=== fetch_instr_queue ===
**fetch_instr_queue: metal 3**

Scale bar: 50 um. Cells faint in the background.
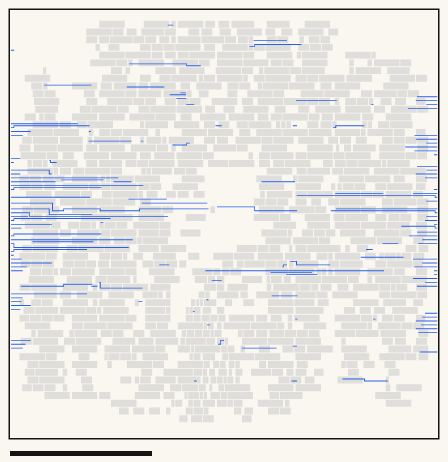
**fetch_instr_queue: selected gate families**

Scale bar: 50 um.
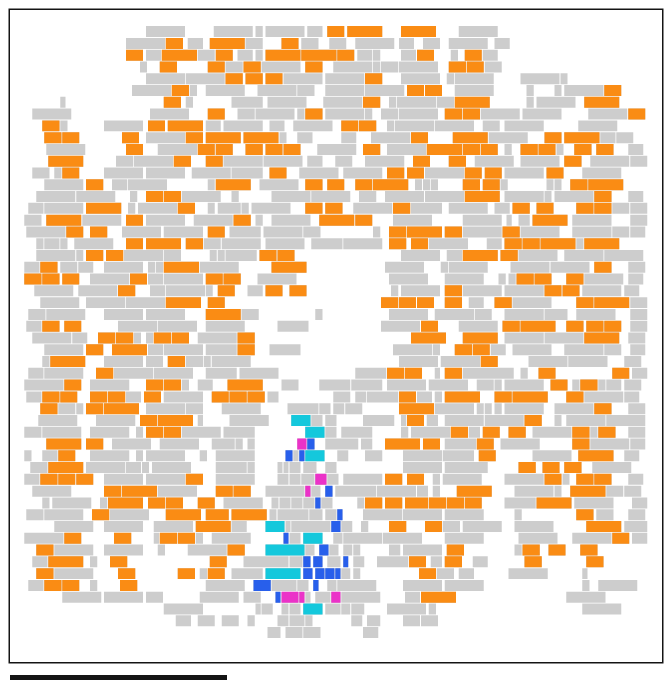
**fetch_instr_queue: layout detail**

Scale bar: 10 um. Region (93, 18) to (133, 58) um. Cells in gray, sequential cells in the stronger gray; small squares are vias.
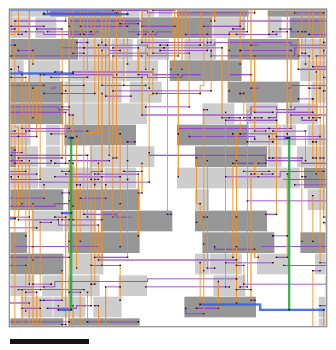
==> src/rtl/fetch_instr_queue.sv <==
// Circular instruction queue between fetch_unit and dispatch.
// Holds {instr, PC, nPC}; stalls fetch when full and flushes on ROB restart.
module fetch_instr_queue #(
  parameter int IQ_DEPTH     = 4,
  parameter int LOG_IQ_DEPTH = 2
) (
  input  logic                    CLK,
  input  logic                    nRST,
  input  logic                    from_fetch_ivalid,
  input  logic [31:0]             from_fetch_instr,
  input  logic [13:0]             from_fetch_PC,
  input  logic [13:0]             from_fetch_nPC,
  input  logic                    from_pipeline_take_resolved,
  input  logic                    dispatch_ready,
  output logic                    to_fetch_stall,
  output logic                    to_dispatch_valid,
  output logic [31:0]             to_dispatch_instr,
  output logic [13:0]             to_dispatch_PC,
  output logic [13:0]             to_dispatch_nPC,
  output logic [LOG_IQ_DEPTH:0]   IQ_count_out,
  output logic                    DUT_error
);

  localparam int PW = LOG_IQ_DEPTH + 1;
  localparam logic [PW-1:0] PTR_ONE = 1;

  // Handshake: an entry moves to dispatch on a clock edge where
  // to_dispatch_valid & dispatch_ready are both high and no flush is requested;
  // fetch is accepted on an edge where ivalid is high, the queue is not full and
  // no flush is requested.
  logic [PW-1:0]           head_q, head_d, tail_q, tail_d;
  logic [31:0]             instr_q [IQ_DEPTH];
  logic [31:0]             instr_d [IQ_DEPTH];
  logic [13:0]             pc_q    [IQ_DEPTH];
  logic [13:0]             pc_d    [IQ_DEPTH];
  logic [13:0]             npc_q   [IQ_DEPTH];
  logic [13:0]             npc_d   [IQ_DEPTH];
  logic                    err_q, err_d;

  logic [LOG_IQ_DEPTH-1:0] head_idx, tail_idx;
  logic                    empty, full, enq, deq, flush;

  assign head_idx = head_q[LOG_IQ_DEPTH-1:0];
  assign tail_idx = tail_q[LOG_IQ_DEPTH-1:0];
  assign flush    = from_pipeline_take_resolved;
  assign empty    = (head_q == tail_q);
  assign full     = (head_idx == tail_idx) && (head_q[PW-1] != tail_q[PW-1]);
  assign enq      = from_fetch_ivalid && !full && !flush;
  assign deq      = to_dispatch_valid && dispatch_ready && !flush;

  // Stall depends only on registered pointers, never on dispatch_ready.
  assign to_fetch_stall    = full;
  assign to_dispatch_valid = !empty;
  assign to_dispatch_instr = instr_q[head_idx];
  assign to_dispatch_PC    = pc_q[head_idx];
  assign to_dispatch_nPC   = npc_q[head_idx];
  assign IQ_count_out      = tail_q - head_q;
  assign DUT_error         = err_q;

  always_comb begin
    head_d  = head_q;
    tail_d  = tail_q;
    instr_d = instr_q;
    pc_d    = pc_q;
    npc_d   = npc_q;
    err_d   = from_fetch_ivalid && full && !flush;
    if (flush) begin
      head_d = '0;
      tail_d = '0;
    end else begin
      if (enq) begin
        instr_d[tail_idx] = from_fetch_instr;
        pc_d[tail_idx]    = from_fetch_PC;
        npc_d[tail_idx]   = from_fetch_nPC;
        tail_d            = tail_q + PTR_ONE;
      end
      if (deq) begin
        head_d = head_q + PTR_ONE;
      end
    end
  end

  always_ff @(posedge CLK or negedge nRST) begin
    if (!nRST) begin
      head_q <= '0;
      tail_q <= '0;
      err_q  <= 1'b0;
      for (int i = 0; i < IQ_DEPTH; i++) begin
        instr_q[i] <= '0;
        pc_q[i]    <= '0;
        npc_q[i]   <= '0;
      end
    end else begin
      head_q  <= head_d;
      tail_q  <= tail_d;
      err_q   <= err_d;
      instr_q <= instr_d;
      pc_q    <= pc_d;
      npc_q   <= npc_d;
    end
  end

endmodule

==> config.mk <==
export PLATFORM = sky130hd
export DESIGN_NAME = fetch_instr_queue
export DESIGN_NICKNAME = d
export VERILOG_FILES = /design/src/rtl/fetch_instr_queue.sv
export SDC_FILE = /design/constraint.sdc
export NUM_CORES = 1
export LEC_CHECK = 0
export CORE_MARGIN = 3
export CORE_UTILIZATION = 52
export CTS_BUF_LIST = sky130_fd_sc_hd__clkbuf_2
export DETAILED_ROUTE_END_ITERATION = 12
export PLACE_DENSITY = 0.84
export SKIP_LAST_GASP = 1
export SLEW_MARGIN = 30
export SYNTH_ARGS = -nofsm -noshare
export SYNTH_HDL_FRONTEND = slang
export SYNTH_SLANG_ARGS = --single-unit
export TNS_END_PERCENT = 30
==> constraint.sdc <==
create_clock -name CLK -period 2.1 [get_ports CLK]
set_input_delay 0.525 -clock CLK [delete_from_list [all_inputs] [get_ports CLK]]
set_output_delay 0.525 -clock CLK [all_outputs]
set_load 0.02 [all_outputs]
==> flow_summary.ini <==
; physical design summary
[final_timing]
worst_slack_ns = -0.687
setup_viol = 272
min_period_ns = 2.79
worst_pin_slew_ns = 0.536

[die]
die_w_um = 151
core_mm2 = 0.0204
initial_utilization_pct = 53.3
dieHeight_um = 151

[cts]
clock-root-buffer = clkbuf_2
cts_tree = done
cts_buffers = 66

[synthesis]
ys_area_mm2 = 0.0109
top_cell = dfrtp_1
top_cells_by_count = 247 x dfrtp_1, 180 x mux2_2, 60 x mux2_1, 60 x mux4_2, 25 x buf_2
area_leaders = dfrtp_1 57%, mux2_2 19%, mux4_2 12%

[min_path]
min_path_type = in2async

[run_status]
failed_checks = negative setup slack
status = finished with violations

[finish]
fin_area_mm2 = 0.0139
regMostFlops = instr_q

[pwr]
p_leak_nw = 6.27
vdd_drop_max_uv = 945

[worst_setup_path]
critPathCapture = IQ_count_out[1]
worstPathArrival_ns = 2.26
cp_slowest_stage_delay_ns = 0.52

[grt]
grt_pass1_wl_um = 40100
grt_max_degree = 66

[route]
wl_per_cell_um = 21.3
dr.pass1.iters = 4

[placement]
dp_slack_ns = -0.330
Notes on 'metal 3' of fetch_instr_queue above:
main direction	horizontal
share of all routed wire	6.2%
GRT met3 Usage: 6.74%
Via Count: 6687

Notes on 'selected gate families' of fetch_instr_queue above:
color	family	cells	where
orange	mux cells	300	widely spread
cyan	fa/ha/maj cells	8	bottom middle
magenta	nor cells	6	bottom middle
blue	nand cells	19	bottom middle
logic share of the area: 32.3%
Layout Cells excl Fill: 1182
Top cell excl fill/tap: dfrtp_1

Notes on 'layout detail' of fetch_instr_queue above:
color	layer
orange	M2
green	M4
purple	M1
blue	M3
sequential cells in the window	20
cells with their middle in the window	71
most frequent	mux2_2 (22), dfrtp_1 (20), clkbuf_2 (7)
netlist names of flops here include	instr_q (20)

==> area by class of cell <==
cell class,count,area share (%)
Timing Repair Buffer,201,17.0
Clock inverter,8,0.225
Multi-Input combinational cell,353,32.3
Sequential cell,247,44.4
Antenna cell,1,0.0180
Tap cell,270,2.43
Clock buffer,96,3.45
Inverter,6,0.162
==> repair_timing <==
item / in CTS / in global routing
pin swaps: 3 / 3
gates resized: 381 / 37
endpoints found under the setup margin: 286 / 302
cloned: 5 / 4
endpoints found under the hold margin: 57 / 0
hold buffers: 1 / 0
buffers inserted: 12 / 1
==> cells by family after synthesis <==
kind of cell / after synthesis / synth area share [%]
flops: 247 / 56.9
simple gates: 31 / 1.47
fa+ha+maj: 8 / 0.991
compound gates: 11 / 0.818
xor+xnor: 3 / 0.242
buf+inv: 50 / 2.22
mux: 300 / 37.3
==> per-layer routing <==
layer  global-route usage [%]  up-vias  wire length [um]
met1                     27.2     3559              9830
met5                        0        -                13
met2                     39.8      165             13300
li1                         -     2924                 -
met3                     6.74       37              1560
met4                     7.87        2               415
==> power breakdown <==
| group | internal (W) | switching (W) |
|---|---|---|
| logic | 0.00620 | 0.00464 |
| registers | 0.00713 | 0.00123 |
| clock network | 0.00119 | 0.00183 |

=== melody_sequencer ===
==> src/rtl/melody_sequencer_pkg.sv <==
// Shared definitions for the melody sequencer and the tone stage it drives.
package melody_sequencer_pkg;

    localparam int unsigned CLK_FRQ_DEFAULT = 125_000_000;

    typedef enum logic [2:0] {
        S_IDLE,
        S_FETCH,
        S_LOAD,
        S_PLAY,
        S_GAP,
        S_ADVANCE
    } state_e;

endpackage

==> src/rtl/tick_gen.sv <==
// Duration time base: one-cycle tick every CLK_FRQ/TICK_HZ clocks, restartable via clr.
module tick_gen
    import melody_sequencer_pkg::*;
#(
    parameter int unsigned CLK_FRQ = CLK_FRQ_DEFAULT,
    parameter int unsigned TICK_HZ = 1000
) (
    input  logic clk,
    input  logic rst_n,
    input  logic clr,
    output logic tick
);
    localparam int unsigned DIV   = CLK_FRQ / TICK_HZ;
    localparam int unsigned CNT_W = (DIV > 1) ? $clog2(DIV) : 1;
    localparam logic [CNT_W-1:0] TERMINAL = CNT_W'(DIV - 1);

    logic [CNT_W-1:0] cnt_q, cnt_d;

    // tick is not gated by clr: the cycle that ends a note uses tick and raises clr together
    assign tick = (cnt_q == TERMINAL);

    always_comb begin
        cnt_d = cnt_q + CNT_W'(1);
        if (clr || tick) begin
            cnt_d = '0;
        end
    end

    always_ff @(posedge clk or negedge rst_n) begin
        if (!rst_n) begin
            cnt_q <= '0;
        end else begin
            cnt_q <= cnt_d;
        end
    end

endmodule

==> src/rtl/melody_sequencer.sv <==
// Walks an external note table and drives freq/output_enable for the tone stage, with inter-note gaps.
module melody_sequencer
    import melody_sequencer_pkg::*;
#(
    parameter int unsigned CLK_FRQ   = CLK_FRQ_DEFAULT,
    parameter int unsigned TICK_HZ   = 1000,
    parameter int unsigned ADDR_W    = 6,
    parameter int unsigned GAP_TICKS = 20
) (
    input  logic              clk,
    input  logic              rst_n,
    input  logic              start,
    input  logic              stop,
    input  logic              loop_en,
    output logic [ADDR_W-1:0] mem_addr,
    input  logic [23:0]       note_freq,
    input  logic [15:0]       note_dur,
    output logic [23:0]       freq,
    output logic              output_enable,
    output logic              busy,
    output logic              done
);
    localparam int unsigned GAP_W = (GAP_TICKS > 0) ? $clog2(GAP_TICKS + 1) : 1;
    localparam logic [GAP_W-1:0] GAP_LOAD = GAP_W'(GAP_TICKS);

    state_e             state_q, state_d;
    logic [ADDR_W-1:0]  addr_q, addr_d;
    logic [23:0]        freq_q, freq_d;
    logic               oe_q, oe_d;
    logic [15:0]        dur_q, dur_d;
    logic [GAP_W-1:0]   gap_q, gap_d;
    logic               done_q, done_d;
    logic               end_song;
    logic               tick;
    logic               tick_clr;

    // Restart the prescaler on entry so the first tick is one full period later
    assign tick_clr = (state_d != state_q) && ((state_d == S_PLAY) || (state_d == S_GAP));

    tick_gen #(
        .CLK_FRQ(CLK_FRQ),
        .TICK_HZ(TICK_HZ)
    ) u_tick_gen (
        .clk  (clk),
        .rst_n(rst_n),
        .clr  (tick_clr),
        .tick (tick)
    );

    always_comb begin
        state_d  = state_q;
        addr_d   = addr_q;
        freq_d   = freq_q;
        oe_d     = oe_q;
        dur_d    = dur_q;
        gap_d    = gap_q;
        done_d   = 1'b0;
        end_song = 1'b0;

        unique case (state_q)
            S_IDLE: begin
                freq_d = '0;
                oe_d   = 1'b0;
                if (start) begin
                    addr_d  = '0;
                    state_d = S_FETCH;
                end
            end
            S_FETCH: state_d = S_LOAD;
            S_LOAD: begin
                if (note_dur == 16'd0) begin
                    end_song = 1'b1;
                end else begin
                    freq_d  = note_freq;
                    oe_d    = (note_freq != 24'd0);
                    dur_d   = note_dur;
                    state_d = S_PLAY;
                end
            end
            S_PLAY: begin
                if (tick) begin
                    dur_d = dur_q - 16'd1;
                    if (dur_q == 16'd1) begin
                        freq_d = '0;
                        oe_d   = 1'b0;
                        if (GAP_TICKS > 0) begin
                            gap_d   = GAP_LOAD;
                            state_d = S_GAP;
                        end else begin
                            state_d = S_ADVANCE;
                        end
                    end
                end
            end
            S_GAP: begin
                if (tick) begin
                    gap_d = gap_q - GAP_W'(1);
                    if (gap_q == GAP_W'(1)) begin
                        state_d = S_ADVANCE;
                    end
                end
            end
            S_ADVANCE: begin
                // The last table slot ends the song instead of wrapping to address 0
                if (&addr_q) begin
                    end_song = 1'b1;
                end else begin
                    addr_d  = addr_q + ADDR_W'(1);
                    state_d = S_FETCH;
                end
            end
            default: state_d = S_IDLE;
        endcase

        if (end_song) begin
            if (loop_en) begin
                addr_d  = '0;
                state_d = S_FETCH;
            end else begin
                done_d  = 1'b1;
                state_d = S_IDLE;
            end
        end

        // stop overrides everything, including start and end-of-song handling
        if (stop) begin
            state_d = S_IDLE;
            freq_d  = '0;
            oe_d    = 1'b0;
            done_d  = 1'b0;
        end
    end

    always_ff @(posedge clk or negedge rst_n) begin
        if (!rst_n) begin
            state_q <= S_IDLE;
            addr_q  <= '0;
            freq_q  <= '0;
            oe_q    <= 1'b0;
            dur_q   <= '0;
            gap_q   <= '0;
            done_q  <= 1'b0;
        end else begin
            state_q <= state_d;
            addr_q  <= addr_d;
            freq_q  <= freq_d;
            oe_q    <= oe_d;
            dur_q   <= dur_d;
            gap_q   <= gap_d;
            done_q  <= done_d;
        end
    end

    assign mem_addr      = addr_q;
    assign freq          = freq_q;
    assign output_enable = oe_q;
    assign busy          = (state_q != S_IDLE);
    assign done          = done_q;

endmodule
==> config.mk <==
export PLATFORM = sky130hd
export DESIGN_NAME = melody_sequencer
export DESIGN_NICKNAME = d
export VERILOG_FILES = /design/src/rtl/melody_sequencer_pkg.sv /design/src/rtl/tick_gen.sv /design/src/rtl/melody_sequencer.sv
export SDC_FILE = /design/constraint.sdc
export NUM_CORES = 1
export LEC_CHECK = 0
export ABC_CLOCK_PERIOD_IN_PS = 4700
export CAP_MARGIN = 20
export CORE_MARGIN = 3
export CORE_UTILIZATION = 50
export CTS_BUF_LIST = sky130_fd_sc_hd__clkbuf_4
export CTS_CLUSTER_SIZE = 14
export DETAILED_ROUTE_END_ITERATION = 10
export GPL_TIMING_DRIVEN = 0
export PLACE_DENSITY = 0.88
export SLEW_MARGIN = 25
export SYNTH_ARGS = -nofsm -noshare
export SYNTH_HDL_FRONTEND = slang
export SYNTH_SLANG_ARGS = --single-unit
==> constraint.sdc <==
create_clock -name clk -period 4.7 [get_ports clk]
set_input_delay 1.175 -clock clk [delete_from_list [all_inputs] [get_ports clk]]
set_output_delay 1.175 -clock clk [all_outputs]
set_load 0.01 [all_outputs]
==> flow_summary.ini <==
; physical design summary
[final_timing]
slew_headroom_pct = 49.2
worst_slack_ns = 1.50
fmax_mhz = 312

[synthesis]
yosys.area_share.adder_pct = 1.95
yosys_most_used_dff = dfrtp_1
ys_cells = 388
syn_area_mm2 = 0.00386

[route]
wl_per_cell_um = 17.3
wl_met2_um = 4800
m1WireLength_um = 4300

[worst_setup_path]
crit_fanout = 10

[finish]
fillers = 576
final_net_count = 528
final_cell_mix = 76 x clkdlybuf4s50_1, 73 x dfrtp_1, 45 x nor2_1

[cts]
cts_setup_buffers = 0
cts_tree = done

[run_status]
status = completed

[pwr]
p_leak_nw = 2.14
finalPower_w = 0.00168

[grt]
grt_pass1_wl_um = 16700
[layout make-up]
cell class	instances	area (um^2)	area share, %
buffer	16	85.1	1.72
clock buffer	10	75.1	1.51
clock inverter	6	115	2.32
inverter	11	41.3	0.832
multi-input combinational	288	1910	38.4
sequential	73	1830	36.8
tap	99	124	2.50
timing repair buffer	78	788	15.9
[synth_stat cells, drive strengths merged (6+ instances only)]
master	n	area share [%]
dfrtp	73	47
nor2	46	4.7
a22o	25	5.7
nand2	20	1.9
nor3	19	2.8
o21ai	19	2.5
nand3	17	2.2
nor4	15	2.6
a21oi	13	1.8
buf	11	1.7
inv	11	1.1
nand4	9	1.5
xnor2	8	1.8
xor2	8	1.8
a31oi	6	0.97
and3	6	0.97
ha	6	1.9
[metrics by stage]
step           instance area (um^2)  std cells
2_1_floorplan                  3860        388
3_3_place_gp                   4750        564
3_5_place_dp                   4770        565
4_1_cts                        4960        581
5_1_grt                        4960        581
6_report                       4960        581
[critical path: cells and delay by family, from the launching register on]
family	cells	cell delay, ns
flops	1	0.42
simple gates	2	0.24
buf+inv	2	0.95
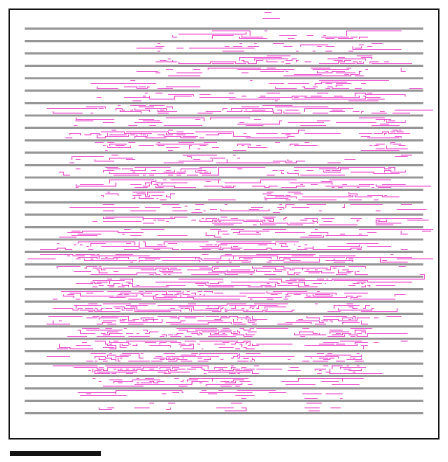
**Above:** melody_sequencer (met1 routing).
Scale bar: 20 um. Supply wires on this layer in gray.
nets with wire on the layer	481
longest straight run	22.5 um
share of all routed wire	43%
wire length on this layer	4300 um
main direction	horizontal
GR met1 Demand/Resource: 32.5%
Routed WL: 10000 um
Via Count: 3581


=== poly_operand_driver ===
--- src/rtl/poly_operand_driver.sv ---
`default_nettype none
// ============================================================================
// Module   : poly_operand_driver
// Brief    : Presents four latched operands (A, B, C, X) to a polynomial unit
//            using a go press/release strobe, then captures the unit's result.
//            Optional result-wait timeout: define POLY_DRV_TIMEOUT_EN to bound
//            the wait by TIMEOUT_CYCLES (timeout is tied 0 otherwise).
// Revision : 1.0 - initial release
// ============================================================================
module poly_operand_driver #(
  parameter int GO_HIGH_CYCLES = 2,
  parameter int GO_LOW_CYCLES  = 2,
  parameter int TIMEOUT_CYCLES = 64
) (
  input  logic       clk,
  input  logic       reset,
  input  logic       start,
  input  logic [7:0] op_a,
  input  logic [7:0] op_b,
  input  logic [7:0] op_c,
  input  logic [7:0] op_x,
  output logic       ready,
  output logic       go,
  output logic [7:0] data_out,
  input  logic [7:0] result_in,
  input  logic       result_valid_in,
  output logic [7:0] result,
  output logic       result_valid,
  output logic       timeout
);

  localparam logic [2:0] c_IDLE     = 3'd0;
  localparam logic [2:0] c_SETUP    = 3'd1;
  localparam logic [2:0] c_PRESS    = 3'd2;
  localparam logic [2:0] c_RELEASE  = 3'd3;
  localparam logic [2:0] c_WAIT_RES = 3'd4;

  // Phase counters run 0..N-1 and the state advances on the last count.
  localparam logic [3:0] c_HIGH_LAST = 4'(GO_HIGH_CYCLES - 1);
  localparam logic [3:0] c_LOW_LAST  = 4'(GO_LOW_CYCLES - 1);
  localparam logic [1:0] c_IDX_LAST  = 2'd3;

  // Reject out-of-range configurations at elaboration.
  if (GO_HIGH_CYCLES < 1 || GO_HIGH_CYCLES > 15 ||
      GO_LOW_CYCLES  < 1 || GO_LOW_CYCLES  > 15 ||
      TIMEOUT_CYCLES < 8 || TIMEOUT_CYCLES > 255) begin : g_param_check
    $error("poly_operand_driver: parameter out of legal range");
  end

  logic [2:0]       state_q, state_d;
  logic [3:0]       cnt_q, cnt_d;
  logic [1:0]       idx_q, idx_d;
  logic [3:0][7:0]  ops_q, ops_d;     // [0]=A, [1]=B, [2]=C, [3]=X
  logic [7:0]       dout_q, dout_d;
  logic [7:0]       result_q, result_d;
  logic             rv_q, rv_d;

`ifdef POLY_DRV_TIMEOUT_EN
  localparam logic [7:0] c_TO_LAST = 8'(TIMEOUT_CYCLES - 1);
  logic [7:0]       wait_q, wait_d;
  logic             to_q, to_d;
`endif

  // Next-state and datapath decode for the operand sequencer.
  always_comb begin
    state_d  = state_q;
    cnt_d    = cnt_q;
    idx_d    = idx_q;
    ops_d    = ops_q;
    dout_d   = dout_q;
    result_d = result_q;
    rv_d     = 1'b0;
`ifdef POLY_DRV_TIMEOUT_EN
    wait_d   = wait_q;
    to_d     = 1'b0;
`endif
    case (state_q)
      c_IDLE: begin
        if (start) begin
          // Operands are sampled only here, so op_* may change freely mid-run.
          ops_d   = {op_x, op_c, op_b, op_a};
          idx_d   = 2'd0;
          cnt_d   = 4'd0;
          dout_d  = op_a;
          state_d = c_SETUP;
        end
      end
      c_SETUP: begin
        cnt_d   = 4'd0;
        state_d = c_PRESS;
      end
      c_PRESS: begin
        if (cnt_q == c_HIGH_LAST) begin
          cnt_d   = 4'd0;
          state_d = c_RELEASE;
        end else begin
          cnt_d = cnt_q + 4'd1;
        end
      end
      c_RELEASE: begin
        if (cnt_q == c_LOW_LAST) begin
          cnt_d = 4'd0;
          if (idx_q == c_IDX_LAST) begin
            state_d = c_WAIT_RES;
`ifdef POLY_DRV_TIMEOUT_EN
            wait_d  = 8'd0;
`endif
          end else begin
            // Load the next operand now so it is stable for the whole SETUP cycle.
            idx_d   = idx_q + 2'd1;
            dout_d  = ops_q[idx_q + 2'd1];
            state_d = c_SETUP;
          end
        end else begin
          cnt_d = cnt_q + 4'd1;
        end
      end
      c_WAIT_RES: begin
        // Capture has priority over a timeout expiring in the same cycle.
        if (result_valid_in) begin
          result_d = result_in;
          rv_d     = 1'b1;
          state_d  = c_IDLE;
`ifdef POLY_DRV_TIMEOUT_EN
          wait_d   = 8'd0;
        end else if (wait_q == c_TO_LAST) begin
          to_d     = 1'b1;
          wait_d   = 8'd0;
          state_d  = c_IDLE;
        end else begin
          wait_d   = wait_q + 8'd1;
`endif
        end
      end
      default: begin
        state_d = c_IDLE;
      end
    endcase
  end

  // State and datapath registers with synchronous reset.
  always_ff @(posedge clk) begin
    if (reset) begin
      state_q  <= c_IDLE;
      cnt_q    <= 4'd0;
      idx_q    <= 2'd0;
      ops_q    <= '0;
      dout_q   <= 8'd0;
      result_q <= 8'd0;
      rv_q     <= 1'b0;
    end else begin
      state_q  <= state_d;
      cnt_q    <= cnt_d;
      idx_q    <= idx_d;
      ops_q    <= ops_d;
      dout_q   <= dout_d;
      result_q <= result_d;
      rv_q     <= rv_d;
    end
  end

`ifdef POLY_DRV_TIMEOUT_EN
  // Result-wait counter and timeout pulse register.
  always_ff @(posedge clk) begin
    if (reset) begin
      wait_q <= 8'd0;
      to_q   <= 1'b0;
    end else begin
      wait_q <= wait_d;
      to_q   <= to_d;
    end
  end

  assign timeout = to_q;
`else
  assign timeout = 1'b0;
`endif

  assign ready        = (state_q == c_IDLE);
  assign go           = (state_q == c_PRESS);
  assign data_out     = dout_q;
  assign result       = result_q;
  assign result_valid = rv_q;

endmodule
`default_nettype wire
--- config.mk ---
export PLATFORM = sky130hd
export DESIGN_NAME = poly_operand_driver
export DESIGN_NICKNAME = d
export VERILOG_FILES = /design/src/rtl/poly_operand_driver.sv
export SDC_FILE = /design/constraint.sdc
export NUM_CORES = 1
export LEC_CHECK = 0
export ABC_AREA = 1
export CORE_MARGIN = 2
export CORE_UTILIZATION = 45
export DETAILED_ROUTE_END_ITERATION = 10
export PLACE_DENSITY = 0.73
export SLEW_MARGIN = 20
export SYNTH_ARGS = -nofsm -noshare
export SYNTH_HDL_FRONTEND = slang
export SYNTH_SLANG_ARGS = --single-unit
--- constraint.sdc ---
create_clock -name clk -period 1.5 [get_ports clk]
set_input_delay 0.15 -clock clk [delete_from_list [all_inputs] [get_ports clk]]
set_output_delay 0.15 -clock clk [all_outputs]
set_load 0.005 [all_outputs]
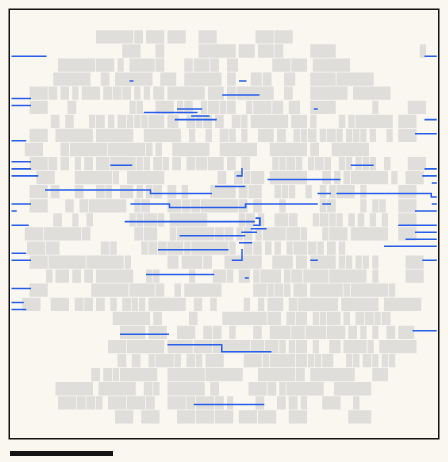
**Above:** poly_operand_driver (metal 3).
Scale bar: 20 um. Cells faint in the background.
main direction	horizontal
nets with wire on the layer	50
longest straight run	24.8 um
GRT met3 Usage: 5.33%
Via Count: 2720
Routed WL: 6890 um

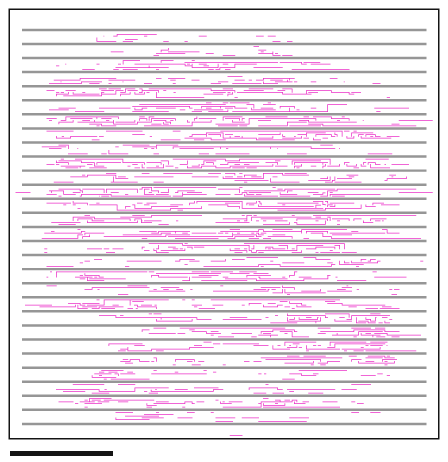
**Above:** poly_operand_driver (met1 routing).
Scale bar: 20 um. Supply wires on this layer in gray.
share of all routed wire	47%
longest straight run	26.7 um
nets with wire on the layer	459
GR met1 Demand/Resource: 29.3%

[what timing repair did]
item | 4_1_cts | 5_1_grt
pin swaps | 1 | 1
setup endpoints to repair | 2 | 11
resized | 7 | 5
endpoints found under the hold margin | 0 | 0
setup buffers | 2 | 0
[layout by cell type, fill, tap and decap left out, types with 12 or more instances in the layout]
cell type and instances:
nand2_1 89, dfxtp_1 55, clkdlybuf4s50_1 60, nand2_2 13, nand3_1 46, nor2_1 29
a21oi_1 49, inv_1 33, o21ai_0 16, buf_4 19, clkbuf_8 12
[sequential cells by signal, indices dropped and copies added (netlist names)]
register      count
cnt_q             4
data_out          8
idx_q             2
ops_q            32
result            8
result_valid      1
state_q           3
[cells by family after synthesis]
family                   Yosys count
XOR/XNOR                           1
AND/OR/NAND/NOR                  189
AND-OR/OR-AND                     78
flip-flops                        58
other                              1
buffers and inverters             60
adder cells (fa/ha/maj)            3
[layout make-up]
type                            instances  area (um^2)  share of cell area [%]
Sequential cell                        58         1170                    31.1
Tap cell                               75         93.8                    2.49
Multi-Input combinational cell        272         1350                    35.9
Clock inverter                          2         10.0                   0.266
Inverter                               37          144                    3.82
Timing Repair Buffer                   84          821                    21.8
Clock buffer                           14          173                    4.59
==> flow_summary.ini <==
; physical design summary
[synthesis]
top_cells_by_count = 90 x nand2_1, 58 x dfxtp_1, 49 x a21oi_1, 47 x nand3_1, 33 x inv_1
yosysSeqAreaShare_pct = 41.6
top_area_cell = dfxtp_1
syn_area_per_cell_um2 = 7.15
syn_area_mm2 = 0.00279
edf_count = 0

[route]
drt_iter0_markers = 111

[finish]
fin_util_pct = 63.2

[cts]
cts_buffer_depth = 2
cts_tree = done
cts-htree-levels = 3

[run_status]
status = completed

[grt]
grt_busiest_layer = met2

[placement]
dp.cells = 524
dp_slack_ns = 0.000821

[die]
initial_utilization_pct = 46.8
die_area_mm2 = 0.00684

[pwr]
finalPower_w = 0.00724

=== mbist_err_capture ===
**mbist_err_capture: met1 routing**

Scale bar: 20 um. Supply wires on this layer in gray.
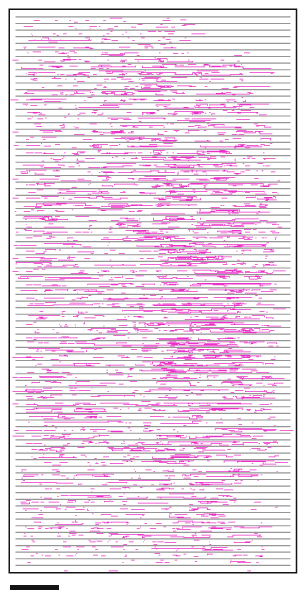
**mbist_err_capture: metal 3**

Scale bar: 20 um. Cells faint in the background.
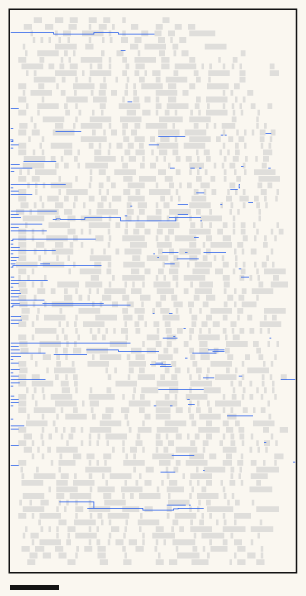
--- src/rtl/mbist_def.sv ---
// Shared MBIST definitions: fail-table sizing, fail-table entry layout and
// the saturation point of the total-mismatch counter.
package mbist_def;

    localparam int BIST_ERR_LIMIT = 4;
    localparam int MBIST_ADDR_WD  = 9;
    localparam int FAIL_CNT_MAX   = 255;

    typedef struct packed {
        logic                     valid;
        logic [MBIST_ADDR_WD-1:0] addr;
    } fail_entry_t;

endpackage

--- src/rtl/mbist_rd_align.sv ---
// DEPTH-deep shift pipeline that delays a read's {vld, addr, exp, mask} so it
// lines up with the SRAM read data; flush drops every in-flight read.
module mbist_rd_align #(
    parameter int ADDR_WD = 9,
    parameter int DATA_WD = 32,
    parameter int DEPTH   = 1
) (
    input  logic               clk,
    input  logic               rst_n,
    input  logic               flush,
    input  logic               in_vld,
    input  logic [ADDR_WD-1:0] in_addr,
    input  logic [DATA_WD-1:0] in_exp,
    input  logic [DATA_WD-1:0] in_mask,
    output logic               out_vld,
    output logic [ADDR_WD-1:0] out_addr,
    output logic [DATA_WD-1:0] out_exp,
    output logic [DATA_WD-1:0] out_mask
);

    logic               vld_q  [DEPTH];
    logic [ADDR_WD-1:0] addr_q [DEPTH];
    logic [DATA_WD-1:0] exp_q  [DEPTH];
    logic [DATA_WD-1:0] mask_q [DEPTH];

    // Payload is cleared along with vld so a flushed pipe holds no stale data.
    always_ff @(posedge clk or negedge rst_n) begin
        if (!rst_n) begin
            for (int i = 0; i < DEPTH; i++) begin
                vld_q[i]  <= 1'b0;
                addr_q[i] <= '0;
                exp_q[i]  <= '0;
                mask_q[i] <= '0;
            end
        end else if (flush) begin
            for (int i = 0; i < DEPTH; i++) begin
                vld_q[i]  <= 1'b0;
                addr_q[i] <= '0;
                exp_q[i]  <= '0;
                mask_q[i] <= '0;
            end
        end else begin
            vld_q[0]  <= in_vld;
            addr_q[0] <= in_addr;
            exp_q[0]  <= in_exp;
            mask_q[0] <= in_mask;
            for (int i = 1; i < DEPTH; i++) begin
                vld_q[i]  <= vld_q[i-1];
                addr_q[i] <= addr_q[i-1];
                exp_q[i]  <= exp_q[i-1];
                mask_q[i] <= mask_q[i-1];
            end
        end
    end

    assign out_vld  = vld_q[DEPTH-1];
    assign out_addr = addr_q[DEPTH-1];
    assign out_exp  = exp_q[DEPTH-1];
    assign out_mask = mask_q[DEPTH-1];

endmodule

--- src/rtl/mbist_err_capture.sv ---
// MBIST error capture: aligns reads with SRAM data, compares under mask, and
// reports each failing address once while keeping sticky status and counters.
module mbist_err_capture
    import mbist_def::*;
#(
    parameter int BIST_ADDR_WD = MBIST_ADDR_WD,
    parameter int BIST_DATA_WD = 32,
    parameter int READ_LAT     = 1
) (
    input  logic                    clk,
    input  logic                    rst_n,
    input  logic                    bist_start,
    input  logic                    rd_en,
    input  logic [BIST_ADDR_WD-1:0] rd_addr,
    input  logic [BIST_DATA_WD-1:0] exp_data,
    input  logic [BIST_DATA_WD-1:0] cmp_mask,
    input  logic [BIST_DATA_WD-1:0] rdata,
    output logic                    Error,
    output logic [BIST_ADDR_WD-1:0] ErrorAddr,
    output logic                    bist_fail,
    output logic                    err_overflow,
    output logic [7:0]              fail_cnt,
    output logic [3:0]              uniq_cnt
);

    logic                    vld_c;
    logic [BIST_ADDR_WD-1:0] addr_c;
    logic [BIST_DATA_WD-1:0] exp_c;
    logic [BIST_DATA_WD-1:0] mask_c;
    logic                    mismatch;
    logic                    table_hit;
    logic                    table_full;

    fail_entry_t fail_table [BIST_ERR_LIMIT];

    mbist_rd_align #(
        .ADDR_WD (BIST_ADDR_WD),
        .DATA_WD (BIST_DATA_WD),
        .DEPTH   (READ_LAT)
    ) u_rd_align (
        .clk      (clk),
        .rst_n    (rst_n),
        .flush    (bist_start),
        .in_vld   (rd_en),
        .in_addr  (rd_addr),
        .in_exp   (exp_data),
        .in_mask  (cmp_mask),
        .out_vld  (vld_c),
        .out_addr (addr_c),
        .out_exp  (exp_c),
        .out_mask (mask_c)
    );

    // vld_c gates the compare so X on rdata in idle cycles cannot propagate.
    assign mismatch   = vld_c && (|((rdata ^ exp_c) & mask_c));
    assign table_full = (uniq_cnt >= 4'(BIST_ERR_LIMIT));

    always_comb begin
        table_hit = 1'b0;
        for (int i = 0; i < BIST_ERR_LIMIT; i++) begin
            if (fail_table[i].valid && (fail_table[i].addr == addr_c)) begin
                table_hit = 1'b1;
            end
        end
    end

    // A table write here is visible to the very next compare, so back-to-back
    // fails on one address produce a single Error.
    always_ff @(posedge clk or negedge rst_n) begin
        if (!rst_n) begin
            Error        <= 1'b0;
            ErrorAddr    <= '0;
            bist_fail    <= 1'b0;
            err_overflow <= 1'b0;
            fail_cnt     <= '0;
            uniq_cnt     <= '0;
            for (int i = 0; i < BIST_ERR_LIMIT; i++) begin
                fail_table[i] <= '0;
            end
        end else if (bist_start) begin
            Error        <= 1'b0;
            ErrorAddr    <= '0;
            bist_fail    <= 1'b0;
            err_overflow <= 1'b0;
            fail_cnt     <= '0;
            uniq_cnt     <= '0;
            for (int i = 0; i < BIST_ERR_LIMIT; i++) begin
                fail_table[i] <= '0;
            end
        end else begin
            Error <= 1'b0;
            if (mismatch) begin
                bist_fail <= 1'b1;
                if (fail_cnt != 8'(FAIL_CNT_MAX)) begin
                    fail_cnt <= fail_cnt + 8'd1;
                end
                if (!table_hit) begin
                    if (!table_full) begin
                        Error     <= 1'b1;
                        ErrorAddr <= addr_c;
                        uniq_cnt  <= uniq_cnt + 4'd1;
                        for (int i = 0; i < BIST_ERR_LIMIT; i++) begin
                            if (uniq_cnt == 4'(i)) begin
                                fail_table[i] <= '{valid: 1'b1, addr: addr_c};
                            end
                        end
                    end else begin
                        err_overflow <= 1'b1;
                    end
                end
            end
        end
    end

endmodule

--- config.mk ---
export PLATFORM = sky130hd
export DESIGN_NAME = mbist_err_capture
export DESIGN_NICKNAME = d
export VERILOG_FILES = /design/src/rtl/mbist_def.sv /design/src/rtl/mbist_rd_align.sv /design/src/rtl/mbist_err_capture.sv
export SDC_FILE = /design/constraint.sdc
export NUM_CORES = 1
export LEC_CHECK = 0
export ABC_AREA = 1
export ABC_CLOCK_PERIOD_IN_PS = 1500
export CAP_MARGIN = 20
export CELL_PAD_IN_SITES_DETAIL_PLACEMENT = 2
export CELL_PAD_IN_SITES_GLOBAL_PLACEMENT = 2
export CORE_ASPECT_RATIO = 2
export CORE_MARGIN = 2
export CORE_UTILIZATION = 27
export DETAILED_ROUTE_END_ITERATION = 8
export PLACE_DENSITY_LB_ADDON = 0.1
export SYNTH_ARGS = -nofsm -noshare
export SYNTH_HDL_FRONTEND = slang
export SYNTH_HIERARCHICAL = 1
export SYNTH_SLANG_ARGS = --single-unit
--- constraint.sdc ---
create_clock -name clk -period 1.5 [get_ports clk]
set_input_delay 0.225 -clock clk [delete_from_list [all_inputs] [get_ports clk]]
set_output_delay 0.225 -clock clk [all_outputs]
set_load 0.005 [all_outputs]
==> flow_summary.ini <==
; physical design summary
[worst_setup_path]
critPathMostFrequentCell = nand2_1
worstSetupEndpointType = flop
critical_path_class = reg2reg
critPathCapture = fail_table[10]$_DFFE_PN0P_
critPathTopFamily = simple AND/OR/NAND/NOR gates
reg2reg_slack_ns = -0.58

[synthesis]
ys_types = 29
topCombFamilyByArea = simple AND/OR/NAND/NOR gates

[final_timing]
worst_slack_ns = -0.578
setup_viol = 63

[route]
m1WireLength_um = 8820
antenna_left = 0
dr.pass1.iters = 4
wl_per_cell_um = 19.1

[cts]
hold_buffers = 1
clock-root-buffer = clkbuf_16

[pwr]
power_frac_clock_pct = 45.7
clock_net_power_w = 0.00494
largestPowerGroup = the clock network

[run_status]
failed_checks = negative setup slack
status = finished with violations

[finish]
biggestCellCategory = flip-flops and latches

[grt]
gr-usage-met2_pct = 47.1
antenna_found_initial = 0
grt_max_degree = 42

[die]
nWellTaps = 340
About 'met1 routing' of mbist_err_capture:
share of all routed wire	30%
main direction	horizontal
Routed WL: 29600 um
Via Count: 7086

About 'metal 3' of mbist_err_capture:
share of all routed wire	3.1%
wire length on this layer	932 um
main direction	horizontal
GRT met3 Usage: 4.80%

==> synthesized netlist by cell type, drive strengths merged (6+ instances only) <==
library cell | count | area (um^2)
dfrtp | 138 | 3450
nor2 | 140 | 547
clkbuf | 9 | 33.8
xor2 | 6 | 52.6
a21oi | 8 | 40.0
nand2 | 298 | 1150
inv | 166 | 623
nand3 | 59 | 330
nand4 | 46 | 288
buf | 17 | 153
o21ai | 11 | 55.1
xnor2 | 6 | 52.6
or2 | 14 | 87.6
==> stage by stage <==
step	worst slack [ns]	instance area, um^2	power, W	std cells	util, %
floorplan	-0.0707	7060	0.00467	930	-
global placement	-1.20	9530	0.00558	1473	37.3
detailed placement	-1.25	9530	0.00563	1473	37.3
CTS	-0.521	10800	0.0108	1540	42.3
global route	-0.669	11200	0.0113	1551	43.8
finish	-0.578	11200	0.0108	1551	43.8
==> kinds of logic (layout without fill, tap and decap cells) <==
family | Yosys count | count (layout)
simple gates | 563 | 569
buf+inv | 193 | 468
flops | 138 | 138
compound gates | 19 | 19
xor+xnor | 12 | 12
fa+ha+maj | 5 | 5

=== arbitro_sumador ===
===== src/rtl/arbitro_sumador_pkg.sv =====
// Shared definitions for the request arbiter and selective adder.
// Contents:
//   - operand, result and select widths (3-bit operands, 4-bit result, 2-bit select)
//   - operation-select codes
//   - FSM state encoding
package arbitro_sumador_pkg;

    localparam int unsigned NB_OPERAND = 3;
    localparam int unsigned NB_RESULT  = 4;
    localparam int unsigned NB_SEL     = 2;
    localparam int unsigned N_REQ      = 2;

    localparam logic [NB_SEL-1:0] SEL_DATA2 = 2'b00;
    localparam logic [NB_SEL-1:0] SEL_SUMA  = 2'b01;
    localparam logic [NB_SEL-1:0] SEL_DATA1 = 2'b10;
    localparam logic [NB_SEL-1:0] SEL_CERO  = 2'b11;

    typedef enum logic [1:0] {
        StIdle = 2'b00,
        StExec = 2'b01,
        StResp = 2'b10
    } state_e;

endpackage


===== src/rtl/sumador_selectivo.sv =====
// Combinational selective adder.
// Ports:
//   data1_i  operand 1 (3 bits)
//   data2_i  operand 2 (3 bits)
//   sel_i    operation select: 00 data2, 01 data1+data2, 10 data1, 11 zero
//   suma_o   4-bit result, wide enough that the sum never overflows
module sumador_selectivo
    import arbitro_sumador_pkg::*;
(
    input  logic [NB_OPERAND-1:0] data1_i,
    input  logic [NB_OPERAND-1:0] data2_i,
    input  logic [NB_SEL-1:0]     sel_i,
    output logic [NB_RESULT-1:0]  suma_o
);

    always_comb begin
        suma_o = '0;
        unique case (sel_i)
            SEL_DATA2: suma_o = {1'b0, data2_i};
            SEL_SUMA:  suma_o = {1'b0, data1_i} + {1'b0, data2_i};
            SEL_DATA1: suma_o = {1'b0, data1_i};
            SEL_CERO:  suma_o = '0;
            default:   suma_o = '0;
        endcase
    end

endmodule


===== src/rtl/arbitro_sumador.sv =====
// Two-requester arbiter in front of a selective adder, with a valid/ready
// request side, a valid/ready response side and a served-operation counter.
// Ports:
//   i_clock, i_reset          clock; synchronous active-high reset
//   i_req_valid[1:0]          per-requester request valid
//   i_req_data1[5:0]          operand 1, requester k on [3k+2:3k]
//   i_req_data2[5:0]          operand 2, same packing
//   i_req_sel[3:0]            operation select, requester k on [2k+1:2k]
//   o_req_ready[1:0]          one-hot grant, only in IDLE
//   o_rsp_valid/suma/id       registered result, owner id
//   i_rsp_ready               consumer ready
//   o_ops_count[NB_COUNT-1:0] completed response transfers (wraps)
// Configuration:
//   ARBITRO_ROUND_ROBIN_EN    defined: round-robin on contention;
//                             undefined: requester 0 always wins contention.
module arbitro_sumador
    import arbitro_sumador_pkg::*;
#(
    parameter int unsigned NB_COUNT = 8
) (
    input  logic                  i_clock,
    input  logic                  i_reset,
    input  logic [1:0]            i_req_valid,
    input  logic [5:0]            i_req_data1,
    input  logic [5:0]            i_req_data2,
    input  logic [3:0]            i_req_sel,
    output logic [1:0]            o_req_ready,
    output logic                  o_rsp_valid,
    output logic [3:0]            o_rsp_suma,
    output logic                  o_rsp_id,
    input  logic                  i_rsp_ready,
    output logic [NB_COUNT-1:0]   o_ops_count
);

    state_e                state_q;
    logic                  ptr_q;
    logic [NB_OPERAND-1:0] data1_q;
    logic [NB_OPERAND-1:0] data2_q;
    logic [NB_SEL-1:0]     sel_q;
    logic                  id_q;

    logic                  grant_id;
    logic                  ptr_d;
    logic                  req_fire;
    logic [NB_OPERAND-1:0] data1_grant;
    logic [NB_OPERAND-1:0] data2_grant;
    logic [NB_SEL-1:0]     sel_grant;
    logic [NB_RESULT-1:0]  suma;

    // Grant: a lone requester always wins; the pointer only breaks ties.
    always_comb begin
        grant_id = 1'b0;
        unique case (i_req_valid)
            2'b10:   grant_id = 1'b1;
            2'b11:   grant_id = ptr_q;
            default: grant_id = 1'b0;
        endcase
    end

    // Ready is suppressed while reset is high so no handshake can appear to
    // win against reset at the same edge.
    always_comb begin
        o_req_ready = 2'b00;
        if (state_q == StIdle && !i_reset && (|i_req_valid)) begin
            o_req_ready = grant_id ? 2'b10 : 2'b01;
        end
    end

    assign req_fire = |(i_req_valid & o_req_ready);

    assign data1_grant = grant_id ? i_req_data1[5:3] : i_req_data1[2:0];
    assign data2_grant = grant_id ? i_req_data2[5:3] : i_req_data2[2:0];
    assign sel_grant   = grant_id ? i_req_sel[3:2]   : i_req_sel[1:0];

`ifdef ARBITRO_ROUND_ROBIN_EN
    assign ptr_d = ~grant_id;
`else
    assign ptr_d = 1'b0;
`endif

    sumador_selectivo u_sumador (
        .data1_i (data1_q),
        .data2_i (data2_q),
        .sel_i   (sel_q),
        .suma_o  (suma)
    );

    always_ff @(posedge i_clock) begin
        if (i_reset) begin
            state_q     <= StIdle;
            ptr_q       <= 1'b0;
            data1_q     <= '0;
            data2_q     <= '0;
            sel_q       <= '0;
            id_q        <= 1'b0;
            o_rsp_valid <= 1'b0;
            o_rsp_suma  <= '0;
            o_rsp_id    <= 1'b0;
            o_ops_count <= '0;
        end else begin
            case (state_q)
                StIdle: begin
                    if (req_fire) begin
                        data1_q <= data1_grant;
                        data2_q <= data2_grant;
                        sel_q   <= sel_grant;
                        id_q    <= grant_id;
                        ptr_q   <= ptr_d;
                        state_q <= StExec;
                    end
                end
                StExec: begin
                    o_rsp_suma  <= suma;
                    o_rsp_id    <= id_q;
                    o_rsp_valid <= 1'b1;
                    state_q     <= StResp;
                end
                StResp: begin
                    if (i_rsp_ready) begin
                        o_rsp_valid <= 1'b0;
                        o_ops_count <= o_ops_count + NB_COUNT'(1);
                        state_q     <= StIdle;
                    end
                end
                default: state_q <= StIdle;
            endcase
        end
    end

endmodule


===== config.mk =====
export PLATFORM = sky130hd
export DESIGN_NAME = arbitro_sumador
export DESIGN_NICKNAME = d
export VERILOG_FILES = /design/src/rtl/arbitro_sumador_pkg.sv /design/src/rtl/sumador_selectivo.sv /design/src/rtl/arbitro_sumador.sv
export SDC_FILE = /design/constraint.sdc
export NUM_CORES = 1
export LEC_CHECK = 0
export CAP_MARGIN = 20
export CORE_MARGIN = 2
export CORE_UTILIZATION = 45
export CTS_CLUSTER_SIZE = 20
export DETAILED_ROUTE_END_ITERATION = 16
export GPL_TIMING_DRIVEN = 0
export HOLD_SLACK_MARGIN = 0.08
export PLACE_DENSITY = 0.77
export SLEW_MARGIN = 5
export SYNTH_ARGS = -nofsm -noshare
export SYNTH_HDL_FRONTEND = slang
export SYNTH_SLANG_ARGS = --single-unit

===== constraint.sdc =====
create_clock -name i_clock -period 1.7 [get_ports i_clock]
set_input_delay 0.34 -clock i_clock [delete_from_list [all_inputs] [get_ports i_clock]]
set_output_delay 0.34 -clock i_clock [all_outputs]
set_load 0.005 [all_outputs]

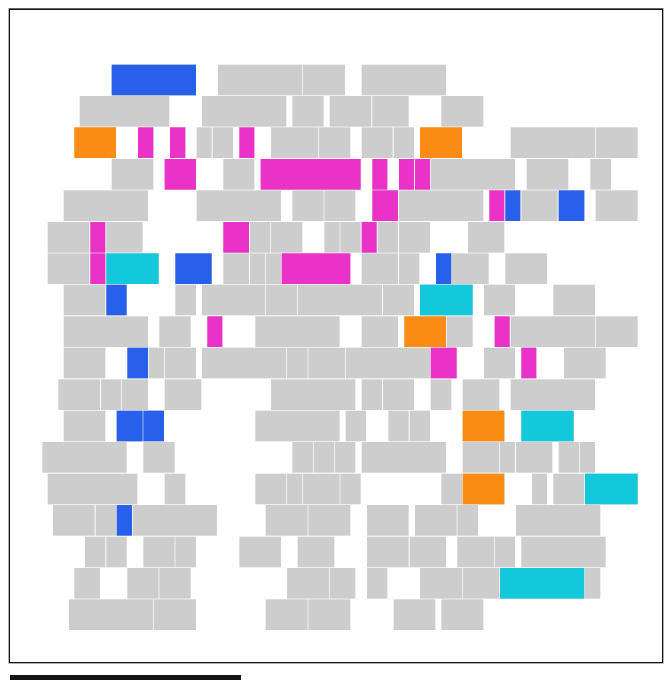
**Above:** arbitro_sumador (selected gate families).
Scale bar: 20 um.
color	family	cells
orange	mux cells	5
cyan	fa/ha/maj cells	5
magenta	nor cells	19
blue	nand cells	10
logic share of the area: 39.6%
Layout Cells excl Fill: 209
Top cell excl fill/tap: clkdlybuf4s50_1

==> flow_summary.ini <==
; physical design summary
[run_status]
status = completed

[pwr]
p_per_area_mw_per_mm2 = 694

[route]
antenna_left = 0
highest_layer = met4

[worst_setup_path]
ff2ff_path_depth = 6

[synthesis]
edf_count = 0
syn_area_per_cell_um2 = 9.21
yosys_most_used_dff = dfxtp_1
simple_gate_area_share_pct = 18.7
ys_cells = 134

[final_timing]
worst_pin_slew_ns = 0.516
slew_headroom_pct = 65.6

[finish]
fin_area_mm2 = 0.00170

[grt]
grt_max_degree = 14

[die]
initial_utilization_pct = 48.5
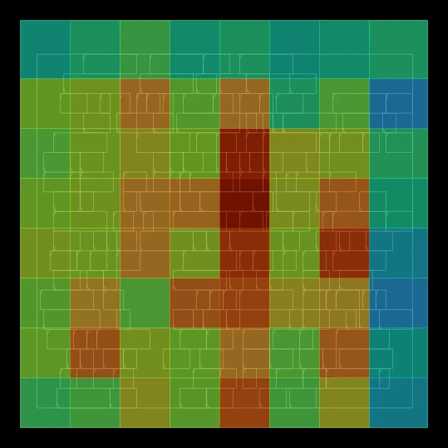
**Above:** arbitro_sumador (congestion heat map).
GRT met3 Usage: 3.69%
GR Util met2: 37.3%
GR met1 Demand/Resource: 25.9%

[sequential cells by signal, indices dropped and copies added (netlist names)]
register     flops
data1_q          3
data2_q          3
id_q             1
o_ops_count      8
o_rsp_id         1
o_rsp_suma       4
o_rsp_valid      1
sel_q            2
state_q          2
[stage by stage]
stage | setup slack [ns] | util, % | hold WS (ns)
after floorplan | 0.324 | - | 0.440
final | 0.0730 | 66.8 | 0.342
after global routing | -0.0733 | 66.8 | 0.391
after global placement | -0.599 | 63.7 | 0.450
after CTS | 0.0137 | 65.8 | 0.348
after detailed placement | -0.628 | 63.7 | 0.466
[synth_stat cells (all sizes together) (2+ instances only)]
cell     instances  area, um^2
a211oi           3        22.5
a21oi           14        70.1
a2bb2oi          2        17.5
a32oi            8        70.1
buf              4        28.8
clkbuf           4        15.0
dfxtp           25         500
ha               4        50.1
inv              6        22.5
mux2i            5        50.1
nand2            3        11.3
nand3            3        15.0
nor2            13        48.8
nor2b            3        18.8
o21ai           11        55.1
o31ai            3        22.5
or3              3        18.8
or4              3        22.5
xnor2            2        17.5
[worst max-delay path: stages (launching register included)]
cell	delay, ns
dfxtp_1	0.33
buf_6	0.13
nor4b_4	0.32
buf_2	0.18

=== mult_accum_flat ===
--- src/rtl/mult_accum_if.sv ---
// Handshake bundle between the product source / result consumer and mult_accum.
// The master side drives products and acknowledges results; the slave side is the accumulator.
interface mult_accum_if #(
    parameter int unsigned P_WIDTH   = 32,
    parameter int unsigned ACC_WIDTH = 40,
    parameter int unsigned LEN_WIDTH = 8
);
    logic                 start;
    logic [LEN_WIDTH-1:0] len;
    logic [P_WIDTH-1:0]   p_in;
    logic                 p_valid;
    logic                 busy;
    logic [ACC_WIDTH-1:0] sum_out;
    logic                 sum_valid;
    logic                 sum_ready;
    logic                 overflow;

    modport master (
        output start, len, p_in, p_valid, sum_ready,
        input  busy, sum_out, sum_valid, overflow
    );

    modport slave (
        input  start, len, p_in, p_valid, sum_ready,
        output busy, sum_out, sum_valid, overflow
    );
endinterface

--- src/rtl/mult_accum.sv ---
// Dot-product back end: sums a programmed number of unsigned products with
// saturation and presents the result over a valid/ready handshake.
module mult_accum #(
    parameter int unsigned P_WIDTH   = 32,
    parameter int unsigned ACC_WIDTH = 40,
    parameter int unsigned LEN_WIDTH = 8
) (
    input  logic        clk,
    input  logic        rst_n,
    mult_accum_if.slave bus
);
    localparam int unsigned ACC_EXT = ACC_WIDTH + 1;

    localparam logic [1:0] S_IDLE  = 2'd0;
    localparam logic [1:0] S_ACCUM = 2'd1;
    localparam logic [1:0] S_HOLD  = 2'd2;

    logic [1:0]           state_q,     state_d;
    logic [LEN_WIDTH-1:0] len_q,       len_d;
    logic [LEN_WIDTH-1:0] count_q,     count_d;
    logic [ACC_WIDTH-1:0] acc_q,       acc_d;
    logic [ACC_WIDTH-1:0] sum_q,       sum_d;
    logic                 sum_valid_q, sum_valid_d;
    logic                 busy_q,      busy_d;
    logic                 overflow_q,  overflow_d;

    logic [ACC_WIDTH:0]   add_ext;
    logic [ACC_WIDTH-1:0] add_sat;
    logic [LEN_WIDTH-1:0] count_inc;

    // Saturating add: a carry out pins the accumulator at all ones; an
    // already-saturated accumulator carries on any nonzero product.
    always_comb begin
        add_ext   = {1'b0, acc_q} + ACC_EXT'(bus.p_in);
        add_sat   = add_ext[ACC_WIDTH] ? '1 : add_ext[ACC_WIDTH-1:0];
        count_inc = count_q + LEN_WIDTH'(1);
    end

    always_comb begin
        state_d     = state_q;
        len_d       = len_q;
        count_d     = count_q;
        acc_d       = acc_q;
        sum_d       = sum_q;
        sum_valid_d = sum_valid_q;
        busy_d      = busy_q;
        overflow_d  = overflow_q;

        case (state_q)
            S_IDLE: begin
                if (bus.start) begin
                    busy_d     = 1'b1;
                    overflow_d = 1'b0;
                    if (bus.len != '0) begin
                        len_d   = bus.len;
                        acc_d   = '0;
                        count_d = '0;
                        state_d = S_ACCUM;
                    end else begin
                        sum_d       = '0;
                        sum_valid_d = 1'b1;
                        state_d     = S_HOLD;
                    end
                end
            end
            S_ACCUM: begin
                if (bus.p_valid) begin
                    acc_d   = add_sat;
                    count_d = count_inc;
                    if (add_ext[ACC_WIDTH]) begin
                        overflow_d = 1'b1;
                    end
                    if (count_inc == len_q) begin
                        sum_d       = add_sat;
                        sum_valid_d = 1'b1;
                        state_d     = S_HOLD;
                    end
                end
            end
            S_HOLD: begin
                if (bus.sum_ready) begin
                    sum_valid_d = 1'b0;
                    busy_d      = 1'b0;
                    state_d     = S_IDLE;
                end
            end
            default: begin
                state_d     = S_IDLE;
                sum_valid_d = 1'b0;
                busy_d      = 1'b0;
            end
        endcase
    end

    always_ff @(posedge clk) begin
        if (!rst_n) begin
            state_q     <= S_IDLE;
            len_q       <= '0;
            count_q     <= '0;
            acc_q       <= '0;
            sum_q       <= '0;
            sum_valid_q <= 1'b0;
            busy_q      <= 1'b0;
            overflow_q  <= 1'b0;
        end else begin
            state_q     <= state_d;
            len_q       <= len_d;
            count_q     <= count_d;
            acc_q       <= acc_d;
            sum_q       <= sum_d;
            sum_valid_q <= sum_valid_d;
            busy_q      <= busy_d;
            overflow_q  <= overflow_d;
        end
    end

    assign bus.busy      = busy_q;
    assign bus.sum_out   = sum_q;
    assign bus.sum_valid = sum_valid_q;
    assign bus.overflow  = overflow_q;
endmodule

--- src/flat_wrapper.sv ---
// flat-port wrapper written by rule: the top's interface ports become plain ports
module mult_accum_flat 
#(
    parameter int unsigned P_WIDTH   = 32,
    parameter int unsigned ACC_WIDTH = 40,
    parameter int unsigned LEN_WIDTH = 8
)
  (clk, rst_n, bus_start, bus_len, bus_p_in, bus_p_valid, bus_sum_ready, bus_busy, bus_sum_out, bus_sum_valid, bus_overflow);
  mult_accum_if #(.P_WIDTH(P_WIDTH), .ACC_WIDTH(ACC_WIDTH), .LEN_WIDTH(LEN_WIDTH)) bus_i ();
  input  logic clk;
  input  logic rst_n;
  input wire logic [$bits(bus_i.start)-1:0] bus_start;
  input wire logic [$bits(bus_i.len)-1:0] bus_len;
  input wire logic [$bits(bus_i.p_in)-1:0] bus_p_in;
  input wire logic [$bits(bus_i.p_valid)-1:0] bus_p_valid;
  input wire logic [$bits(bus_i.sum_ready)-1:0] bus_sum_ready;
  output wire logic [$bits(bus_i.busy)-1:0] bus_busy;
  output wire logic [$bits(bus_i.sum_out)-1:0] bus_sum_out;
  output wire logic [$bits(bus_i.sum_valid)-1:0] bus_sum_valid;
  output wire logic [$bits(bus_i.overflow)-1:0] bus_overflow;
  assign bus_i.start = bus_start;
  assign bus_i.len = bus_len;
  assign bus_i.p_in = bus_p_in;
  assign bus_i.p_valid = bus_p_valid;
  assign bus_i.sum_ready = bus_sum_ready;
  assign bus_busy = bus_i.busy;
  assign bus_sum_out = bus_i.sum_out;
  assign bus_sum_valid = bus_i.sum_valid;
  assign bus_overflow = bus_i.overflow;
  mult_accum #(.P_WIDTH(P_WIDTH), .ACC_WIDTH(ACC_WIDTH), .LEN_WIDTH(LEN_WIDTH)) u_core (.clk(clk), .rst_n(rst_n), .bus(bus_i));
endmodule
--- config.mk ---
export PLATFORM = sky130hd
export DESIGN_NAME = mult_accum_flat
export DESIGN_NICKNAME = d
export VERILOG_FILES = /design/src/rtl/mult_accum_if.sv /design/src/rtl/mult_accum.sv /design/src/flat_wrapper.sv
export SDC_FILE = /design/constraint.sdc
export NUM_CORES = 1
export LEC_CHECK = 0
export CORE_MARGIN = 8
export CORE_UTILIZATION = 45
export DETAILED_ROUTE_END_ITERATION = 8
export GPL_ROUTABILITY_DRIVEN = 0
export PLACE_DENSITY_LB_ADDON = 0.3
export RECOVER_POWER = 100
export SLEW_MARGIN = 20
export SYNTH_ARGS = -nofsm -noshare
export SYNTH_HDL_FRONTEND = slang
export SYNTH_SLANG_ARGS = --single-unit
--- constraint.sdc ---
create_clock -name clk -period 4.55 [get_ports clk]
set_input_delay 0.91 -clock clk [delete_from_list [all_inputs] [get_ports clk]]
set_output_delay 0.91 -clock clk [all_outputs]
set_load 0.05 [all_outputs]
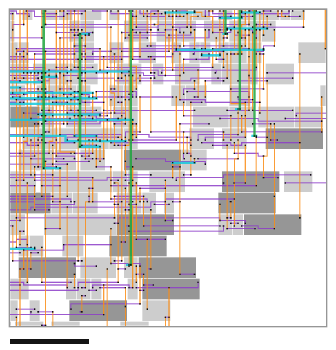
**Above:** mult_accum_flat (layout detail).
Scale bar: 10 um. Region (79, 13) to (119, 53) um. Cells in gray, sequential cells in the stronger gray; small squares are vias.
color	layer
orange	M2
purple	M1
green	M4
cyan	M3
most frequent	nand2_1 (14), dfxtp_1 (13), o21ai_0 (12)
cells with their middle in the window	105
sequential cells in the window	13
netlist names of flops here include	u_core.acc_q (7), u_core.bus.sum_out (6)

==> flow_summary.ini <==
; physical design summary
[min_path]
whs_path_depth = 2

[run_status]
status = completed

[finish]
fin_area_mm2 = 0.00728
biggestCellCategory = multi-input combinational cells
final_cell_mix = 104 x nand2_1, 101 x dfxtp_1, 69 x o21ai_0
final-nonclk-buf-share_pct = 13.0
n_antenna_cell = 0

[pwr]
comb_power_share_pct = 18.9

[cts]
cts_resized = 0
path_clk_slew_ns = 0.07
clock.latency.late_pin_ns = 0.36

[worst_setup_path]
cp_slowest_stage_delay_ns = 0.52

[synthesis]
syn_area_mm2 = 0.00603
async_reset_ff_share_pct = 0
edf_count = 0
yosysSeqAreaShare_pct = 33.5
ys_cells = 762

[final_timing]
worst_slack_ns = 0.475

[die]
fp-row-count = 42

[route]
wl_per_cell_um = 17.7
m1WireLength_um = 8030
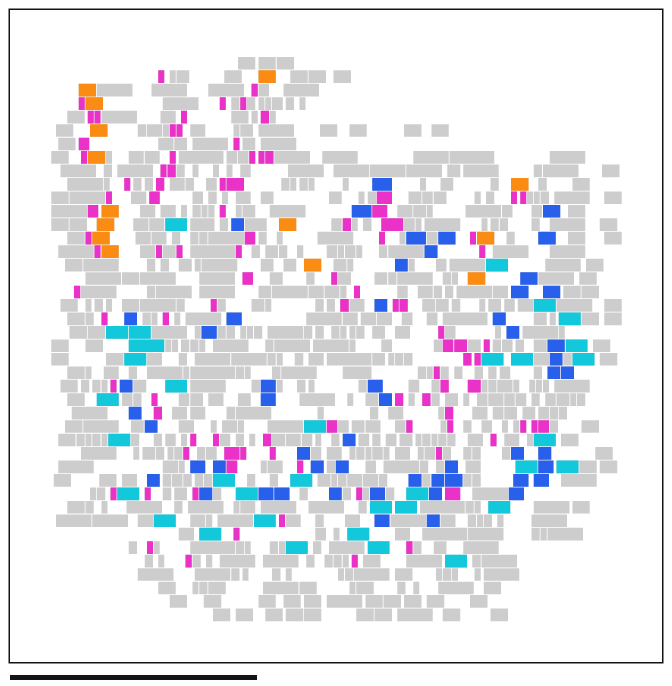
**Above:** mult_accum_flat (selected gate families).
Scale bar: 50 um.
color	family	cells	most used
magenta	nor cells	96	nor2_1
orange	mux cells	14	mux2i_1
cyan	fa/ha/maj cells	34	ha_1
blue	non-inverting ao/oa cells	54	a21o_1
logic share of the area: 51.3%
Layout Cells excl Fill: 1010
Top cell excl fill/tap: nand2_1

==> logic make-up (layout without fill, tap and decap cells) <==
group,after synthesis,count (layout),share of synthesized area [%]
simple gates,265,265,20.5
fa+ha+maj,34,34,7.17
compound gates,251,251,27.0
buf+inv,61,133,4.19
flops,101,101,33.5
xor+xnor,36,36,5.23
mux,14,14,2.32
==> Yosys cell counts (11+ instances only) <==
cell / n
nor2_1: 67
dfxtp_1: 101
nand4_1: 13
a21oi_1: 65
ha_1: 33
xnor2_1: 28
mux2i_1: 14
nor3_1: 15
a21o_1: 23
a211oi_1: 11
o21ai_0: 68
nand2_1: 104
nand3_1: 21
clkbuf_1: 30
a22o_1: 12
inv_1: 17
==> registers in the layout, indices dropped and copies added (netlist names) <==
| name | flops |
|---|---|
| u_core.bus.sum_out | 40 |
| u_core.acc_q | 40 |
| u_core.bus.sum_valid | 1 |
| u_core.state_q | 2 |
| u_core.bus.overflow | 1 |
| u_core.len_q | 8 |
| u_core.count_q | 8 |
| u_core.bus.busy | 1 |

=== display_feeder ===
### src/rtl/display_feeder.sv
// Display producer: converts a binary magnitude to 8 BCD digits with a sequential
// double-dabble engine (or forwards an error/overflow code), then strobes latch once.
module display_feeder #(
   parameter int                BIN_W    = 27,
   parameter logic [BIN_W-1:0]  MAX_VAL  = BIN_W'(99_999_999),
   parameter logic [3:0]        OVF_CODE = 4'h1
) (
   input  logic             clock,
   input  logic             reset,
   input  logic             start,
   input  logic [BIN_W-1:0] value,
   input  logic [2:0]       dp_in,
   input  logic             err,
   input  logic [3:0]       err_code,
   output logic             busy,
   output logic             latch,
   output logic             mode,
   output logic [2:0]       dp,
   output logic [3:0]       codes,
   output logic [31:0]      num
);

   localparam int CNT_W = $clog2(BIN_W + 1);

   typedef enum logic [1:0] {IDLE, SHIFT, EMIT, DONE} state_t;

   state_t             state_q, state_d;
   logic [BIN_W-1:0]   bin_q, bin_d;
   logic [31:0]        bcd_q, bcd_d;
   logic [CNT_W-1:0]   cnt_q, cnt_d;
   logic [2:0]         dp_cap_q, dp_cap_d;
   logic [3:0]         code_q, code_d;
   logic               is_code_q, is_code_d;
   logic               busy_q, busy_d;
   logic               latch_q, latch_d;
   logic               mode_q, mode_d;
   logic [2:0]         dp_q, dp_d;
   logic [3:0]         codes_q, codes_d;
   logic [31:0]        num_q, num_d;
   logic [31:0]        adj;

   always_comb begin
      state_d   = state_q;
      bin_d     = bin_q;
      bcd_d     = bcd_q;
      cnt_d     = cnt_q;
      dp_cap_d  = dp_cap_q;
      code_d    = code_q;
      is_code_d = is_code_q;
      busy_d    = busy_q;
      latch_d   = latch_q;
      mode_d    = mode_q;
      dp_d      = dp_q;
      codes_d   = codes_q;
      num_d     = num_q;
      adj       = bcd_q;

      case (state_q)
         IDLE: begin
            if (start) begin
               busy_d   = 1'b1;
               bin_d    = value;
               dp_cap_d = dp_in;
               if (err) begin
                  code_d    = err_code;
                  is_code_d = 1'b1;
                  state_d   = EMIT;
               end else if (value > MAX_VAL) begin
                  code_d    = OVF_CODE;
                  is_code_d = 1'b1;
                  state_d   = EMIT;
               end else begin
                  bcd_d     = '0;
                  cnt_d     = '0;
                  is_code_d = 1'b0;
                  state_d   = SHIFT;
               end
            end
         end
         SHIFT: begin
            // add-3 correction keeps each nibble decimal after the following doubling
            for (int i = 0; i < 8; i++) begin
               if (adj[4*i +: 4] >= 4'd5) adj[4*i +: 4] = adj[4*i +: 4] + 4'd3;
            end
            {bcd_d, bin_d} = {adj, bin_q} << 1;
            cnt_d = cnt_q + CNT_W'(1);
            if (cnt_q == CNT_W'(BIN_W - 1)) state_d = EMIT;
         end
         EMIT: begin
            latch_d = 1'b1;
            state_d = DONE;
            if (is_code_q) begin
               mode_d  = 1'b1;
               codes_d = code_q;
               num_d   = '0;
               dp_d    = '0;
            end else begin
               mode_d  = 1'b0;
               codes_d = '0;
               num_d   = bcd_q;
               dp_d    = dp_cap_q;
            end
         end
         DONE: begin
            latch_d = 1'b0;
            busy_d  = 1'b0;
            state_d = IDLE;
         end
         default: state_d = IDLE;
      endcase
   end

   always_ff @(posedge clock) begin
      if (reset) begin
         state_q   <= IDLE;
         bin_q     <= '0;
         bcd_q     <= '0;
         cnt_q     <= '0;
         dp_cap_q  <= '0;
         code_q    <= '0;
         is_code_q <= 1'b0;
         busy_q    <= 1'b0;
         latch_q   <= 1'b0;
         mode_q    <= 1'b0;
         dp_q      <= '0;
         codes_q   <= '0;
         num_q     <= '0;
      end else begin
         state_q   <= state_d;
         bin_q     <= bin_d;
         bcd_q     <= bcd_d;
         cnt_q     <= cnt_d;
         dp_cap_q  <= dp_cap_d;
         code_q    <= code_d;
         is_code_q <= is_code_d;
         busy_q    <= busy_d;
         latch_q   <= latch_d;
         mode_q    <= mode_d;
         dp_q      <= dp_d;
         codes_q   <= codes_d;
         num_q     <= num_d;
      end
   end

   assign busy  = busy_q;
   assign latch = latch_q;
   assign mode  = mode_q;
   assign dp    = dp_q;
   assign codes = codes_q;
   assign num   = num_q;

endmodule

### config.mk
export PLATFORM = sky130hd
export DESIGN_NAME = display_feeder
export DESIGN_NICKNAME = d
export VERILOG_FILES = /design/src/rtl/display_feeder.sv
export SDC_FILE = /design/constraint.sdc
export NUM_CORES = 1
export LEC_CHECK = 0
export CORE_MARGIN = 2
export CORE_UTILIZATION = 45
export DETAILED_ROUTE_END_ITERATION = 10
export GPL_TIMING_DRIVEN = 0
export PLACE_DENSITY = 0.74
export SLEW_MARGIN = 20
export SYNTH_ARGS = -nofsm -noshare
export SYNTH_HDL_FRONTEND = slang
export SYNTH_SLANG_ARGS = --single-unit
### constraint.sdc
create_clock -name clock -period 2.4 [get_ports clock]
set_input_delay 0.48 -clock clock [delete_from_list [all_inputs] [get_ports clock]]
set_output_delay 0.48 -clock clock [all_outputs]
set_load 0.02 [all_outputs]
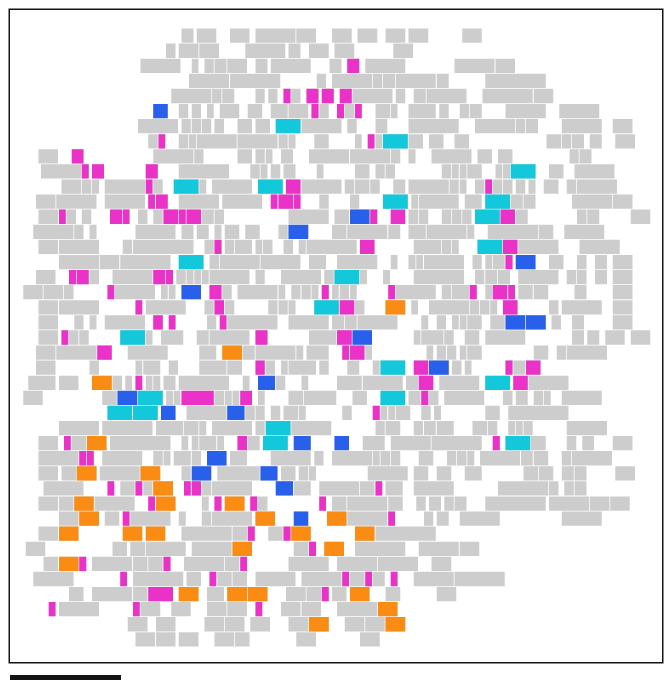
**Above:** display_feeder (selected gate families).
Scale bar: 20 um.
color	family	cells	most used
magenta	nor cells	102	nor2_1
blue	non-inverting ao/oa cells	20	a221o_1
cyan	fa/ha/maj cells	22	ha_1
orange	mux cells	28	mux2i_1
Top cell excl fill/tap: dfxtp_1
logic share of the area: 41.8%

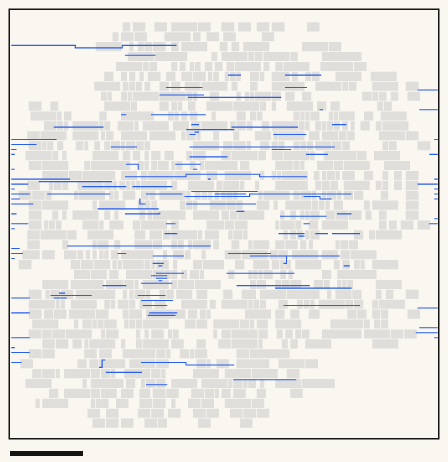
**Above:** display_feeder (metal 3).
Scale bar: 20 um. Cells faint in the background.
wire length on this layer	1010 um
main direction	horizontal
share of all routed wire	6.5%
longest straight run	39.6 um
nets with wire on the layer	93
GRT met3 Usage: 5.09%
Via Count: 5277
Routed WL: 15600 um

==> flow_summary.ini <==
; physical design summary
[cts]
cts_setup_buffers = 0

[synthesis]
syn_area_mm2 = 0.00580
ys_types = 50
topCombFamilyByArea = simple AND/OR/NAND/NOR gates

[worst_setup_path]
required_ns = 2.74
crit_cells = 6
critPathCapture = codes[3]$_SDFFE_PP0P_
critPathMostFrequentCell = clkbuf_1

[route]
wl_per_cell_um = 16.4
dr.pass1.iters = 5
avgViaCountPerCell = 5.55

[pwr]
seq_power_w = 0.00237
vdd_drop_max_uv = 692
power_frac_clock_pct = 37.6

[die]
io_pins = 80

[grt]
grt_pass1_wl_um = 25200

[run_status]
status = completed
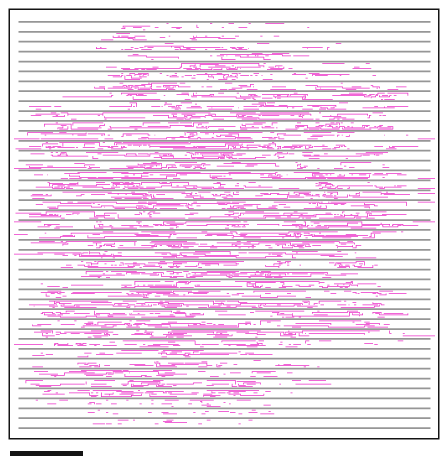
**Above:** display_feeder (met1 routing).
Scale bar: 20 um. Supply wires on this layer in gray.
share of all routed wire	43%
nets with wire on the layer	760
wire length on this layer	6630 um
longest straight run	29.4 um
main direction	horizontal
GR met1 Demand/Resource: 28.0%

## cells in the mapped netlist (7+ instances only)
master / instances
mux2i_1: 28
nand2b_1: 43
nand3_1: 26
buf_2: 7
dfxtp_1: 116
nor3b_1: 18
a211oi_1: 26
nor2_1: 63
o21ai_0: 19
a221o_1: 9
nand3b_1: 34
ha_1: 22
nand2_1: 35
xnor2_1: 8
and2_1: 10
inv_1: 23
clkbuf_1: 27
a21oi_1: 86
nor2b_1: 12
o31ai_1: 9
## area by class of cell
class	instances	area, um^2
clock inverters	13	229
multi-input cells	484	3130
plain buffers	45	262
repair buffers	78	781
inverters	23	86.3
flip-flops and latches	116	2320
well taps	172	215
clock buffers	19	453
fillers	1117	5140
## state kept, by name, summed over array words and instances (netlist names)
register   flops
cnt_q          5
codes          4
dp             3
latch          1
is_code_q      1
num           32
bin_q         27
busy           1
state_q        2
bcd_q         32
code_q         4
mode           1
dp_cap_q       3
## layer usage
metal	up-vias	wire length [um]	track usage, %	part of all wire [%]
met1	2510	6630	28.0	43
met4	0	201	6.78	1.3
met2	205	7720	39.6	50
met3	20	1010	5.09	6.5
li1	2542	-	-	-
met5	-	0	0	0

=== soduku_board_loader ===
--- src/rtl/soduku_board_loader.sv ---
`default_nettype none
// ============================================================================
// Module      : soduku_board_loader
// Description : Writer side of the solver board_in bus. Accepts puzzle givens
//               one cell per valid/ready handshake and packs them into the
//               324-bit BCD board. Flags out-of-range digits and duplicate
//               givens per row, column and 3x3 square. After the 81st cell it
//               holds the solver reset high for KICK_CYCLES cycles so the
//               solver latches the finished board.
// Revision    : 1.0 - initial release
// ============================================================================
module soduku_board_loader #(
  parameter int GRID_SIZE   = 9,  // fixed 9x9 grid with 3x3 squares
  parameter int CELL_W      = 4,  // BCD digit width
  parameter int KICK_CYCLES = 2   // solver reset pulse length, >= 1
) (
  input  logic                                  clk_in,
  input  logic                                  reset_in,
  input  logic                                  load_start_in,
  input  logic                                  cell_valid_in,
  input  logic [CELL_W-1:0]                     cell_data_in,
  output logic                                  cell_ready_out,
  output logic [6:0]                            cell_index_out,
  output logic [GRID_SIZE*GRID_SIZE*CELL_W-1:0] board_out,
  output logic                                  solver_reset_out,
  output logic                                  load_busy_out,
  output logic                                  load_done_out,
  output logic                                  load_error_out,
  output logic                                  load_conflict_out
);

  localparam int                    c_CELLS      = GRID_SIZE * GRID_SIZE;
  localparam int                    c_BOARD_W    = c_CELLS * CELL_W;
  localparam logic [6:0]            c_LAST_INDEX = 7'(c_CELLS - 1);
  localparam logic [3:0]            c_LAST_RC    = 4'(GRID_SIZE - 1);
  localparam logic [CELL_W-1:0]     c_MAX_DIGIT  = CELL_W'(9);
  localparam int                    c_KICK_W     = (KICK_CYCLES > 1) ? $clog2(KICK_CYCLES) : 1;
  localparam logic [c_KICK_W-1:0]   c_KICK_LAST  = c_KICK_W'(KICK_CYCLES - 1);

  localparam logic [1:0] c_ST_IDLE = 2'd0;
  localparam logic [1:0] c_ST_LOAD = 2'd1;
  localparam logic [1:0] c_ST_KICK = 2'd2;

  // Registered state
  logic [1:0]           r_state;
  logic [6:0]           r_index;
  logic [3:0]           r_row;
  logic [3:0]           r_col;
  logic [c_BOARD_W-1:0] r_board;
  logic [c_KICK_W-1:0]  r_kick_cnt;
  logic                 r_solver_reset;
  logic                 r_done;
  logic                 r_error;
  logic                 r_conflict;
  logic [GRID_SIZE-1:0] r_row_mask [0:GRID_SIZE-1];
  logic [GRID_SIZE-1:0] r_col_mask [0:GRID_SIZE-1];
  logic [GRID_SIZE-1:0] r_sq_mask  [0:GRID_SIZE-1];

  // Combinational decode
  logic                 w_start;
  logic                 w_accept;
  logic                 w_digit_bad;
  logic [CELL_W-1:0]    w_cell;
  logic [GRID_SIZE-1:0] w_digit_bit;
  logic [3:0]           w_sq;
  logic [GRID_SIZE-1:0] w_seen;
  logic                 w_dup;

  // Row or column 0..8 mapped to its band 0..2 without a divider
  function automatic logic [1:0] band_of(input logic [3:0] v);
    if (v < 4'd3)      band_of = 2'd0;
    else if (v < 4'd6) band_of = 2'd1;
    else               band_of = 2'd2;
  endfunction

  // A start is honoured in IDLE and LOAD only; it wins over a same-cycle cell
  assign w_start     = load_start_in && (r_state != c_ST_KICK);
  assign w_accept    = (r_state == c_ST_LOAD) && cell_valid_in && !load_start_in;
  assign w_digit_bad = (cell_data_in > c_MAX_DIGIT);
  assign w_cell      = w_digit_bad ? '0 : cell_data_in;
  assign w_sq        = ({2'b00, band_of(r_row)} * 4'd3) + {2'b00, band_of(r_col)};
  assign w_seen      = r_row_mask[r_row] | r_col_mask[r_col] | r_sq_mask[w_sq];
  assign w_dup       = |(w_seen & w_digit_bit);

  // One-hot of the digit; blanks and out-of-range digits never touch the masks
  always_comb begin
    w_digit_bit = '0;
    if (!w_digit_bad && (cell_data_in != '0)) begin
      w_digit_bit[cell_data_in - CELL_W'(1)] = 1'b1;
    end
  end

  // Main sequencer: IDLE -> LOAD -> KICK -> IDLE, with the registered solver kick
  always_ff @(posedge clk_in or posedge reset_in) begin
    if (reset_in) begin
      r_state        <= c_ST_IDLE;
      r_kick_cnt     <= '0;
      r_solver_reset <= 1'b0;
      r_done         <= 1'b0;
    end else begin
      r_done <= 1'b0;
      case (r_state)
        c_ST_IDLE: begin
          if (load_start_in) begin
            r_state <= c_ST_LOAD;
          end
        end
        c_ST_LOAD: begin
          if (!load_start_in && w_accept && (r_index == c_LAST_INDEX)) begin
            r_state        <= c_ST_KICK;
            r_solver_reset <= 1'b1;
            r_kick_cnt     <= '0;
          end
        end
        c_ST_KICK: begin
          if (r_kick_cnt == c_KICK_LAST) begin
            r_state        <= c_ST_IDLE;
            r_solver_reset <= 1'b0;
            r_done         <= 1'b1;
          end else begin
            r_kick_cnt <= r_kick_cnt + c_KICK_W'(1);
          end
        end
        default: begin
          r_state        <= c_ST_IDLE;
          r_solver_reset <= 1'b0;
        end
      endcase
    end
  end

  // Cell index with row/col counters tracked alongside; index saturates at 80
  always_ff @(posedge clk_in or posedge reset_in) begin
    if (reset_in) begin
      r_index <= '0;
      r_row   <= '0;
      r_col   <= '0;
    end else if (w_start) begin
      r_index <= '0;
      r_row   <= '0;
      r_col   <= '0;
    end else if (w_accept && (r_index != c_LAST_INDEX)) begin
      r_index <= r_index + 7'd1;
      if (r_col == c_LAST_RC) begin
        r_col <= '0;
        r_row <= r_row + 4'd1;
      end else begin
        r_col <= r_col + 4'd1;
      end
    end
  end

  // Board assembly: each accepted cell lands in its nibble on the acceptance edge
  always_ff @(posedge clk_in or posedge reset_in) begin
    if (reset_in) begin
      r_board <= '0;
    end else if (w_start) begin
      r_board <= '0;
    end else if (w_accept) begin
      r_board[int'(r_index) * CELL_W +: CELL_W] <= w_cell;
    end
  end

  // Sticky range and duplicate flags, cleared only by a new load or reset
  always_ff @(posedge clk_in or posedge reset_in) begin
    if (reset_in) begin
      r_error    <= 1'b0;
      r_conflict <= 1'b0;
    end else if (w_start) begin
      r_error    <= 1'b0;
      r_conflict <= 1'b0;
    end else if (w_accept) begin
      if (w_digit_bad) begin
        r_error <= 1'b1;
      end
      if (w_dup) begin
        r_conflict <= 1'b1;
      end
    end
  end

  // Seen-digit masks per row, column and square; duplicates still get OR-ed in
  always_ff @(posedge clk_in or posedge reset_in) begin
    if (reset_in) begin
      for (int i = 0; i < GRID_SIZE; i++) begin
        r_row_mask[i] <= '0;
        r_col_mask[i] <= '0;
        r_sq_mask[i]  <= '0;
      end
    end else if (w_start) begin
      for (int i = 0; i < GRID_SIZE; i++) begin
        r_row_mask[i] <= '0;
        r_col_mask[i] <= '0;
        r_sq_mask[i]  <= '0;
      end
    end else if (w_accept) begin
      r_row_mask[r_row] <= r_row_mask[r_row] | w_digit_bit;
      r_col_mask[r_col] <= r_col_mask[r_col] | w_digit_bit;
      r_sq_mask[w_sq]   <= r_sq_mask[w_sq]   | w_digit_bit;
    end
  end

  assign cell_ready_out    = (r_state == c_ST_LOAD);
  assign load_busy_out     = (r_state != c_ST_IDLE);
  assign cell_index_out    = r_index;
  assign board_out         = r_board;
  assign solver_reset_out  = r_solver_reset;
  assign load_done_out     = r_done;
  assign load_error_out    = r_error;
  assign load_conflict_out = r_conflict;

endmodule
`default_nettype wire
--- config.mk ---
export PLATFORM = sky130hd
export DESIGN_NAME = soduku_board_loader
export DESIGN_NICKNAME = d
export VERILOG_FILES = /design/src/rtl/soduku_board_loader.sv
export SDC_FILE = /design/constraint.sdc
export NUM_CORES = 1
export LEC_CHECK = 0
export ABC_CLOCK_PERIOD_IN_PS = 52900
export CORE_MARGIN = 5
export CORE_UTILIZATION = 25
export CTS_CLUSTER_DIAMETER = 120
export DETAILED_ROUTE_END_ITERATION = 16
export SLEW_MARGIN = 30
export SYNTH_ARGS = -nofsm -noshare
export SYNTH_HDL_FRONTEND = slang
export SYNTH_SLANG_ARGS = --single-unit
--- constraint.sdc ---
create_clock -name clk_in -period 52.9 [get_ports clk_in]
set_clock_uncertainty 0.05 [all_clocks]
set_input_delay 5.29 -clock clk_in [delete_from_list [all_inputs] [get_ports clk_in]]
set_output_delay 5.29 -clock clk_in [all_outputs]
set_load 0.01 [all_outputs]
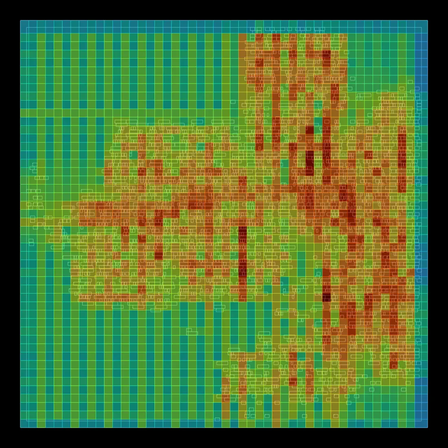
**Above:** soduku_board_loader (congestion heat map).
GRT met3 Usage: 4.61%
final core utilization: 32.0%
GR met1 Demand/Resource: 23.1%

==> flow_summary.ini <==
; physical design summary
[run_status]
status = completed

[synthesis]
synth_nets = 2664
yosys_most_used_dff = dfrtp_1
top_area_cell = dfrtp_1
syn_inst = 2641

[grt]
grt_max_degree = 166

[cts]
cts_buffers = 71

[finish]
sh_comb_area_pct = 32.6

[pwr]
power_frac_clock_pct = 48.9
p_per_area_mw_per_mm2 = 30.2
seq_power_w = 0.000454

[route]
wl_per_cell_um = 22.9
drc = 0

[final_timing]
timing.hold.ws_ns = 0.424
hold_violations = 0
rsz0062_at_grt = false

[placement]
dp_slack_ns = 43.32
gp_congestion = 0.859

[worst_setup_path]
crit_cells = 7
crit_fanout = 9
-- sequential cells by signal (all words and copies together) (netlist names) --
register / cells
r_state: 2
r_col: 4
r_kick_cnt: 1
cell_index_out: 7
r_sq_mask: 81
load_conflict_out: 1
r_row_mask: 81
solver_reset_out: 1
load_done_out: 1
board_out: 324
load_error_out: 1
r_col_mask: 81
r_row: 4
-- worst min-delay path, stage by stage (launching register included) --
cell     delay, ns
dfrtp_1       0.34
nand2_1       0.05
o31ai_1       0.05
-- per-stage QoR --
stage | cell area [um^2] | power (W)
final | 33700 | 0.00102
after global placement | 31200 | 0.000527
after detailed placement | 31200 | 0.000527
after floorplan | 26400 | 0.000503
after CTS | 33600 | 0.00103
after global routing | 33700 | 0.00105
-- routing by layer --
layer	up-vias	GRT usage, %	part of all wire [%]	routed length [um]
met1	11200	23.1	42	42400
li1	10200	-	-	-
met3	149	4.61	8.9	8850
met4	0	4.58	2.6	2560
met5	-	0	0	0
met2	864	27.4	46	46000

=== stepper_axis_ctrl ===
**stepper_axis_ctrl: layout detail**

Scale bar: 10 um. Region (93, 18) to (133, 58) um. Cells in gray, sequential cells in the stronger gray; small squares are vias.
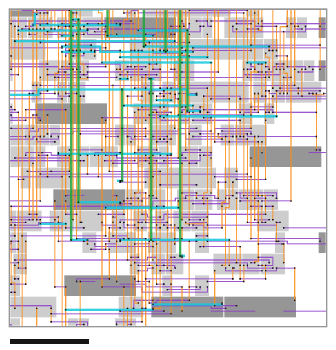
File: config.mk
export PLATFORM = sky130hd
export DESIGN_NAME = stepper_axis_ctrl
export DESIGN_NICKNAME = d
export VERILOG_FILES = /design/src/rtl/stepper_pkg.sv /design/src/rtl/stepper_axis.sv /design/src/rtl/stepper_axis_ctrl.sv
export SDC_FILE = /design/constraint.sdc
export NUM_CORES = 1
export LEC_CHECK = 0
export ABC_CLOCK_PERIOD_IN_PS = 5060
export CAP_MARGIN = 20
export CORE_MARGIN = 8
export CORE_UTILIZATION = 50
export DETAILED_ROUTE_END_ITERATION = 8
export PLACE_DENSITY_LB_ADDON = 0.1
export SKIP_LAST_GASP = 1
export SYNTH_ARGS = -nofsm -noshare
export SYNTH_HDL_FRONTEND = slang
export SYNTH_SLANG_ARGS = --single-unit
export TNS_END_PERCENT = 100
File: constraint.sdc
create_clock -name PCLK -period 5.06 [get_ports PCLK]
set_input_delay 0.759 -clock PCLK [delete_from_list [all_inputs] [get_ports PCLK]]
set_output_delay 0.759 -clock PCLK [all_outputs]
set_load 0.02 [all_outputs]
File: src/rtl/stepper_pkg.sv
// Shared constants and types for the stepper axis controller.
// Register offsets, CTRL bit positions and the per-axis FSM states.
package stepper_pkg;

  localparam logic [7:0] CTRL_OFF    = 8'h00;
  localparam logic [7:0] STEPS_OFF   = 8'h04;
  localparam logic [7:0] HIGH_OFF    = 8'h08;
  localparam logic [7:0] LOW_OFF     = 8'h0C;
  localparam logic [7:0] STATUS_OFF  = 8'h80;
  localparam logic [7:0] DONE_OFF    = 8'h84;
  localparam logic [7:0] IRQ_EN_OFF  = 8'h88;
  localparam logic [7:0] AXIS_STRIDE = 8'h10;

  localparam int CTRL_DIR   = 0;
  localparam int CTRL_START = 1;
  localparam int CTRL_ABORT = 2;
  localparam int CTRL_BUSY  = 1;

  typedef enum logic [1:0] {
    S_IDLE,
    S_SETUP,
    S_HIGH,
    S_LOW
  } axis_state_e;

endpackage

File: src/rtl/stepper_axis.sv
// One STEP/DIR channel: move FSM, timers, remaining count.
// Settings only change while idle; abort returns to idle at once.
module stepper_axis
  import stepper_pkg::*;
#(
  parameter int CNT_W     = 16,
  parameter int STEP_W    = 16,
  parameter int DIR_SETUP = 50
) (
  input  logic              clk,
  input  logic              rst_n,
  input  logic              ctrl_we,
  input  logic              steps_we,
  input  logic              high_we,
  input  logic              low_we,
  input  logic [2:0]        ctrl_wd,
  input  logic [STEP_W-1:0] steps_wd,
  input  logic [CNT_W-1:0]  cnt_wd,
  output logic              step,
  output logic              dir,
  output logic              busy,
  output logic [STEP_W-1:0] remaining,
  output logic [CNT_W-1:0]  high_cyc,
  output logic [CNT_W-1:0]  low_cyc,
  output logic              done_pulse
);

  localparam logic [CNT_W-1:0] ONE = CNT_W'(1);

  axis_state_e       state_q, state_d;
  logic [CNT_W-1:0]  timer_q, timer_d;
  logic [STEP_W-1:0] steps_q, steps_d;
  logic [CNT_W-1:0]  high_q, high_d;
  logic [CNT_W-1:0]  low_q, low_d;
  logic              dir_q, dir_d;
  logic              step_q, step_d;
  logic              start, abort;
  logic [CNT_W-1:0]  hi_ld, lo_ld;

  assign start = ctrl_we & ctrl_wd[CTRL_START];
  assign abort = ctrl_we & ctrl_wd[CTRL_ABORT];
  assign hi_ld = (high_q == '0) ? ONE : high_q;
  assign lo_ld = (low_q == '0) ? ONE : low_q;

  assign step       = step_q;
  assign dir        = dir_q;
  assign busy       = (state_q != S_IDLE);
  assign remaining  = steps_q;
  assign high_cyc   = high_q;
  assign low_cyc    = low_q;

  // Next state: register writes when idle, timed phases while moving.
  always_comb begin
    state_d    = state_q;
    timer_d    = timer_q;
    steps_d    = steps_q;
    high_d     = high_q;
    low_d      = low_q;
    dir_d      = dir_q;
    step_d     = step_q;
    done_pulse = 1'b0;
    unique case (state_q)
      S_IDLE: begin
        if (ctrl_we)  dir_d   = ctrl_wd[CTRL_DIR];
        if (steps_we) steps_d = steps_wd;
        if (high_we)  high_d  = cnt_wd;
        if (low_we)   low_d   = cnt_wd;
        if (start && steps_q != '0) begin
          state_d = S_SETUP;
          timer_d = CNT_W'(DIR_SETUP);
        end
      end
      S_SETUP: begin
        if (timer_q == ONE) begin
          state_d = S_HIGH;
          step_d  = 1'b1;
          timer_d = hi_ld;
        end else begin
          timer_d = timer_q - ONE;
        end
      end
      S_HIGH: begin
        if (timer_q == ONE) begin
          state_d = S_LOW;
          step_d  = 1'b0;
          timer_d = lo_ld;
          if (steps_q != '0) steps_d = steps_q - 1'b1;
        end else begin
          timer_d = timer_q - ONE;
        end
      end
      S_LOW: begin
        if (timer_q == ONE) begin
          if (steps_q != '0) begin
            state_d = S_HIGH;
            step_d  = 1'b1;
            timer_d = hi_ld;
          end else begin
            state_d    = S_IDLE;
            done_pulse = 1'b1;
          end
        end else begin
          timer_d = timer_q - ONE;
        end
      end
    endcase
    if (abort) begin
      state_d    = S_IDLE;
      step_d     = 1'b0;
      timer_d    = '0;
      done_pulse = 1'b0;
    end
  end

  // State and register flops.
  always_ff @(posedge clk or negedge rst_n) begin
    if (!rst_n) begin
      state_q <= S_IDLE;
      timer_q <= '0;
      steps_q <= '0;
      high_q  <= '0;
      low_q   <= '0;
      dir_q   <= 1'b0;
      step_q  <= 1'b0;
    end else begin
      state_q <= state_d;
      timer_q <= timer_d;
      steps_q <= steps_d;
      high_q  <= high_d;
      low_q   <= low_d;
      dir_q   <= dir_d;
      step_q  <= step_d;
    end
  end

endmodule

File: src/rtl/stepper_axis_ctrl.sv
// APB3 front end for NUM_AXES stepper channels plus DONE/STATUS.
// STEPPER_IRQ_EN adds the IRQ_EN register and a registered irq.
module stepper_axis_ctrl
  import stepper_pkg::*;
#(
  parameter int NUM_AXES  = 2,
  parameter int CNT_W     = 16,
  parameter int STEP_W    = 16,
  parameter int DIR_SETUP = 50
) (
  input  logic                PCLK,
  input  logic                PRESERN,
  input  logic                PSEL,
  input  logic                PENABLE,
  input  logic                PWRITE,
  input  logic [31:0]         PADDR,
  input  logic [31:0]         PWDATA,
  output logic [31:0]         PRDATA,
  output logic                PREADY,
  output logic                PSLVERR,
  output logic [NUM_AXES-1:0] step,
  output logic [NUM_AXES-1:0] dir,
  output logic                irq
);

  logic [7:0]          addr;
  logic                wr_en;
  logic [NUM_AXES-1:0] busy;
  logic [NUM_AXES-1:0] done_p;
  logic [STEP_W-1:0]   rem_a  [NUM_AXES];
  logic [CNT_W-1:0]    high_a [NUM_AXES];
  logic [CNT_W-1:0]    low_a  [NUM_AXES];
  logic [NUM_AXES-1:0] done_q, done_d;
  logic [31:0]         rdata;
  logic                unused_bits;

  assign addr        = {PADDR[7:2], 2'b00};
  assign wr_en       = PSEL & PENABLE & PWRITE;
  assign PREADY      = 1'b1;
  assign PSLVERR     = 1'b0;
  assign unused_bits = ^{PADDR[31:8], PADDR[1:0], PWDATA};

  for (genvar i = 0; i < NUM_AXES; i++) begin : g_axis
    localparam logic [7:0] BASE = 8'(i * AXIS_STRIDE);
    logic hit;
    assign hit = wr_en && (addr[7:4] == BASE[7:4]);
    stepper_axis #(
      .CNT_W(CNT_W),
      .STEP_W(STEP_W),
      .DIR_SETUP(DIR_SETUP)
    ) u_axis (
      .clk(PCLK),
      .rst_n(PRESERN),
      .ctrl_we(hit && addr[3:0] == CTRL_OFF[3:0]),
      .steps_we(hit && addr[3:0] == STEPS_OFF[3:0]),
      .high_we(hit && addr[3:0] == HIGH_OFF[3:0]),
      .low_we(hit && addr[3:0] == LOW_OFF[3:0]),
      .ctrl_wd(PWDATA[2:0]),
      .steps_wd(PWDATA[STEP_W-1:0]),
      .cnt_wd(PWDATA[CNT_W-1:0]),
      .step(step[i]),
      .dir(dir[i]),
      .busy(busy[i]),
      .remaining(rem_a[i]),
      .high_cyc(high_a[i]),
      .low_cyc(low_a[i]),
      .done_pulse(done_p[i])
    );
  end

`ifdef STEPPER_IRQ_EN
  logic [NUM_AXES-1:0] irq_en_q, irq_en_d;
  logic                irq_q, irq_d;
`endif

  // Read mux: axis registers, then global registers.
  always_comb begin
    rdata = '0;
    for (int i = 0; i < NUM_AXES; i++) begin
      if (addr[7:4] == 4'(i)) begin
        case (addr[3:0])
          CTRL_OFF[3:0]: begin
            rdata[CTRL_DIR]  = dir[i];
            rdata[CTRL_BUSY] = busy[i];
          end
          STEPS_OFF[3:0]: rdata = 32'(rem_a[i]);
          HIGH_OFF[3:0]:  rdata = 32'(high_a[i]);
          LOW_OFF[3:0]:   rdata = 32'(low_a[i]);
          default:        rdata = '0;
        endcase
      end
    end
    if (addr == STATUS_OFF) rdata[NUM_AXES-1:0] = busy;
    if (addr == DONE_OFF)   rdata[NUM_AXES-1:0] = done_q;
`ifdef STEPPER_IRQ_EN
    if (addr == IRQ_EN_OFF) rdata[NUM_AXES-1:0] = irq_en_q;
`endif
  end

  assign PRDATA = PSEL ? rdata : '0;

  // Sticky done bits: new completions win over a W1C in the same cycle.
  always_comb begin
    done_d = done_q;
    if (wr_en && addr == DONE_OFF) done_d = done_q & ~PWDATA[NUM_AXES-1:0];
    done_d = done_d | done_p;
`ifdef STEPPER_IRQ_EN
    irq_en_d = irq_en_q;
    if (wr_en && addr == IRQ_EN_OFF) irq_en_d = PWDATA[NUM_AXES-1:0];
    irq_d = |(done_q & irq_en_q);
`endif
  end

  // Global register flops.
  always_ff @(posedge PCLK or negedge PRESERN) begin
    if (!PRESERN) begin
      done_q <= '0;
`ifdef STEPPER_IRQ_EN
      irq_en_q <= '0;
      irq_q    <= 1'b0;
`endif
    end else begin
      done_q <= done_d;
`ifdef STEPPER_IRQ_EN
      irq_en_q <= irq_en_d;
      irq_q    <= irq_d;
`endif
    end
  end

`ifdef STEPPER_IRQ_EN
  assign irq = irq_q;
`else
  assign irq = 1'b0;
`endif

endmodule

==> flow_summary.ini <==
; physical design summary
[finish]
fin_cells = 1249

[synthesis]
top_cell = dfrtp_1
edf_count = 0
syn_area_mm2 = 0.00899

[pwr]
p_int_w = 0.00264
p_per_area_mw_per_mm2 = 410

[worst_setup_path]
critPathCapture = PRDATA[13]
path_buffers = 3
required_ns = 4.30

[final_timing]
fin_skew_ns = 0.00836
worst_slack_ns = 1.01

[die]
dieHeight_um = 150

[run_status]
status = completed

[grt]
grt_max_degree = 98

[cts]
clock.latency.late_pin_ns = 0.43
path_clk_slew_ns = 0.06
## Picture notes: 'layout detail' of stepper_axis_ctrl
color	layer
green	M4
orange	M2
purple	M1
cyan	M3
cells with their middle in the window	105
sequential cells in the window	7
netlist names of flops here include	g_axis.u_axis.timer_q (6), g_axis.u_axis.state_q (1)
most frequent	nand2_1 (15), nand3_1 (9), a21oi_1 (8)

[worst reg2reg max path, cell delays in order, from the launching register on]
cell	delay (ns)
dfrtp_1	0.68
nor2_1	0.66
nand2_1	0.22
nor2_1	0.25
and3_1	0.78
mux2_2	0.41
[registers in the layout, indices dropped and copies added, names as in the netlist]
| name | count |
|---|---|
| g_axis.u_axis.state_q | 4 |
| g_axis.u_axis.low_cyc | 32 |
| g_axis.u_axis.timer_q | 32 |
| g_axis.u_axis.remaining | 32 |
| g_axis.u_axis.step | 2 |
| g_axis.u_axis.high_cyc | 32 |
| done_q | 2 |
| g_axis.u_axis.dir | 2 |
[placed cells by master (no fill, tap or decap), types with 10 or more instances in the layout]
cell               n
nand3_1           26
buf_4             15
o21ai_0           68
a22oi_1           32
dfrtp_1          138
nor2_1            49
nand4_1           19
nor3_1            23
or3_1             12
a21oi_1           84
clkdlybuf4s50_1   44
o22ai_1           30
mux2_2            85
nand2_1          109
inv_1             17
a211oi_1          10
and2_1            16
conb_1            19
nor4_1            24
clkbuf_16         17
o22a_1            10
[per-layer routing]
metal	up-vias	share of wire, %
met5	-	0
met4	0	3.9
met3	79	6.2
met2	353	47
met1	4023	43
li1	3764	-

=== vtiming_rx_flat ===
### src/rtl/vtiming_rx_pkg.sv
// vtiming_rx_pkg: shared types and constants for the video timing receiver.
//   state_e       - lock FSM states
//   DEF_*         - default counter widths and lock depth
//   P_*           - 480x272 panel timing, used by benches to build stimulus
package vtiming_rx_pkg;

    typedef enum logic [1:0] {SEARCH, MEASURE, CHECK, LOCKED} state_e;

    localparam int DEF_HBITS       = 11;
    localparam int DEF_VBITS       = 10;
    localparam int DEF_LOCK_FRAMES = 2;

    localparam int P_HACTIVE = 480;
    localparam int P_HTOTAL  = 525;
    localparam int P_VACTIVE = 272;
    localparam int P_VFP     = 4;
    localparam int P_VSYNC   = 10;
    localparam int P_VBP     = 4;
    localparam int P_VTOTAL  = 290;

endpackage

### src/rtl/vtiming_rx_if.sv
// vtiming_rx_if: video timing stream into the receiver and its analysis results.
//   master - timing source / consumer side (drives syncs and DE, reads results)
//   slave  - vtiming_rx side
interface vtiming_rx_if #(
    parameter int HBITS = vtiming_rx_pkg::DEF_HBITS,
    parameter int VBITS = vtiming_rx_pkg::DEF_VBITS
);
    logic             hsync_i;
    logic             vsync_i;
    logic             de_i;
    logic [HBITS-1:0] x_o;
    logic [VBITS-1:0] y_o;
    logic             de_o;
    logic [HBITS-1:0] htotal_o;
    logic [VBITS-1:0] vtotal_o;
    logic             frame_o;
    logic             err_o;
    logic             locked_o;
    logic [HBITS-1:0] hact_o;
    logic [VBITS-1:0] vact_o;

    modport master (
        output hsync_i, vsync_i, de_i,
        input  x_o, y_o, de_o, htotal_o, vtotal_o, frame_o, err_o, locked_o, hact_o, vact_o
    );

    modport slave (
        input  hsync_i, vsync_i, de_i,
        output x_o, y_o, de_o, htotal_o, vtotal_o, frame_o, err_o, locked_o, hact_o, vact_o
    );
endinterface

### src/rtl/vtiming_rx_edge.sv
// vtiming_edge: registers one input sample and flags a high->low transition
// between the previous and current registered samples.
//   clk_i, rst_i - pixel clock, synchronous active-high reset
//   in_i         - raw level
//   fall_o       - one-clock pulse, aligned with the registered sample
module vtiming_edge (
    input  logic clk_i,
    input  logic rst_i,
    input  logic in_i,
    output logic fall_o
);
    logic smp_q, smp_d;
    logic prev_q, prev_d;

    always_comb begin
        smp_d  = in_i;
        prev_d = smp_q;
    end

    always_ff @(posedge clk_i) begin
        if (rst_i) begin
            smp_q  <= 1'b0;
            prev_q <= 1'b0;
        end else begin
            smp_q  <= smp_d;
            prev_q <= prev_d;
        end
    end

    // Both flops clear to 0, so a low input right after reset is not an edge.
    assign fall_o = prev_q & ~smp_q;
endmodule

### src/rtl/vtiming_rx.sv
// vtiming_rx: video timing receiver / analyser.
// Recovers active-area pixel position from HSYNC/VSYNC/DE, measures line and
// frame length, and declares lock after LOCK_FRAMES matching frames.
//   clk_i, rst_i - pixel clock, synchronous active-high reset
//   vif (slave)  - syncs/DE in; x/y/de_o (2-clk latency), htotal/vtotal,
//                  frame/err pulses, locked, hact/vact
// Optional: define VTIMING_RX_ACTIVE_MEASURE_EN to measure active width and
// height (hact_o/vact_o) and check them while locked; otherwise both read 0.
module vtiming_rx
    import vtiming_rx_pkg::*;
#(
    parameter int HBITS       = DEF_HBITS,
    parameter int VBITS       = DEF_VBITS,
    parameter int LOCK_FRAMES = DEF_LOCK_FRAMES
) (
    input  logic        clk_i,
    input  logic        rst_i,
    vtiming_rx_if.slave vif
);
    localparam logic [HBITS-1:0] HMAX   = '1;
    localparam logic [VBITS-1:0] VMAX   = '1;
    localparam logic [3:0]       LOCK_N = 4'(LOCK_FRAMES);

    logic hfall, vfall;
    logic de_q, de_d, dep_q, dep_d;
    logic de_fall;

    state_e           state_q, state_d;
    logic [HBITS-1:0] hcnt_q, hcnt_d, htotal_q, htotal_d, ref_h_q, ref_h_d;
    logic [VBITS-1:0] vcnt_q, vcnt_d, vtotal_q, vtotal_d, ref_v_q, ref_v_d;
    logic [HBITS-1:0] xcnt_q, xcnt_d, x_q, x_d;
    logic [VBITS-1:0] ycnt_q, ycnt_d, y_q, y_d;
    logic [3:0]       match_q, match_d;
    logic             skip_q, skip_d;
    logic             de_o_q, de_o_d, frame_q, frame_d, err_q, err_d, locked_q, locked_d;
    logic [HBITS-1:0] line_len;
    logic [VBITS-1:0] frame_len;
    logic             ovf, line_bad, act_bad;

    vtiming_edge u_hedge (.clk_i(clk_i), .rst_i(rst_i), .in_i(vif.hsync_i), .fall_o(hfall));
    vtiming_edge u_vedge (.clk_i(clk_i), .rst_i(rst_i), .in_i(vif.vsync_i), .fall_o(vfall));

    assign de_fall = dep_q & ~de_q;

`ifdef VTIMING_RX_ACTIVE_MEASURE_EN
    logic [HBITS-1:0] hact_q, hact_d, hpix_q, hpix_d;
    logic [VBITS-1:0] vact_q, vact_d, vlin_q, vlin_d;
    logic             lde_q, lde_d, closed;

    // Blanking lines carry no width information, so hact only tracks lines
    // that actually contained DE.
    always_comb begin
        closed = hfall & lde_q;
        hpix_d = hfall ? HBITS'(de_q) : hpix_q + HBITS'(de_q);
        lde_d  = hfall ? de_q : (lde_q | de_q);
        hact_d = closed ? hpix_q : hact_q;
        vlin_d = vlin_q + VBITS'(closed);
        vact_d = vact_q;
        if (vfall) begin
            vact_d = vlin_d;
            vlin_d = '0;
        end
        act_bad = (state_q == LOCKED) &&
                  ((closed && hpix_q != hact_q) || (vfall && vact_d != vact_q));
    end

    always_ff @(posedge clk_i) begin
        if (rst_i) begin
            hact_q <= '0; hpix_q <= '0; vact_q <= '0; vlin_q <= '0; lde_q <= 1'b0;
        end else begin
            hact_q <= hact_d; hpix_q <= hpix_d; vact_q <= vact_d; vlin_q <= vlin_d; lde_q <= lde_d;
        end
    end

    assign vif.hact_o = hact_q;
    assign vif.vact_o = vact_q;
`else
    assign act_bad    = 1'b0;
    assign vif.hact_o = '0;
    assign vif.vact_o = '0;
`endif

    always_comb begin
        de_d     = vif.de_i;
        dep_d    = de_q;
        hcnt_d   = hcnt_q + 1'b1;
        htotal_d = htotal_q;
        vcnt_d   = vcnt_q;
        vtotal_d = vtotal_q;
        ovf      = 1'b0;
        line_len  = (hcnt_q == HMAX) ? HMAX : hcnt_q + 1'b1;
        // A line closing on the frame-start edge belongs to the closing frame.
        frame_len = (hfall && vcnt_q != VMAX) ? vcnt_q + 1'b1 : vcnt_q;

        if (hfall) begin
            hcnt_d   = '0;
            htotal_d = line_len;
            vcnt_d   = frame_len;
            if (vcnt_q == VMAX - 1'b1 && !vfall) ovf = 1'b1;
        end else if (hcnt_q == HMAX) begin
            hcnt_d = HMAX;
        end else if (hcnt_q == HMAX - 1'b1) begin
            ovf = 1'b1;
        end
        if (vfall) begin
            vtotal_d = frame_len;
            vcnt_d   = '0;
        end

        x_d    = hfall ? '0 : xcnt_q;
        xcnt_d = x_d + HBITS'(de_q);
        y_d    = vfall ? '0 : ycnt_q;
        ycnt_d = y_d + VBITS'(de_fall);

        // After a mid-line frame start, the next line close is partial: skip it.
        skip_d   = vfall ? ~hfall : (hfall ? 1'b0 : skip_q);
        line_bad = hfall && !skip_q && (line_len != ref_h_q);

        state_d = state_q;
        ref_h_d = ref_h_q;
        ref_v_d = ref_v_q;
        match_d = match_q;
        err_d   = 1'b0;
        case (state_q)
            SEARCH:  if (vfall) state_d = MEASURE;
            MEASURE: if (vfall) begin
                ref_h_d = htotal_d;
                ref_v_d = vtotal_d;
                match_d = 4'd1;
                state_d = (LOCK_FRAMES == 1) ? LOCKED : CHECK;
            end
            CHECK, LOCKED: begin
                if (line_bad || act_bad || (vfall && vtotal_d != ref_v_q)) begin
                    err_d   = 1'b1;
                    state_d = MEASURE;
                end else if (vfall && state_q == CHECK) begin
                    match_d = match_q + 1'b1;
                    if (match_d >= LOCK_N) state_d = LOCKED;
                end
            end
            default: state_d = SEARCH;
        endcase
        if (ovf) begin
            err_d   = 1'b1;
            state_d = SEARCH;
        end

        locked_d = (state_d == LOCKED);
        frame_d  = vfall;
        de_o_d   = de_q;
    end

    always_ff @(posedge clk_i) begin
        if (rst_i) begin
            state_q <= SEARCH;
            de_q <= 1'b0; dep_q <= 1'b0;
            hcnt_q <= '0; htotal_q <= '0; ref_h_q <= '0; xcnt_q <= '0; x_q <= '0;
            vcnt_q <= '0; vtotal_q <= '0; ref_v_q <= '0; ycnt_q <= '0; y_q <= '0;
            match_q <= '0; skip_q <= 1'b0;
            de_o_q <= 1'b0; frame_q <= 1'b0; err_q <= 1'b0; locked_q <= 1'b0;
        end else begin
            state_q <= state_d;
            de_q <= de_d; dep_q <= dep_d;
            hcnt_q <= hcnt_d; htotal_q <= htotal_d; ref_h_q <= ref_h_d; xcnt_q <= xcnt_d; x_q <= x_d;
            vcnt_q <= vcnt_d; vtotal_q <= vtotal_d; ref_v_q <= ref_v_d; ycnt_q <= ycnt_d; y_q <= y_d;
            match_q <= match_d; skip_q <= skip_d;
            de_o_q <= de_o_d; frame_q <= frame_d; err_q <= err_d; locked_q <= locked_d;
        end
    end

    assign vif.x_o      = x_q;
    assign vif.y_o      = y_q;
    assign vif.de_o     = de_o_q;
    assign vif.htotal_o = htotal_q;
    assign vif.vtotal_o = vtotal_q;
    assign vif.frame_o  = frame_q;
    assign vif.err_o    = err_q;
    assign vif.locked_o = locked_q;
endmodule

### src/flat_wrapper.sv
// flat-port wrapper written by rule: the top's interface ports become plain ports
module vtiming_rx_flat import vtiming_rx_pkg::*;
#(
    parameter int HBITS       = DEF_HBITS,
    parameter int VBITS       = DEF_VBITS,
    parameter int LOCK_FRAMES = DEF_LOCK_FRAMES
)
  (clk_i, rst_i, vif_hsync_i, vif_vsync_i, vif_de_i, vif_x_o, vif_y_o, vif_de_o, vif_htotal_o, vif_vtotal_o, vif_frame_o, vif_err_o, vif_locked_o, vif_hact_o, vif_vact_o);
  vtiming_rx_if #(.HBITS(HBITS), .VBITS(VBITS)) vif_i ();
  input  logic clk_i;
  input  logic rst_i;
  input wire logic [$bits(vif_i.hsync_i)-1:0] vif_hsync_i;
  input wire logic [$bits(vif_i.vsync_i)-1:0] vif_vsync_i;
  input wire logic [$bits(vif_i.de_i)-1:0] vif_de_i;
  output wire logic [$bits(vif_i.x_o)-1:0] vif_x_o;
  output wire logic [$bits(vif_i.y_o)-1:0] vif_y_o;
  output wire logic [$bits(vif_i.de_o)-1:0] vif_de_o;
  output wire logic [$bits(vif_i.htotal_o)-1:0] vif_htotal_o;
  output wire logic [$bits(vif_i.vtotal_o)-1:0] vif_vtotal_o;
  output wire logic [$bits(vif_i.frame_o)-1:0] vif_frame_o;
  output wire logic [$bits(vif_i.err_o)-1:0] vif_err_o;
  output wire logic [$bits(vif_i.locked_o)-1:0] vif_locked_o;
  output wire logic [$bits(vif_i.hact_o)-1:0] vif_hact_o;
  output wire logic [$bits(vif_i.vact_o)-1:0] vif_vact_o;
  assign vif_i.hsync_i = vif_hsync_i;
  assign vif_i.vsync_i = vif_vsync_i;
  assign vif_i.de_i = vif_de_i;
  assign vif_x_o = vif_i.x_o;
  assign vif_y_o = vif_i.y_o;
  assign vif_de_o = vif_i.de_o;
  assign vif_htotal_o = vif_i.htotal_o;
  assign vif_vtotal_o = vif_i.vtotal_o;
  assign vif_frame_o = vif_i.frame_o;
  assign vif_err_o = vif_i.err_o;
  assign vif_locked_o = vif_i.locked_o;
  assign vif_hact_o = vif_i.hact_o;
  assign vif_vact_o = vif_i.vact_o;
  vtiming_rx #(.HBITS(HBITS), .VBITS(VBITS), .LOCK_FRAMES(LOCK_FRAMES)) u_core (.clk_i(clk_i), .rst_i(rst_i), .vif(vif_i));
endmodule
### config.mk
export PLATFORM = sky130hd
export DESIGN_NAME = vtiming_rx_flat
export DESIGN_NICKNAME = d
export VERILOG_FILES = /design/src/rtl/vtiming_rx_pkg.sv /design/src/rtl/vtiming_rx_if.sv /design/src/rtl/vtiming_rx_edge.sv /design/src/rtl/vtiming_rx.sv /design/src/flat_wrapper.sv
export SDC_FILE = /design/constraint.sdc
export NUM_CORES = 1
export LEC_CHECK = 0
export CAP_MARGIN = 20
export CORE_ASPECT_RATIO = 1.4
export CORE_MARGIN = 8
export CORE_UTILIZATION = 37
export DETAILED_ROUTE_END_ITERATION = 16
export PLACE_DENSITY_LB_ADDON = 0.1
export SETUP_SLACK_MARGIN = 0.02
export SYNTH_ARGS = -nofsm -noshare
export SYNTH_HDL_FRONTEND = slang
export SYNTH_SLANG_ARGS = --single-unit
### constraint.sdc
create_clock -name clk_i -period 7.8 [get_ports clk_i]
set_input_delay 1.17 -clock clk_i [delete_from_list [all_inputs] [get_ports clk_i]]
set_output_delay 1.17 -clock clk_i [all_outputs]
set_load 0.01 [all_outputs]
==> flow_summary.ini <==
; physical design summary
[final_timing]
timing.hold.ws_ns = 0.468

[grt]
grt_pass1_wl_um = 26300
grt_use_total_pct = 16.2

[finish]
regArea_mm2 = 0.00242
fin_util_pct = 44.2
nMultiInputCombCells = 527

[worst_setup_path]
required_ns = 8.12
worstSetupEndpointType = flop
critPathCapture = u_core.match_q[2]$_SDFFE_PP0P_

[die]
fp-row-count = 55
io_pins = 72

[synthesis]
ys_area_mm2 = 0.00598
top_cell = dfxtp_1
topCombFamilyByArea = simple AND/OR/NAND/NOR gates

[route]
postRouteWirelength_um = 16200
avgViaCountPerCell = 5.35

[cts]
cts_setup_buffers = 0
cts-htree-levels = 4

[placement]
gp_congestion = 0.856

[run_status]
status = completed

[pwr]
finalPower_w = 0.00148
swShare_pct = 23.9
## cells in the final DEF (no fill, tap or decap), types with 4 or more instances in the layout
cell | netlist | final
nor3_1 | 9 | 9
or3_1 | 10 | 10
xor2_1 | 17 | 17
a31oi_1 | 6 | 6
xnor2_1 | 13 | 13
and2_1 | 13 | 13
o21a_1 | 5 | 5
clkinv_4 | 0 | 4
clkdlybuf4s50_1 | 0 | 49
buf_4 | 24 | 4
nor2b_1 | 16 | 16
nand2b_1 | 8 | 8
nor2_1 | 106 | 106
nand4_1 | 21 | 21
and3_1 | 25 | 25
conb_1 | 1 | 21
o21ai_0 | 17 | 17
o211ai_1 | 4 | 4
o31ai_1 | 5 | 5
clkbuf_16 | 0 | 17
inv_1 | 12 | 12
ha_1 | 10 | 10
nand2_1 | 55 | 55
or2_2 | 4 | 4
and4_1 | 4 | 4
mux2i_1 | 5 | 5
nand3_1 | 28 | 28
a21oi_1 | 46 | 46
dfxtp_1 | 121 | 121
a211oi_1 | 14 | 14
## metal layers
layer	vias to the layer above	global-route usage [%]	wire (um)	part of all wire [%]
met2	84	28.9	8780	54
li1	2508	-	-	-
met3	21	3.64	520	3.2
met1	2444	17.2	6420	40
met5	-	0	0	0
met4	0	8.25	451	2.8
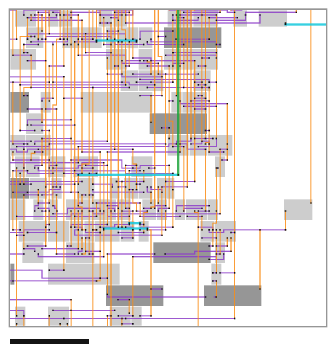
**Above:** vtiming_rx_flat (layout detail).
Scale bar: 10 um. Region (73, 22) to (113, 62) um. Cells in gray, sequential cells in the stronger gray; small squares are vias.
color	layer
orange	M2
cyan	M3
green	M4
purple	M1
cells with their middle in the window	79
sequential cells in the window	5
netlist names of flops here include	u_core.hcnt_q (2), u_core.ref_h_q (2)
most frequent	nor2_1 (12)

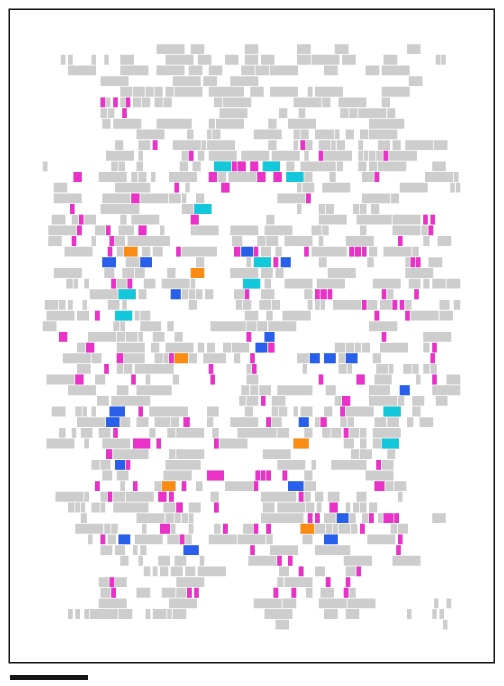
**Above:** vtiming_rx_flat (selected gate families).
Scale bar: 20 um.
color	family	cells	most used
cyan	fa/ha/maj cells	10	ha_1
blue	non-inverting ao/oa cells	20	o21a_1
magenta	nor cells	137	nor2_1
orange	mux cells	6	mux2i_1
Layout Cells excl Fill: 946
logic share of the area: 45.3%


=== branch_resolve_unit ===
$ cat src/rtl/rv32i_pkg.sv
// rv32i_pkg: flag bit indices, branch funct3 codes and branch FSM encoding shared by the ALU and branch resolve unit
package rv32i_pkg;
  localparam int FLAG_Z = 3;
  localparam int FLAG_C = 2;
  localparam int FLAG_V = 1;
  localparam int FLAG_N = 0;
  localparam logic [2:0] F3_BEQ  = 3'b000;
  localparam logic [2:0] F3_BNE  = 3'b001;
  localparam logic [2:0] F3_BLT  = 3'b100;
  localparam logic [2:0] F3_BGE  = 3'b101;
  localparam logic [2:0] F3_BLTU = 3'b110;
  localparam logic [2:0] F3_BGEU = 3'b111;
  typedef enum logic [1:0] {ST_IDLE, ST_REDIRECT, ST_FLUSH} bru_state_t;
endpackage

$ cat src/rtl/branch_cond_decode.sv
// branch_cond_decode: funct3 + {Z,C,V,N} flags -> taken, illegal (funct3 010/011); purely combinational
module branch_cond_decode
  import rv32i_pkg::*;
(
  input  logic [2:0] funct3,
  input  logic [3:0] flags,
  output logic       taken,
  output logic       illegal
);
  logic lt;
  always_comb begin
    lt      = flags[FLAG_N] ^ flags[FLAG_V];
    taken   = funct3 == F3_BEQ  ?  flags[FLAG_Z] :
              funct3 == F3_BNE  ? ~flags[FLAG_Z] :
              funct3 == F3_BLT  ?  lt :
              funct3 == F3_BGE  ? ~lt :
              funct3 == F3_BLTU ?  flags[FLAG_C] :
              funct3 == F3_BGEU ? ~flags[FLAG_C] : 1'b0;
    illegal = funct3[2:1] == 2'b01;
  end
endmodule

$ cat src/rtl/branch_resolve_unit.sv
// branch_resolve_unit: resolves branches/jumps in Execute, raises a held redirect on mispredict, then flushes D/E for FLUSH_CYCLES; BRU_STATS_EN adds BranchCount/MispredCount
module branch_resolve_unit
  import rv32i_pkg::*;
#(
  parameter int XLEN         = 32,
  parameter int FLUSH_CYCLES = 2,
  parameter int CNT_W        = 32
) (
  input  logic            CLK,
  input  logic            RST,
  input  logic            BranchE,
  input  logic            JumpE,
  input  logic [2:0]      Funct3E,
  input  logic [3:0]      FlagsE,
  input  logic            PredTakenE,
  input  logic [XLEN-1:0] PCTargetE,
  input  logic [XLEN-1:0] PCPlus4E,
  output logic            RedirectValid,
  input  logic            RedirectReady,
  output logic [XLEN-1:0] RedirectPC,
  output logic            StallE,
  output logic            FlushD,
  output logic            FlushE,
`ifdef BRU_STATS_EN
  output logic [CNT_W-1:0] BranchCount,
  output logic [CNT_W-1:0] MispredCount,
`endif
  output logic            IllegalBranch
);
  bru_state_t state;
  logic [3:0] cnt;
  logic cond_taken, cond_illegal, sample, taken, mispred;
  branch_cond_decode u_dec (
    .funct3 (Funct3E),
    .flags  (FlagsE),
    .taken  (cond_taken),
    .illegal(cond_illegal)
  );
  always_comb begin
    sample  = BranchE | JumpE;
    taken   = JumpE | (BranchE & cond_taken);
    mispred = sample & (taken != PredTakenE);
  end
  always_ff @(posedge CLK) begin
    if (RST) begin
      state         <= ST_IDLE;
      cnt           <= '0;
      RedirectValid <= 1'b0;
      RedirectPC    <= '0;
      StallE        <= 1'b0;
      FlushD        <= 1'b0;
      FlushE        <= 1'b0;
      IllegalBranch <= 1'b0;
    end else begin
      IllegalBranch <= 1'b0;
      case (state)
        ST_IDLE: begin
          IllegalBranch <= BranchE & ~JumpE & cond_illegal;
          if (mispred) begin
            state         <= ST_REDIRECT;
            RedirectPC    <= taken ? PCTargetE : PCPlus4E;
            RedirectValid <= 1'b1;
            StallE        <= 1'b1;
          end
        end
        ST_REDIRECT: if (RedirectReady) begin
          state         <= ST_FLUSH;
          cnt           <= 4'(FLUSH_CYCLES - 1);
          RedirectValid <= 1'b0;
          StallE        <= 1'b0;
          FlushD        <= 1'b1;
          FlushE        <= 1'b1;
        end
        ST_FLUSH: if (cnt == 4'd0) begin
          state  <= ST_IDLE;
          FlushD <= 1'b0;
          FlushE <= 1'b0;
        end else cnt <= cnt - 4'd1;
        default: state <= ST_IDLE;
      endcase
    end
  end
`ifdef BRU_STATS_EN
  always_ff @(posedge CLK) begin
    if (RST) begin
      BranchCount  <= '0;
      MispredCount <= '0;
    end else if (state == ST_IDLE) begin
      BranchCount  <= BranchCount + CNT_W'(sample);
      MispredCount <= MispredCount + CNT_W'(mispred);
    end
  end
`endif
endmodule

$ cat config.mk
export PLATFORM = sky130hd
export DESIGN_NAME = branch_resolve_unit
export DESIGN_NICKNAME = d
export VERILOG_FILES = /design/src/rtl/rv32i_pkg.sv /design/src/rtl/branch_cond_decode.sv /design/src/rtl/branch_resolve_unit.sv
export SDC_FILE = /design/constraint.sdc
export NUM_CORES = 1
export LEC_CHECK = 0
export CORE_MARGIN = 8
export CORE_UTILIZATION = 30
export DETAILED_ROUTE_END_ITERATION = 10
export PLACE_DENSITY = 0.65
export SYNTH_ARGS = -nofsm -noshare
export SYNTH_HDL_FRONTEND = slang
export SYNTH_HIERARCHICAL = 1
export SYNTH_SLANG_ARGS = --single-unit
$ cat constraint.sdc
create_clock -name CLK -period 2.2 [get_ports CLK]
set_clock_uncertainty 0.15 [all_clocks]
set_input_delay 0.44 -clock CLK [delete_from_list [all_inputs] [get_ports CLK]]
set_output_delay 0.44 -clock CLK [all_outputs]
set_load 0.1 [all_outputs]
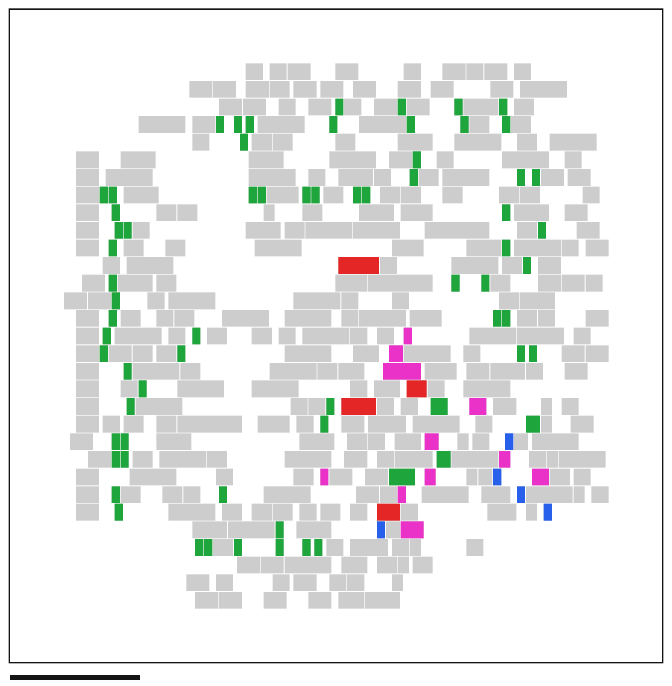
**Above:** branch_resolve_unit (selected gate families).
Scale bar: 20 um.
color	family	cells
green	nand cells	68
blue	inv cells	5
magenta	nor cells	11
red	non-inverting ao/oa cells	4
Top cell excl fill/tap: clkdlybuf4s50_1
Layout Cells excl Fill: 469

==> flow_summary.ini <==
; physical design summary
[run_status]
status = completed

[final_timing]
fmax_mhz = 463
setup_viol = 0
finalClockPeriodUsage_pct = 98.2

[pwr]
p_int_w = 0.00157
vdd_drop_max_uv = 298

[worst_setup_path]
critPathCapture = RedirectPC[25]$_SDFFE_PP0P_

[finish]
final_cell_mix = 69 x clkdlybuf4s50_1, 64 x nand2_1, 56 x buf_4

[cts]
cts-htree-levels = 2

[min_path]
whs_path_depth = 2

[synthesis]
synth_nets = 328
syn_area_per_cell_um2 = 8.63
area_leaders = dfxtp_1 38%, a221oi_1 13%, a311oi_1 13%

[grt]
grt_use_total_pct = 15.7

[route]
wl_met2_um = 3930
drt_iter0_markers = 163

[die]
io_pins = 114
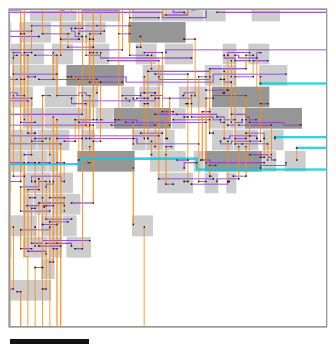
**Above:** branch_resolve_unit (layout detail).
Scale bar: 10 um. Region (55, 5) to (95, 45) um. Cells in gray, sequential cells in the stronger gray; small squares are vias.
color	layer
cyan	M3
purple	M1
orange	M2
netlist names of flops here include	cnt (4)
sequential cells in the window	7
most frequent	buf_4 (11), dfxtp_1 (7), clkdlybuf4s50_1 (6)
cells with their middle in the window	74

[metrics by stage]
step	power (W)	hold WS, ns	worst slack [ns]	cells
floorplan	0.00175	0.319	-0.00834	249
global placement	0.00212	0.323	-0.571	450
detailed placement	0.00213	0.335	-0.646	450
CTS	0.00278	0.345	-0.00447	467
global route	0.00290	0.383	-0.00401	469
finish	0.00278	0.342	0.0394	469
[final cells by class]
type                       count  area [um^2]
tap                           99          124
fill                         677         3350
sequential                    41          821
clock buffer                   7         96.3
timing repair buffer         144         1410
inverter                       5         18.8
clock inverter                 1         5.00
multi-input combinational    172         1270
[timing repair]
item	4_1_cts	5_1_grt
endpoints found under the setup margin	34	32
pin swaps	22	12
endpoints found under the hold margin	0	0
resized	45	19
gates cloned	4	0
buffers inserted	5	3
[worst max-delay path: stages]
cell      delay (ns)
buf_6           0.09
xor2_1          0.15
and3_1          0.15
a311o_1         0.36
a21o_4          0.26
a22o_4          0.25
buf_12          0.13
buf_12          0.13
a311oi_2        0.24
[cells by family after synthesis]
logic type,count (synthesis),share of synthesized area (%)
buffers and inverters,36,8.73
adders and majority gates,2,1.16
xor gates and xnor gates,4,1.98
DFF,41,38.2
and+or+nand+nor,85,18.0
AOI/OAI and AO/OA,81,31.9


==> screenshots <==
Layout detail.
(a)
Scale bar: 10 um. Region (68, 9) to (108, 49) um. Cells in gray, sequential cells in the stronger gray; small squares are vias.
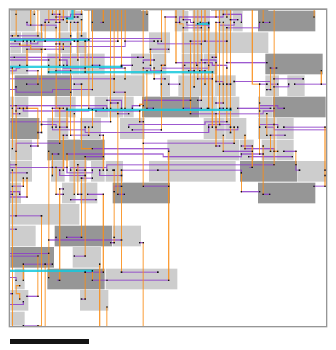
(b)
Scale bar: 10 um. Region (68, 38) to (108, 78) um. Cells in gray, sequential cells in the stronger gray; small squares are vias.
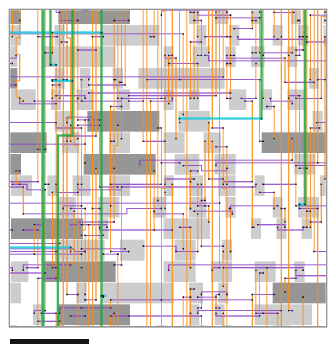
(c)
Scale bar: 10 um. Region (231, 64) to (271, 104) um. Cells in gray, sequential cells in the stronger gray; small squares are vias.
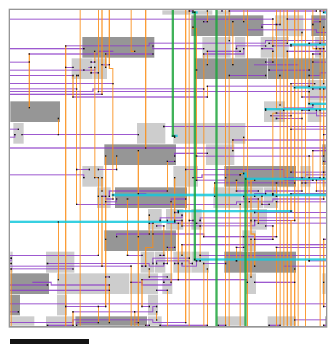
(d)
Scale bar: 10 um. Region (50, 3) to (90, 43) um. Cells in gray, sequential cells in the stronger gray; small squares are vias.
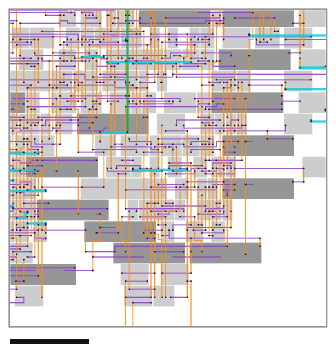
(e)
Scale bar: 10 um. Region (42, 1) to (82, 41) um. Cells in gray, sequential cells in the stronger gray; small squares are vias.
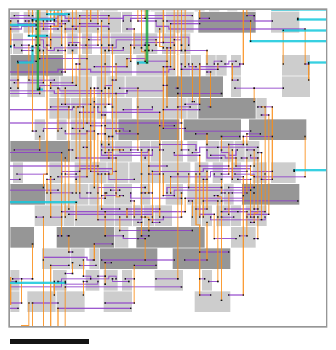
Of these, smallest die: (e)
Of these, largest die: (c)
(c) is soduku_board_loader.
(e) is poly_operand_driver.
(a) is display_feeder.
(d) is melody_sequencer.
(b) is mbist_err_capture.

Key to (c):
color	layer
purple	M1
orange	M2
green	M4
cyan	M3
cells with their middle in the window	48
sequential cells in the window	11
netlist names of flops here include	board_out (11)
most frequent	dfrtp_1 (11), nand2_1 (8), clkdlybuf4s50_1 (7)


## Gallery

Congestion heat map.
Plate I
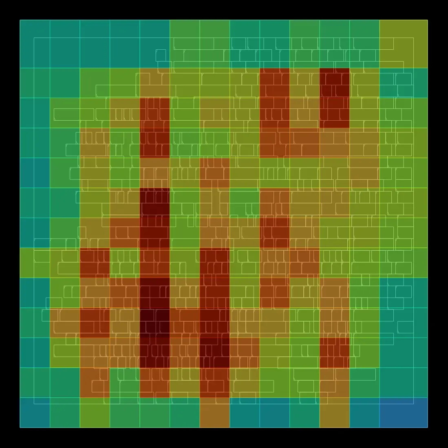
Plate II
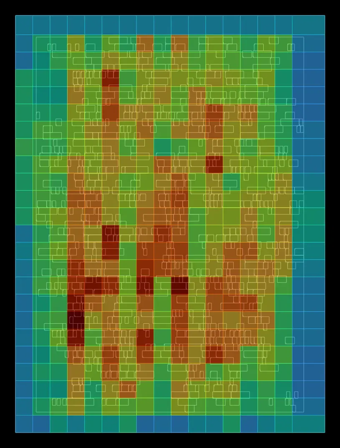
Plate III
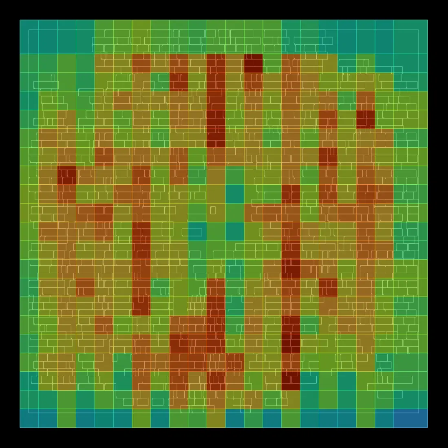
Plate IV
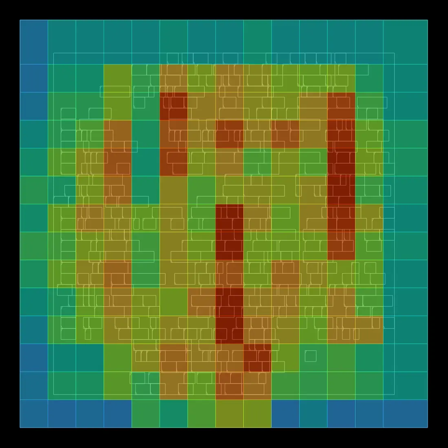
Plate V
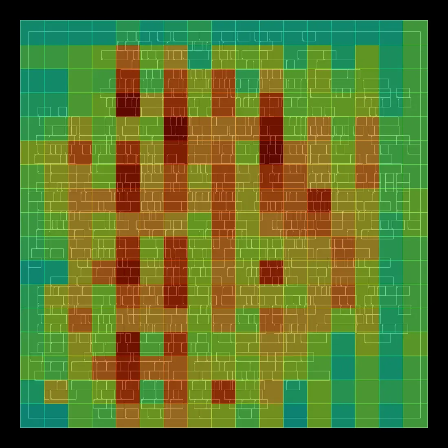
Plate VI
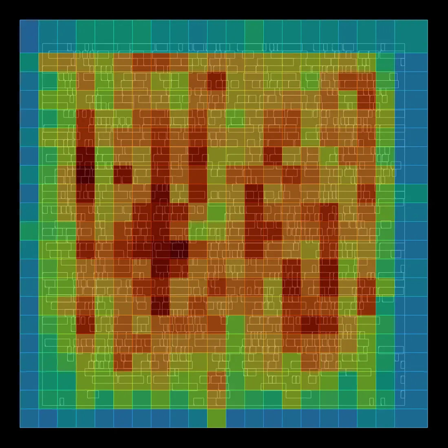
fetch_instr_queue is Plate III.
melody_sequencer is Plate I.
vtiming_rx_flat is Plate II.
stepper_axis_ctrl is Plate VI.
branch_resolve_unit is Plate IV.
display_feeder is Plate V.

No activity file was given, so power comes from the tool's default toggle rates.
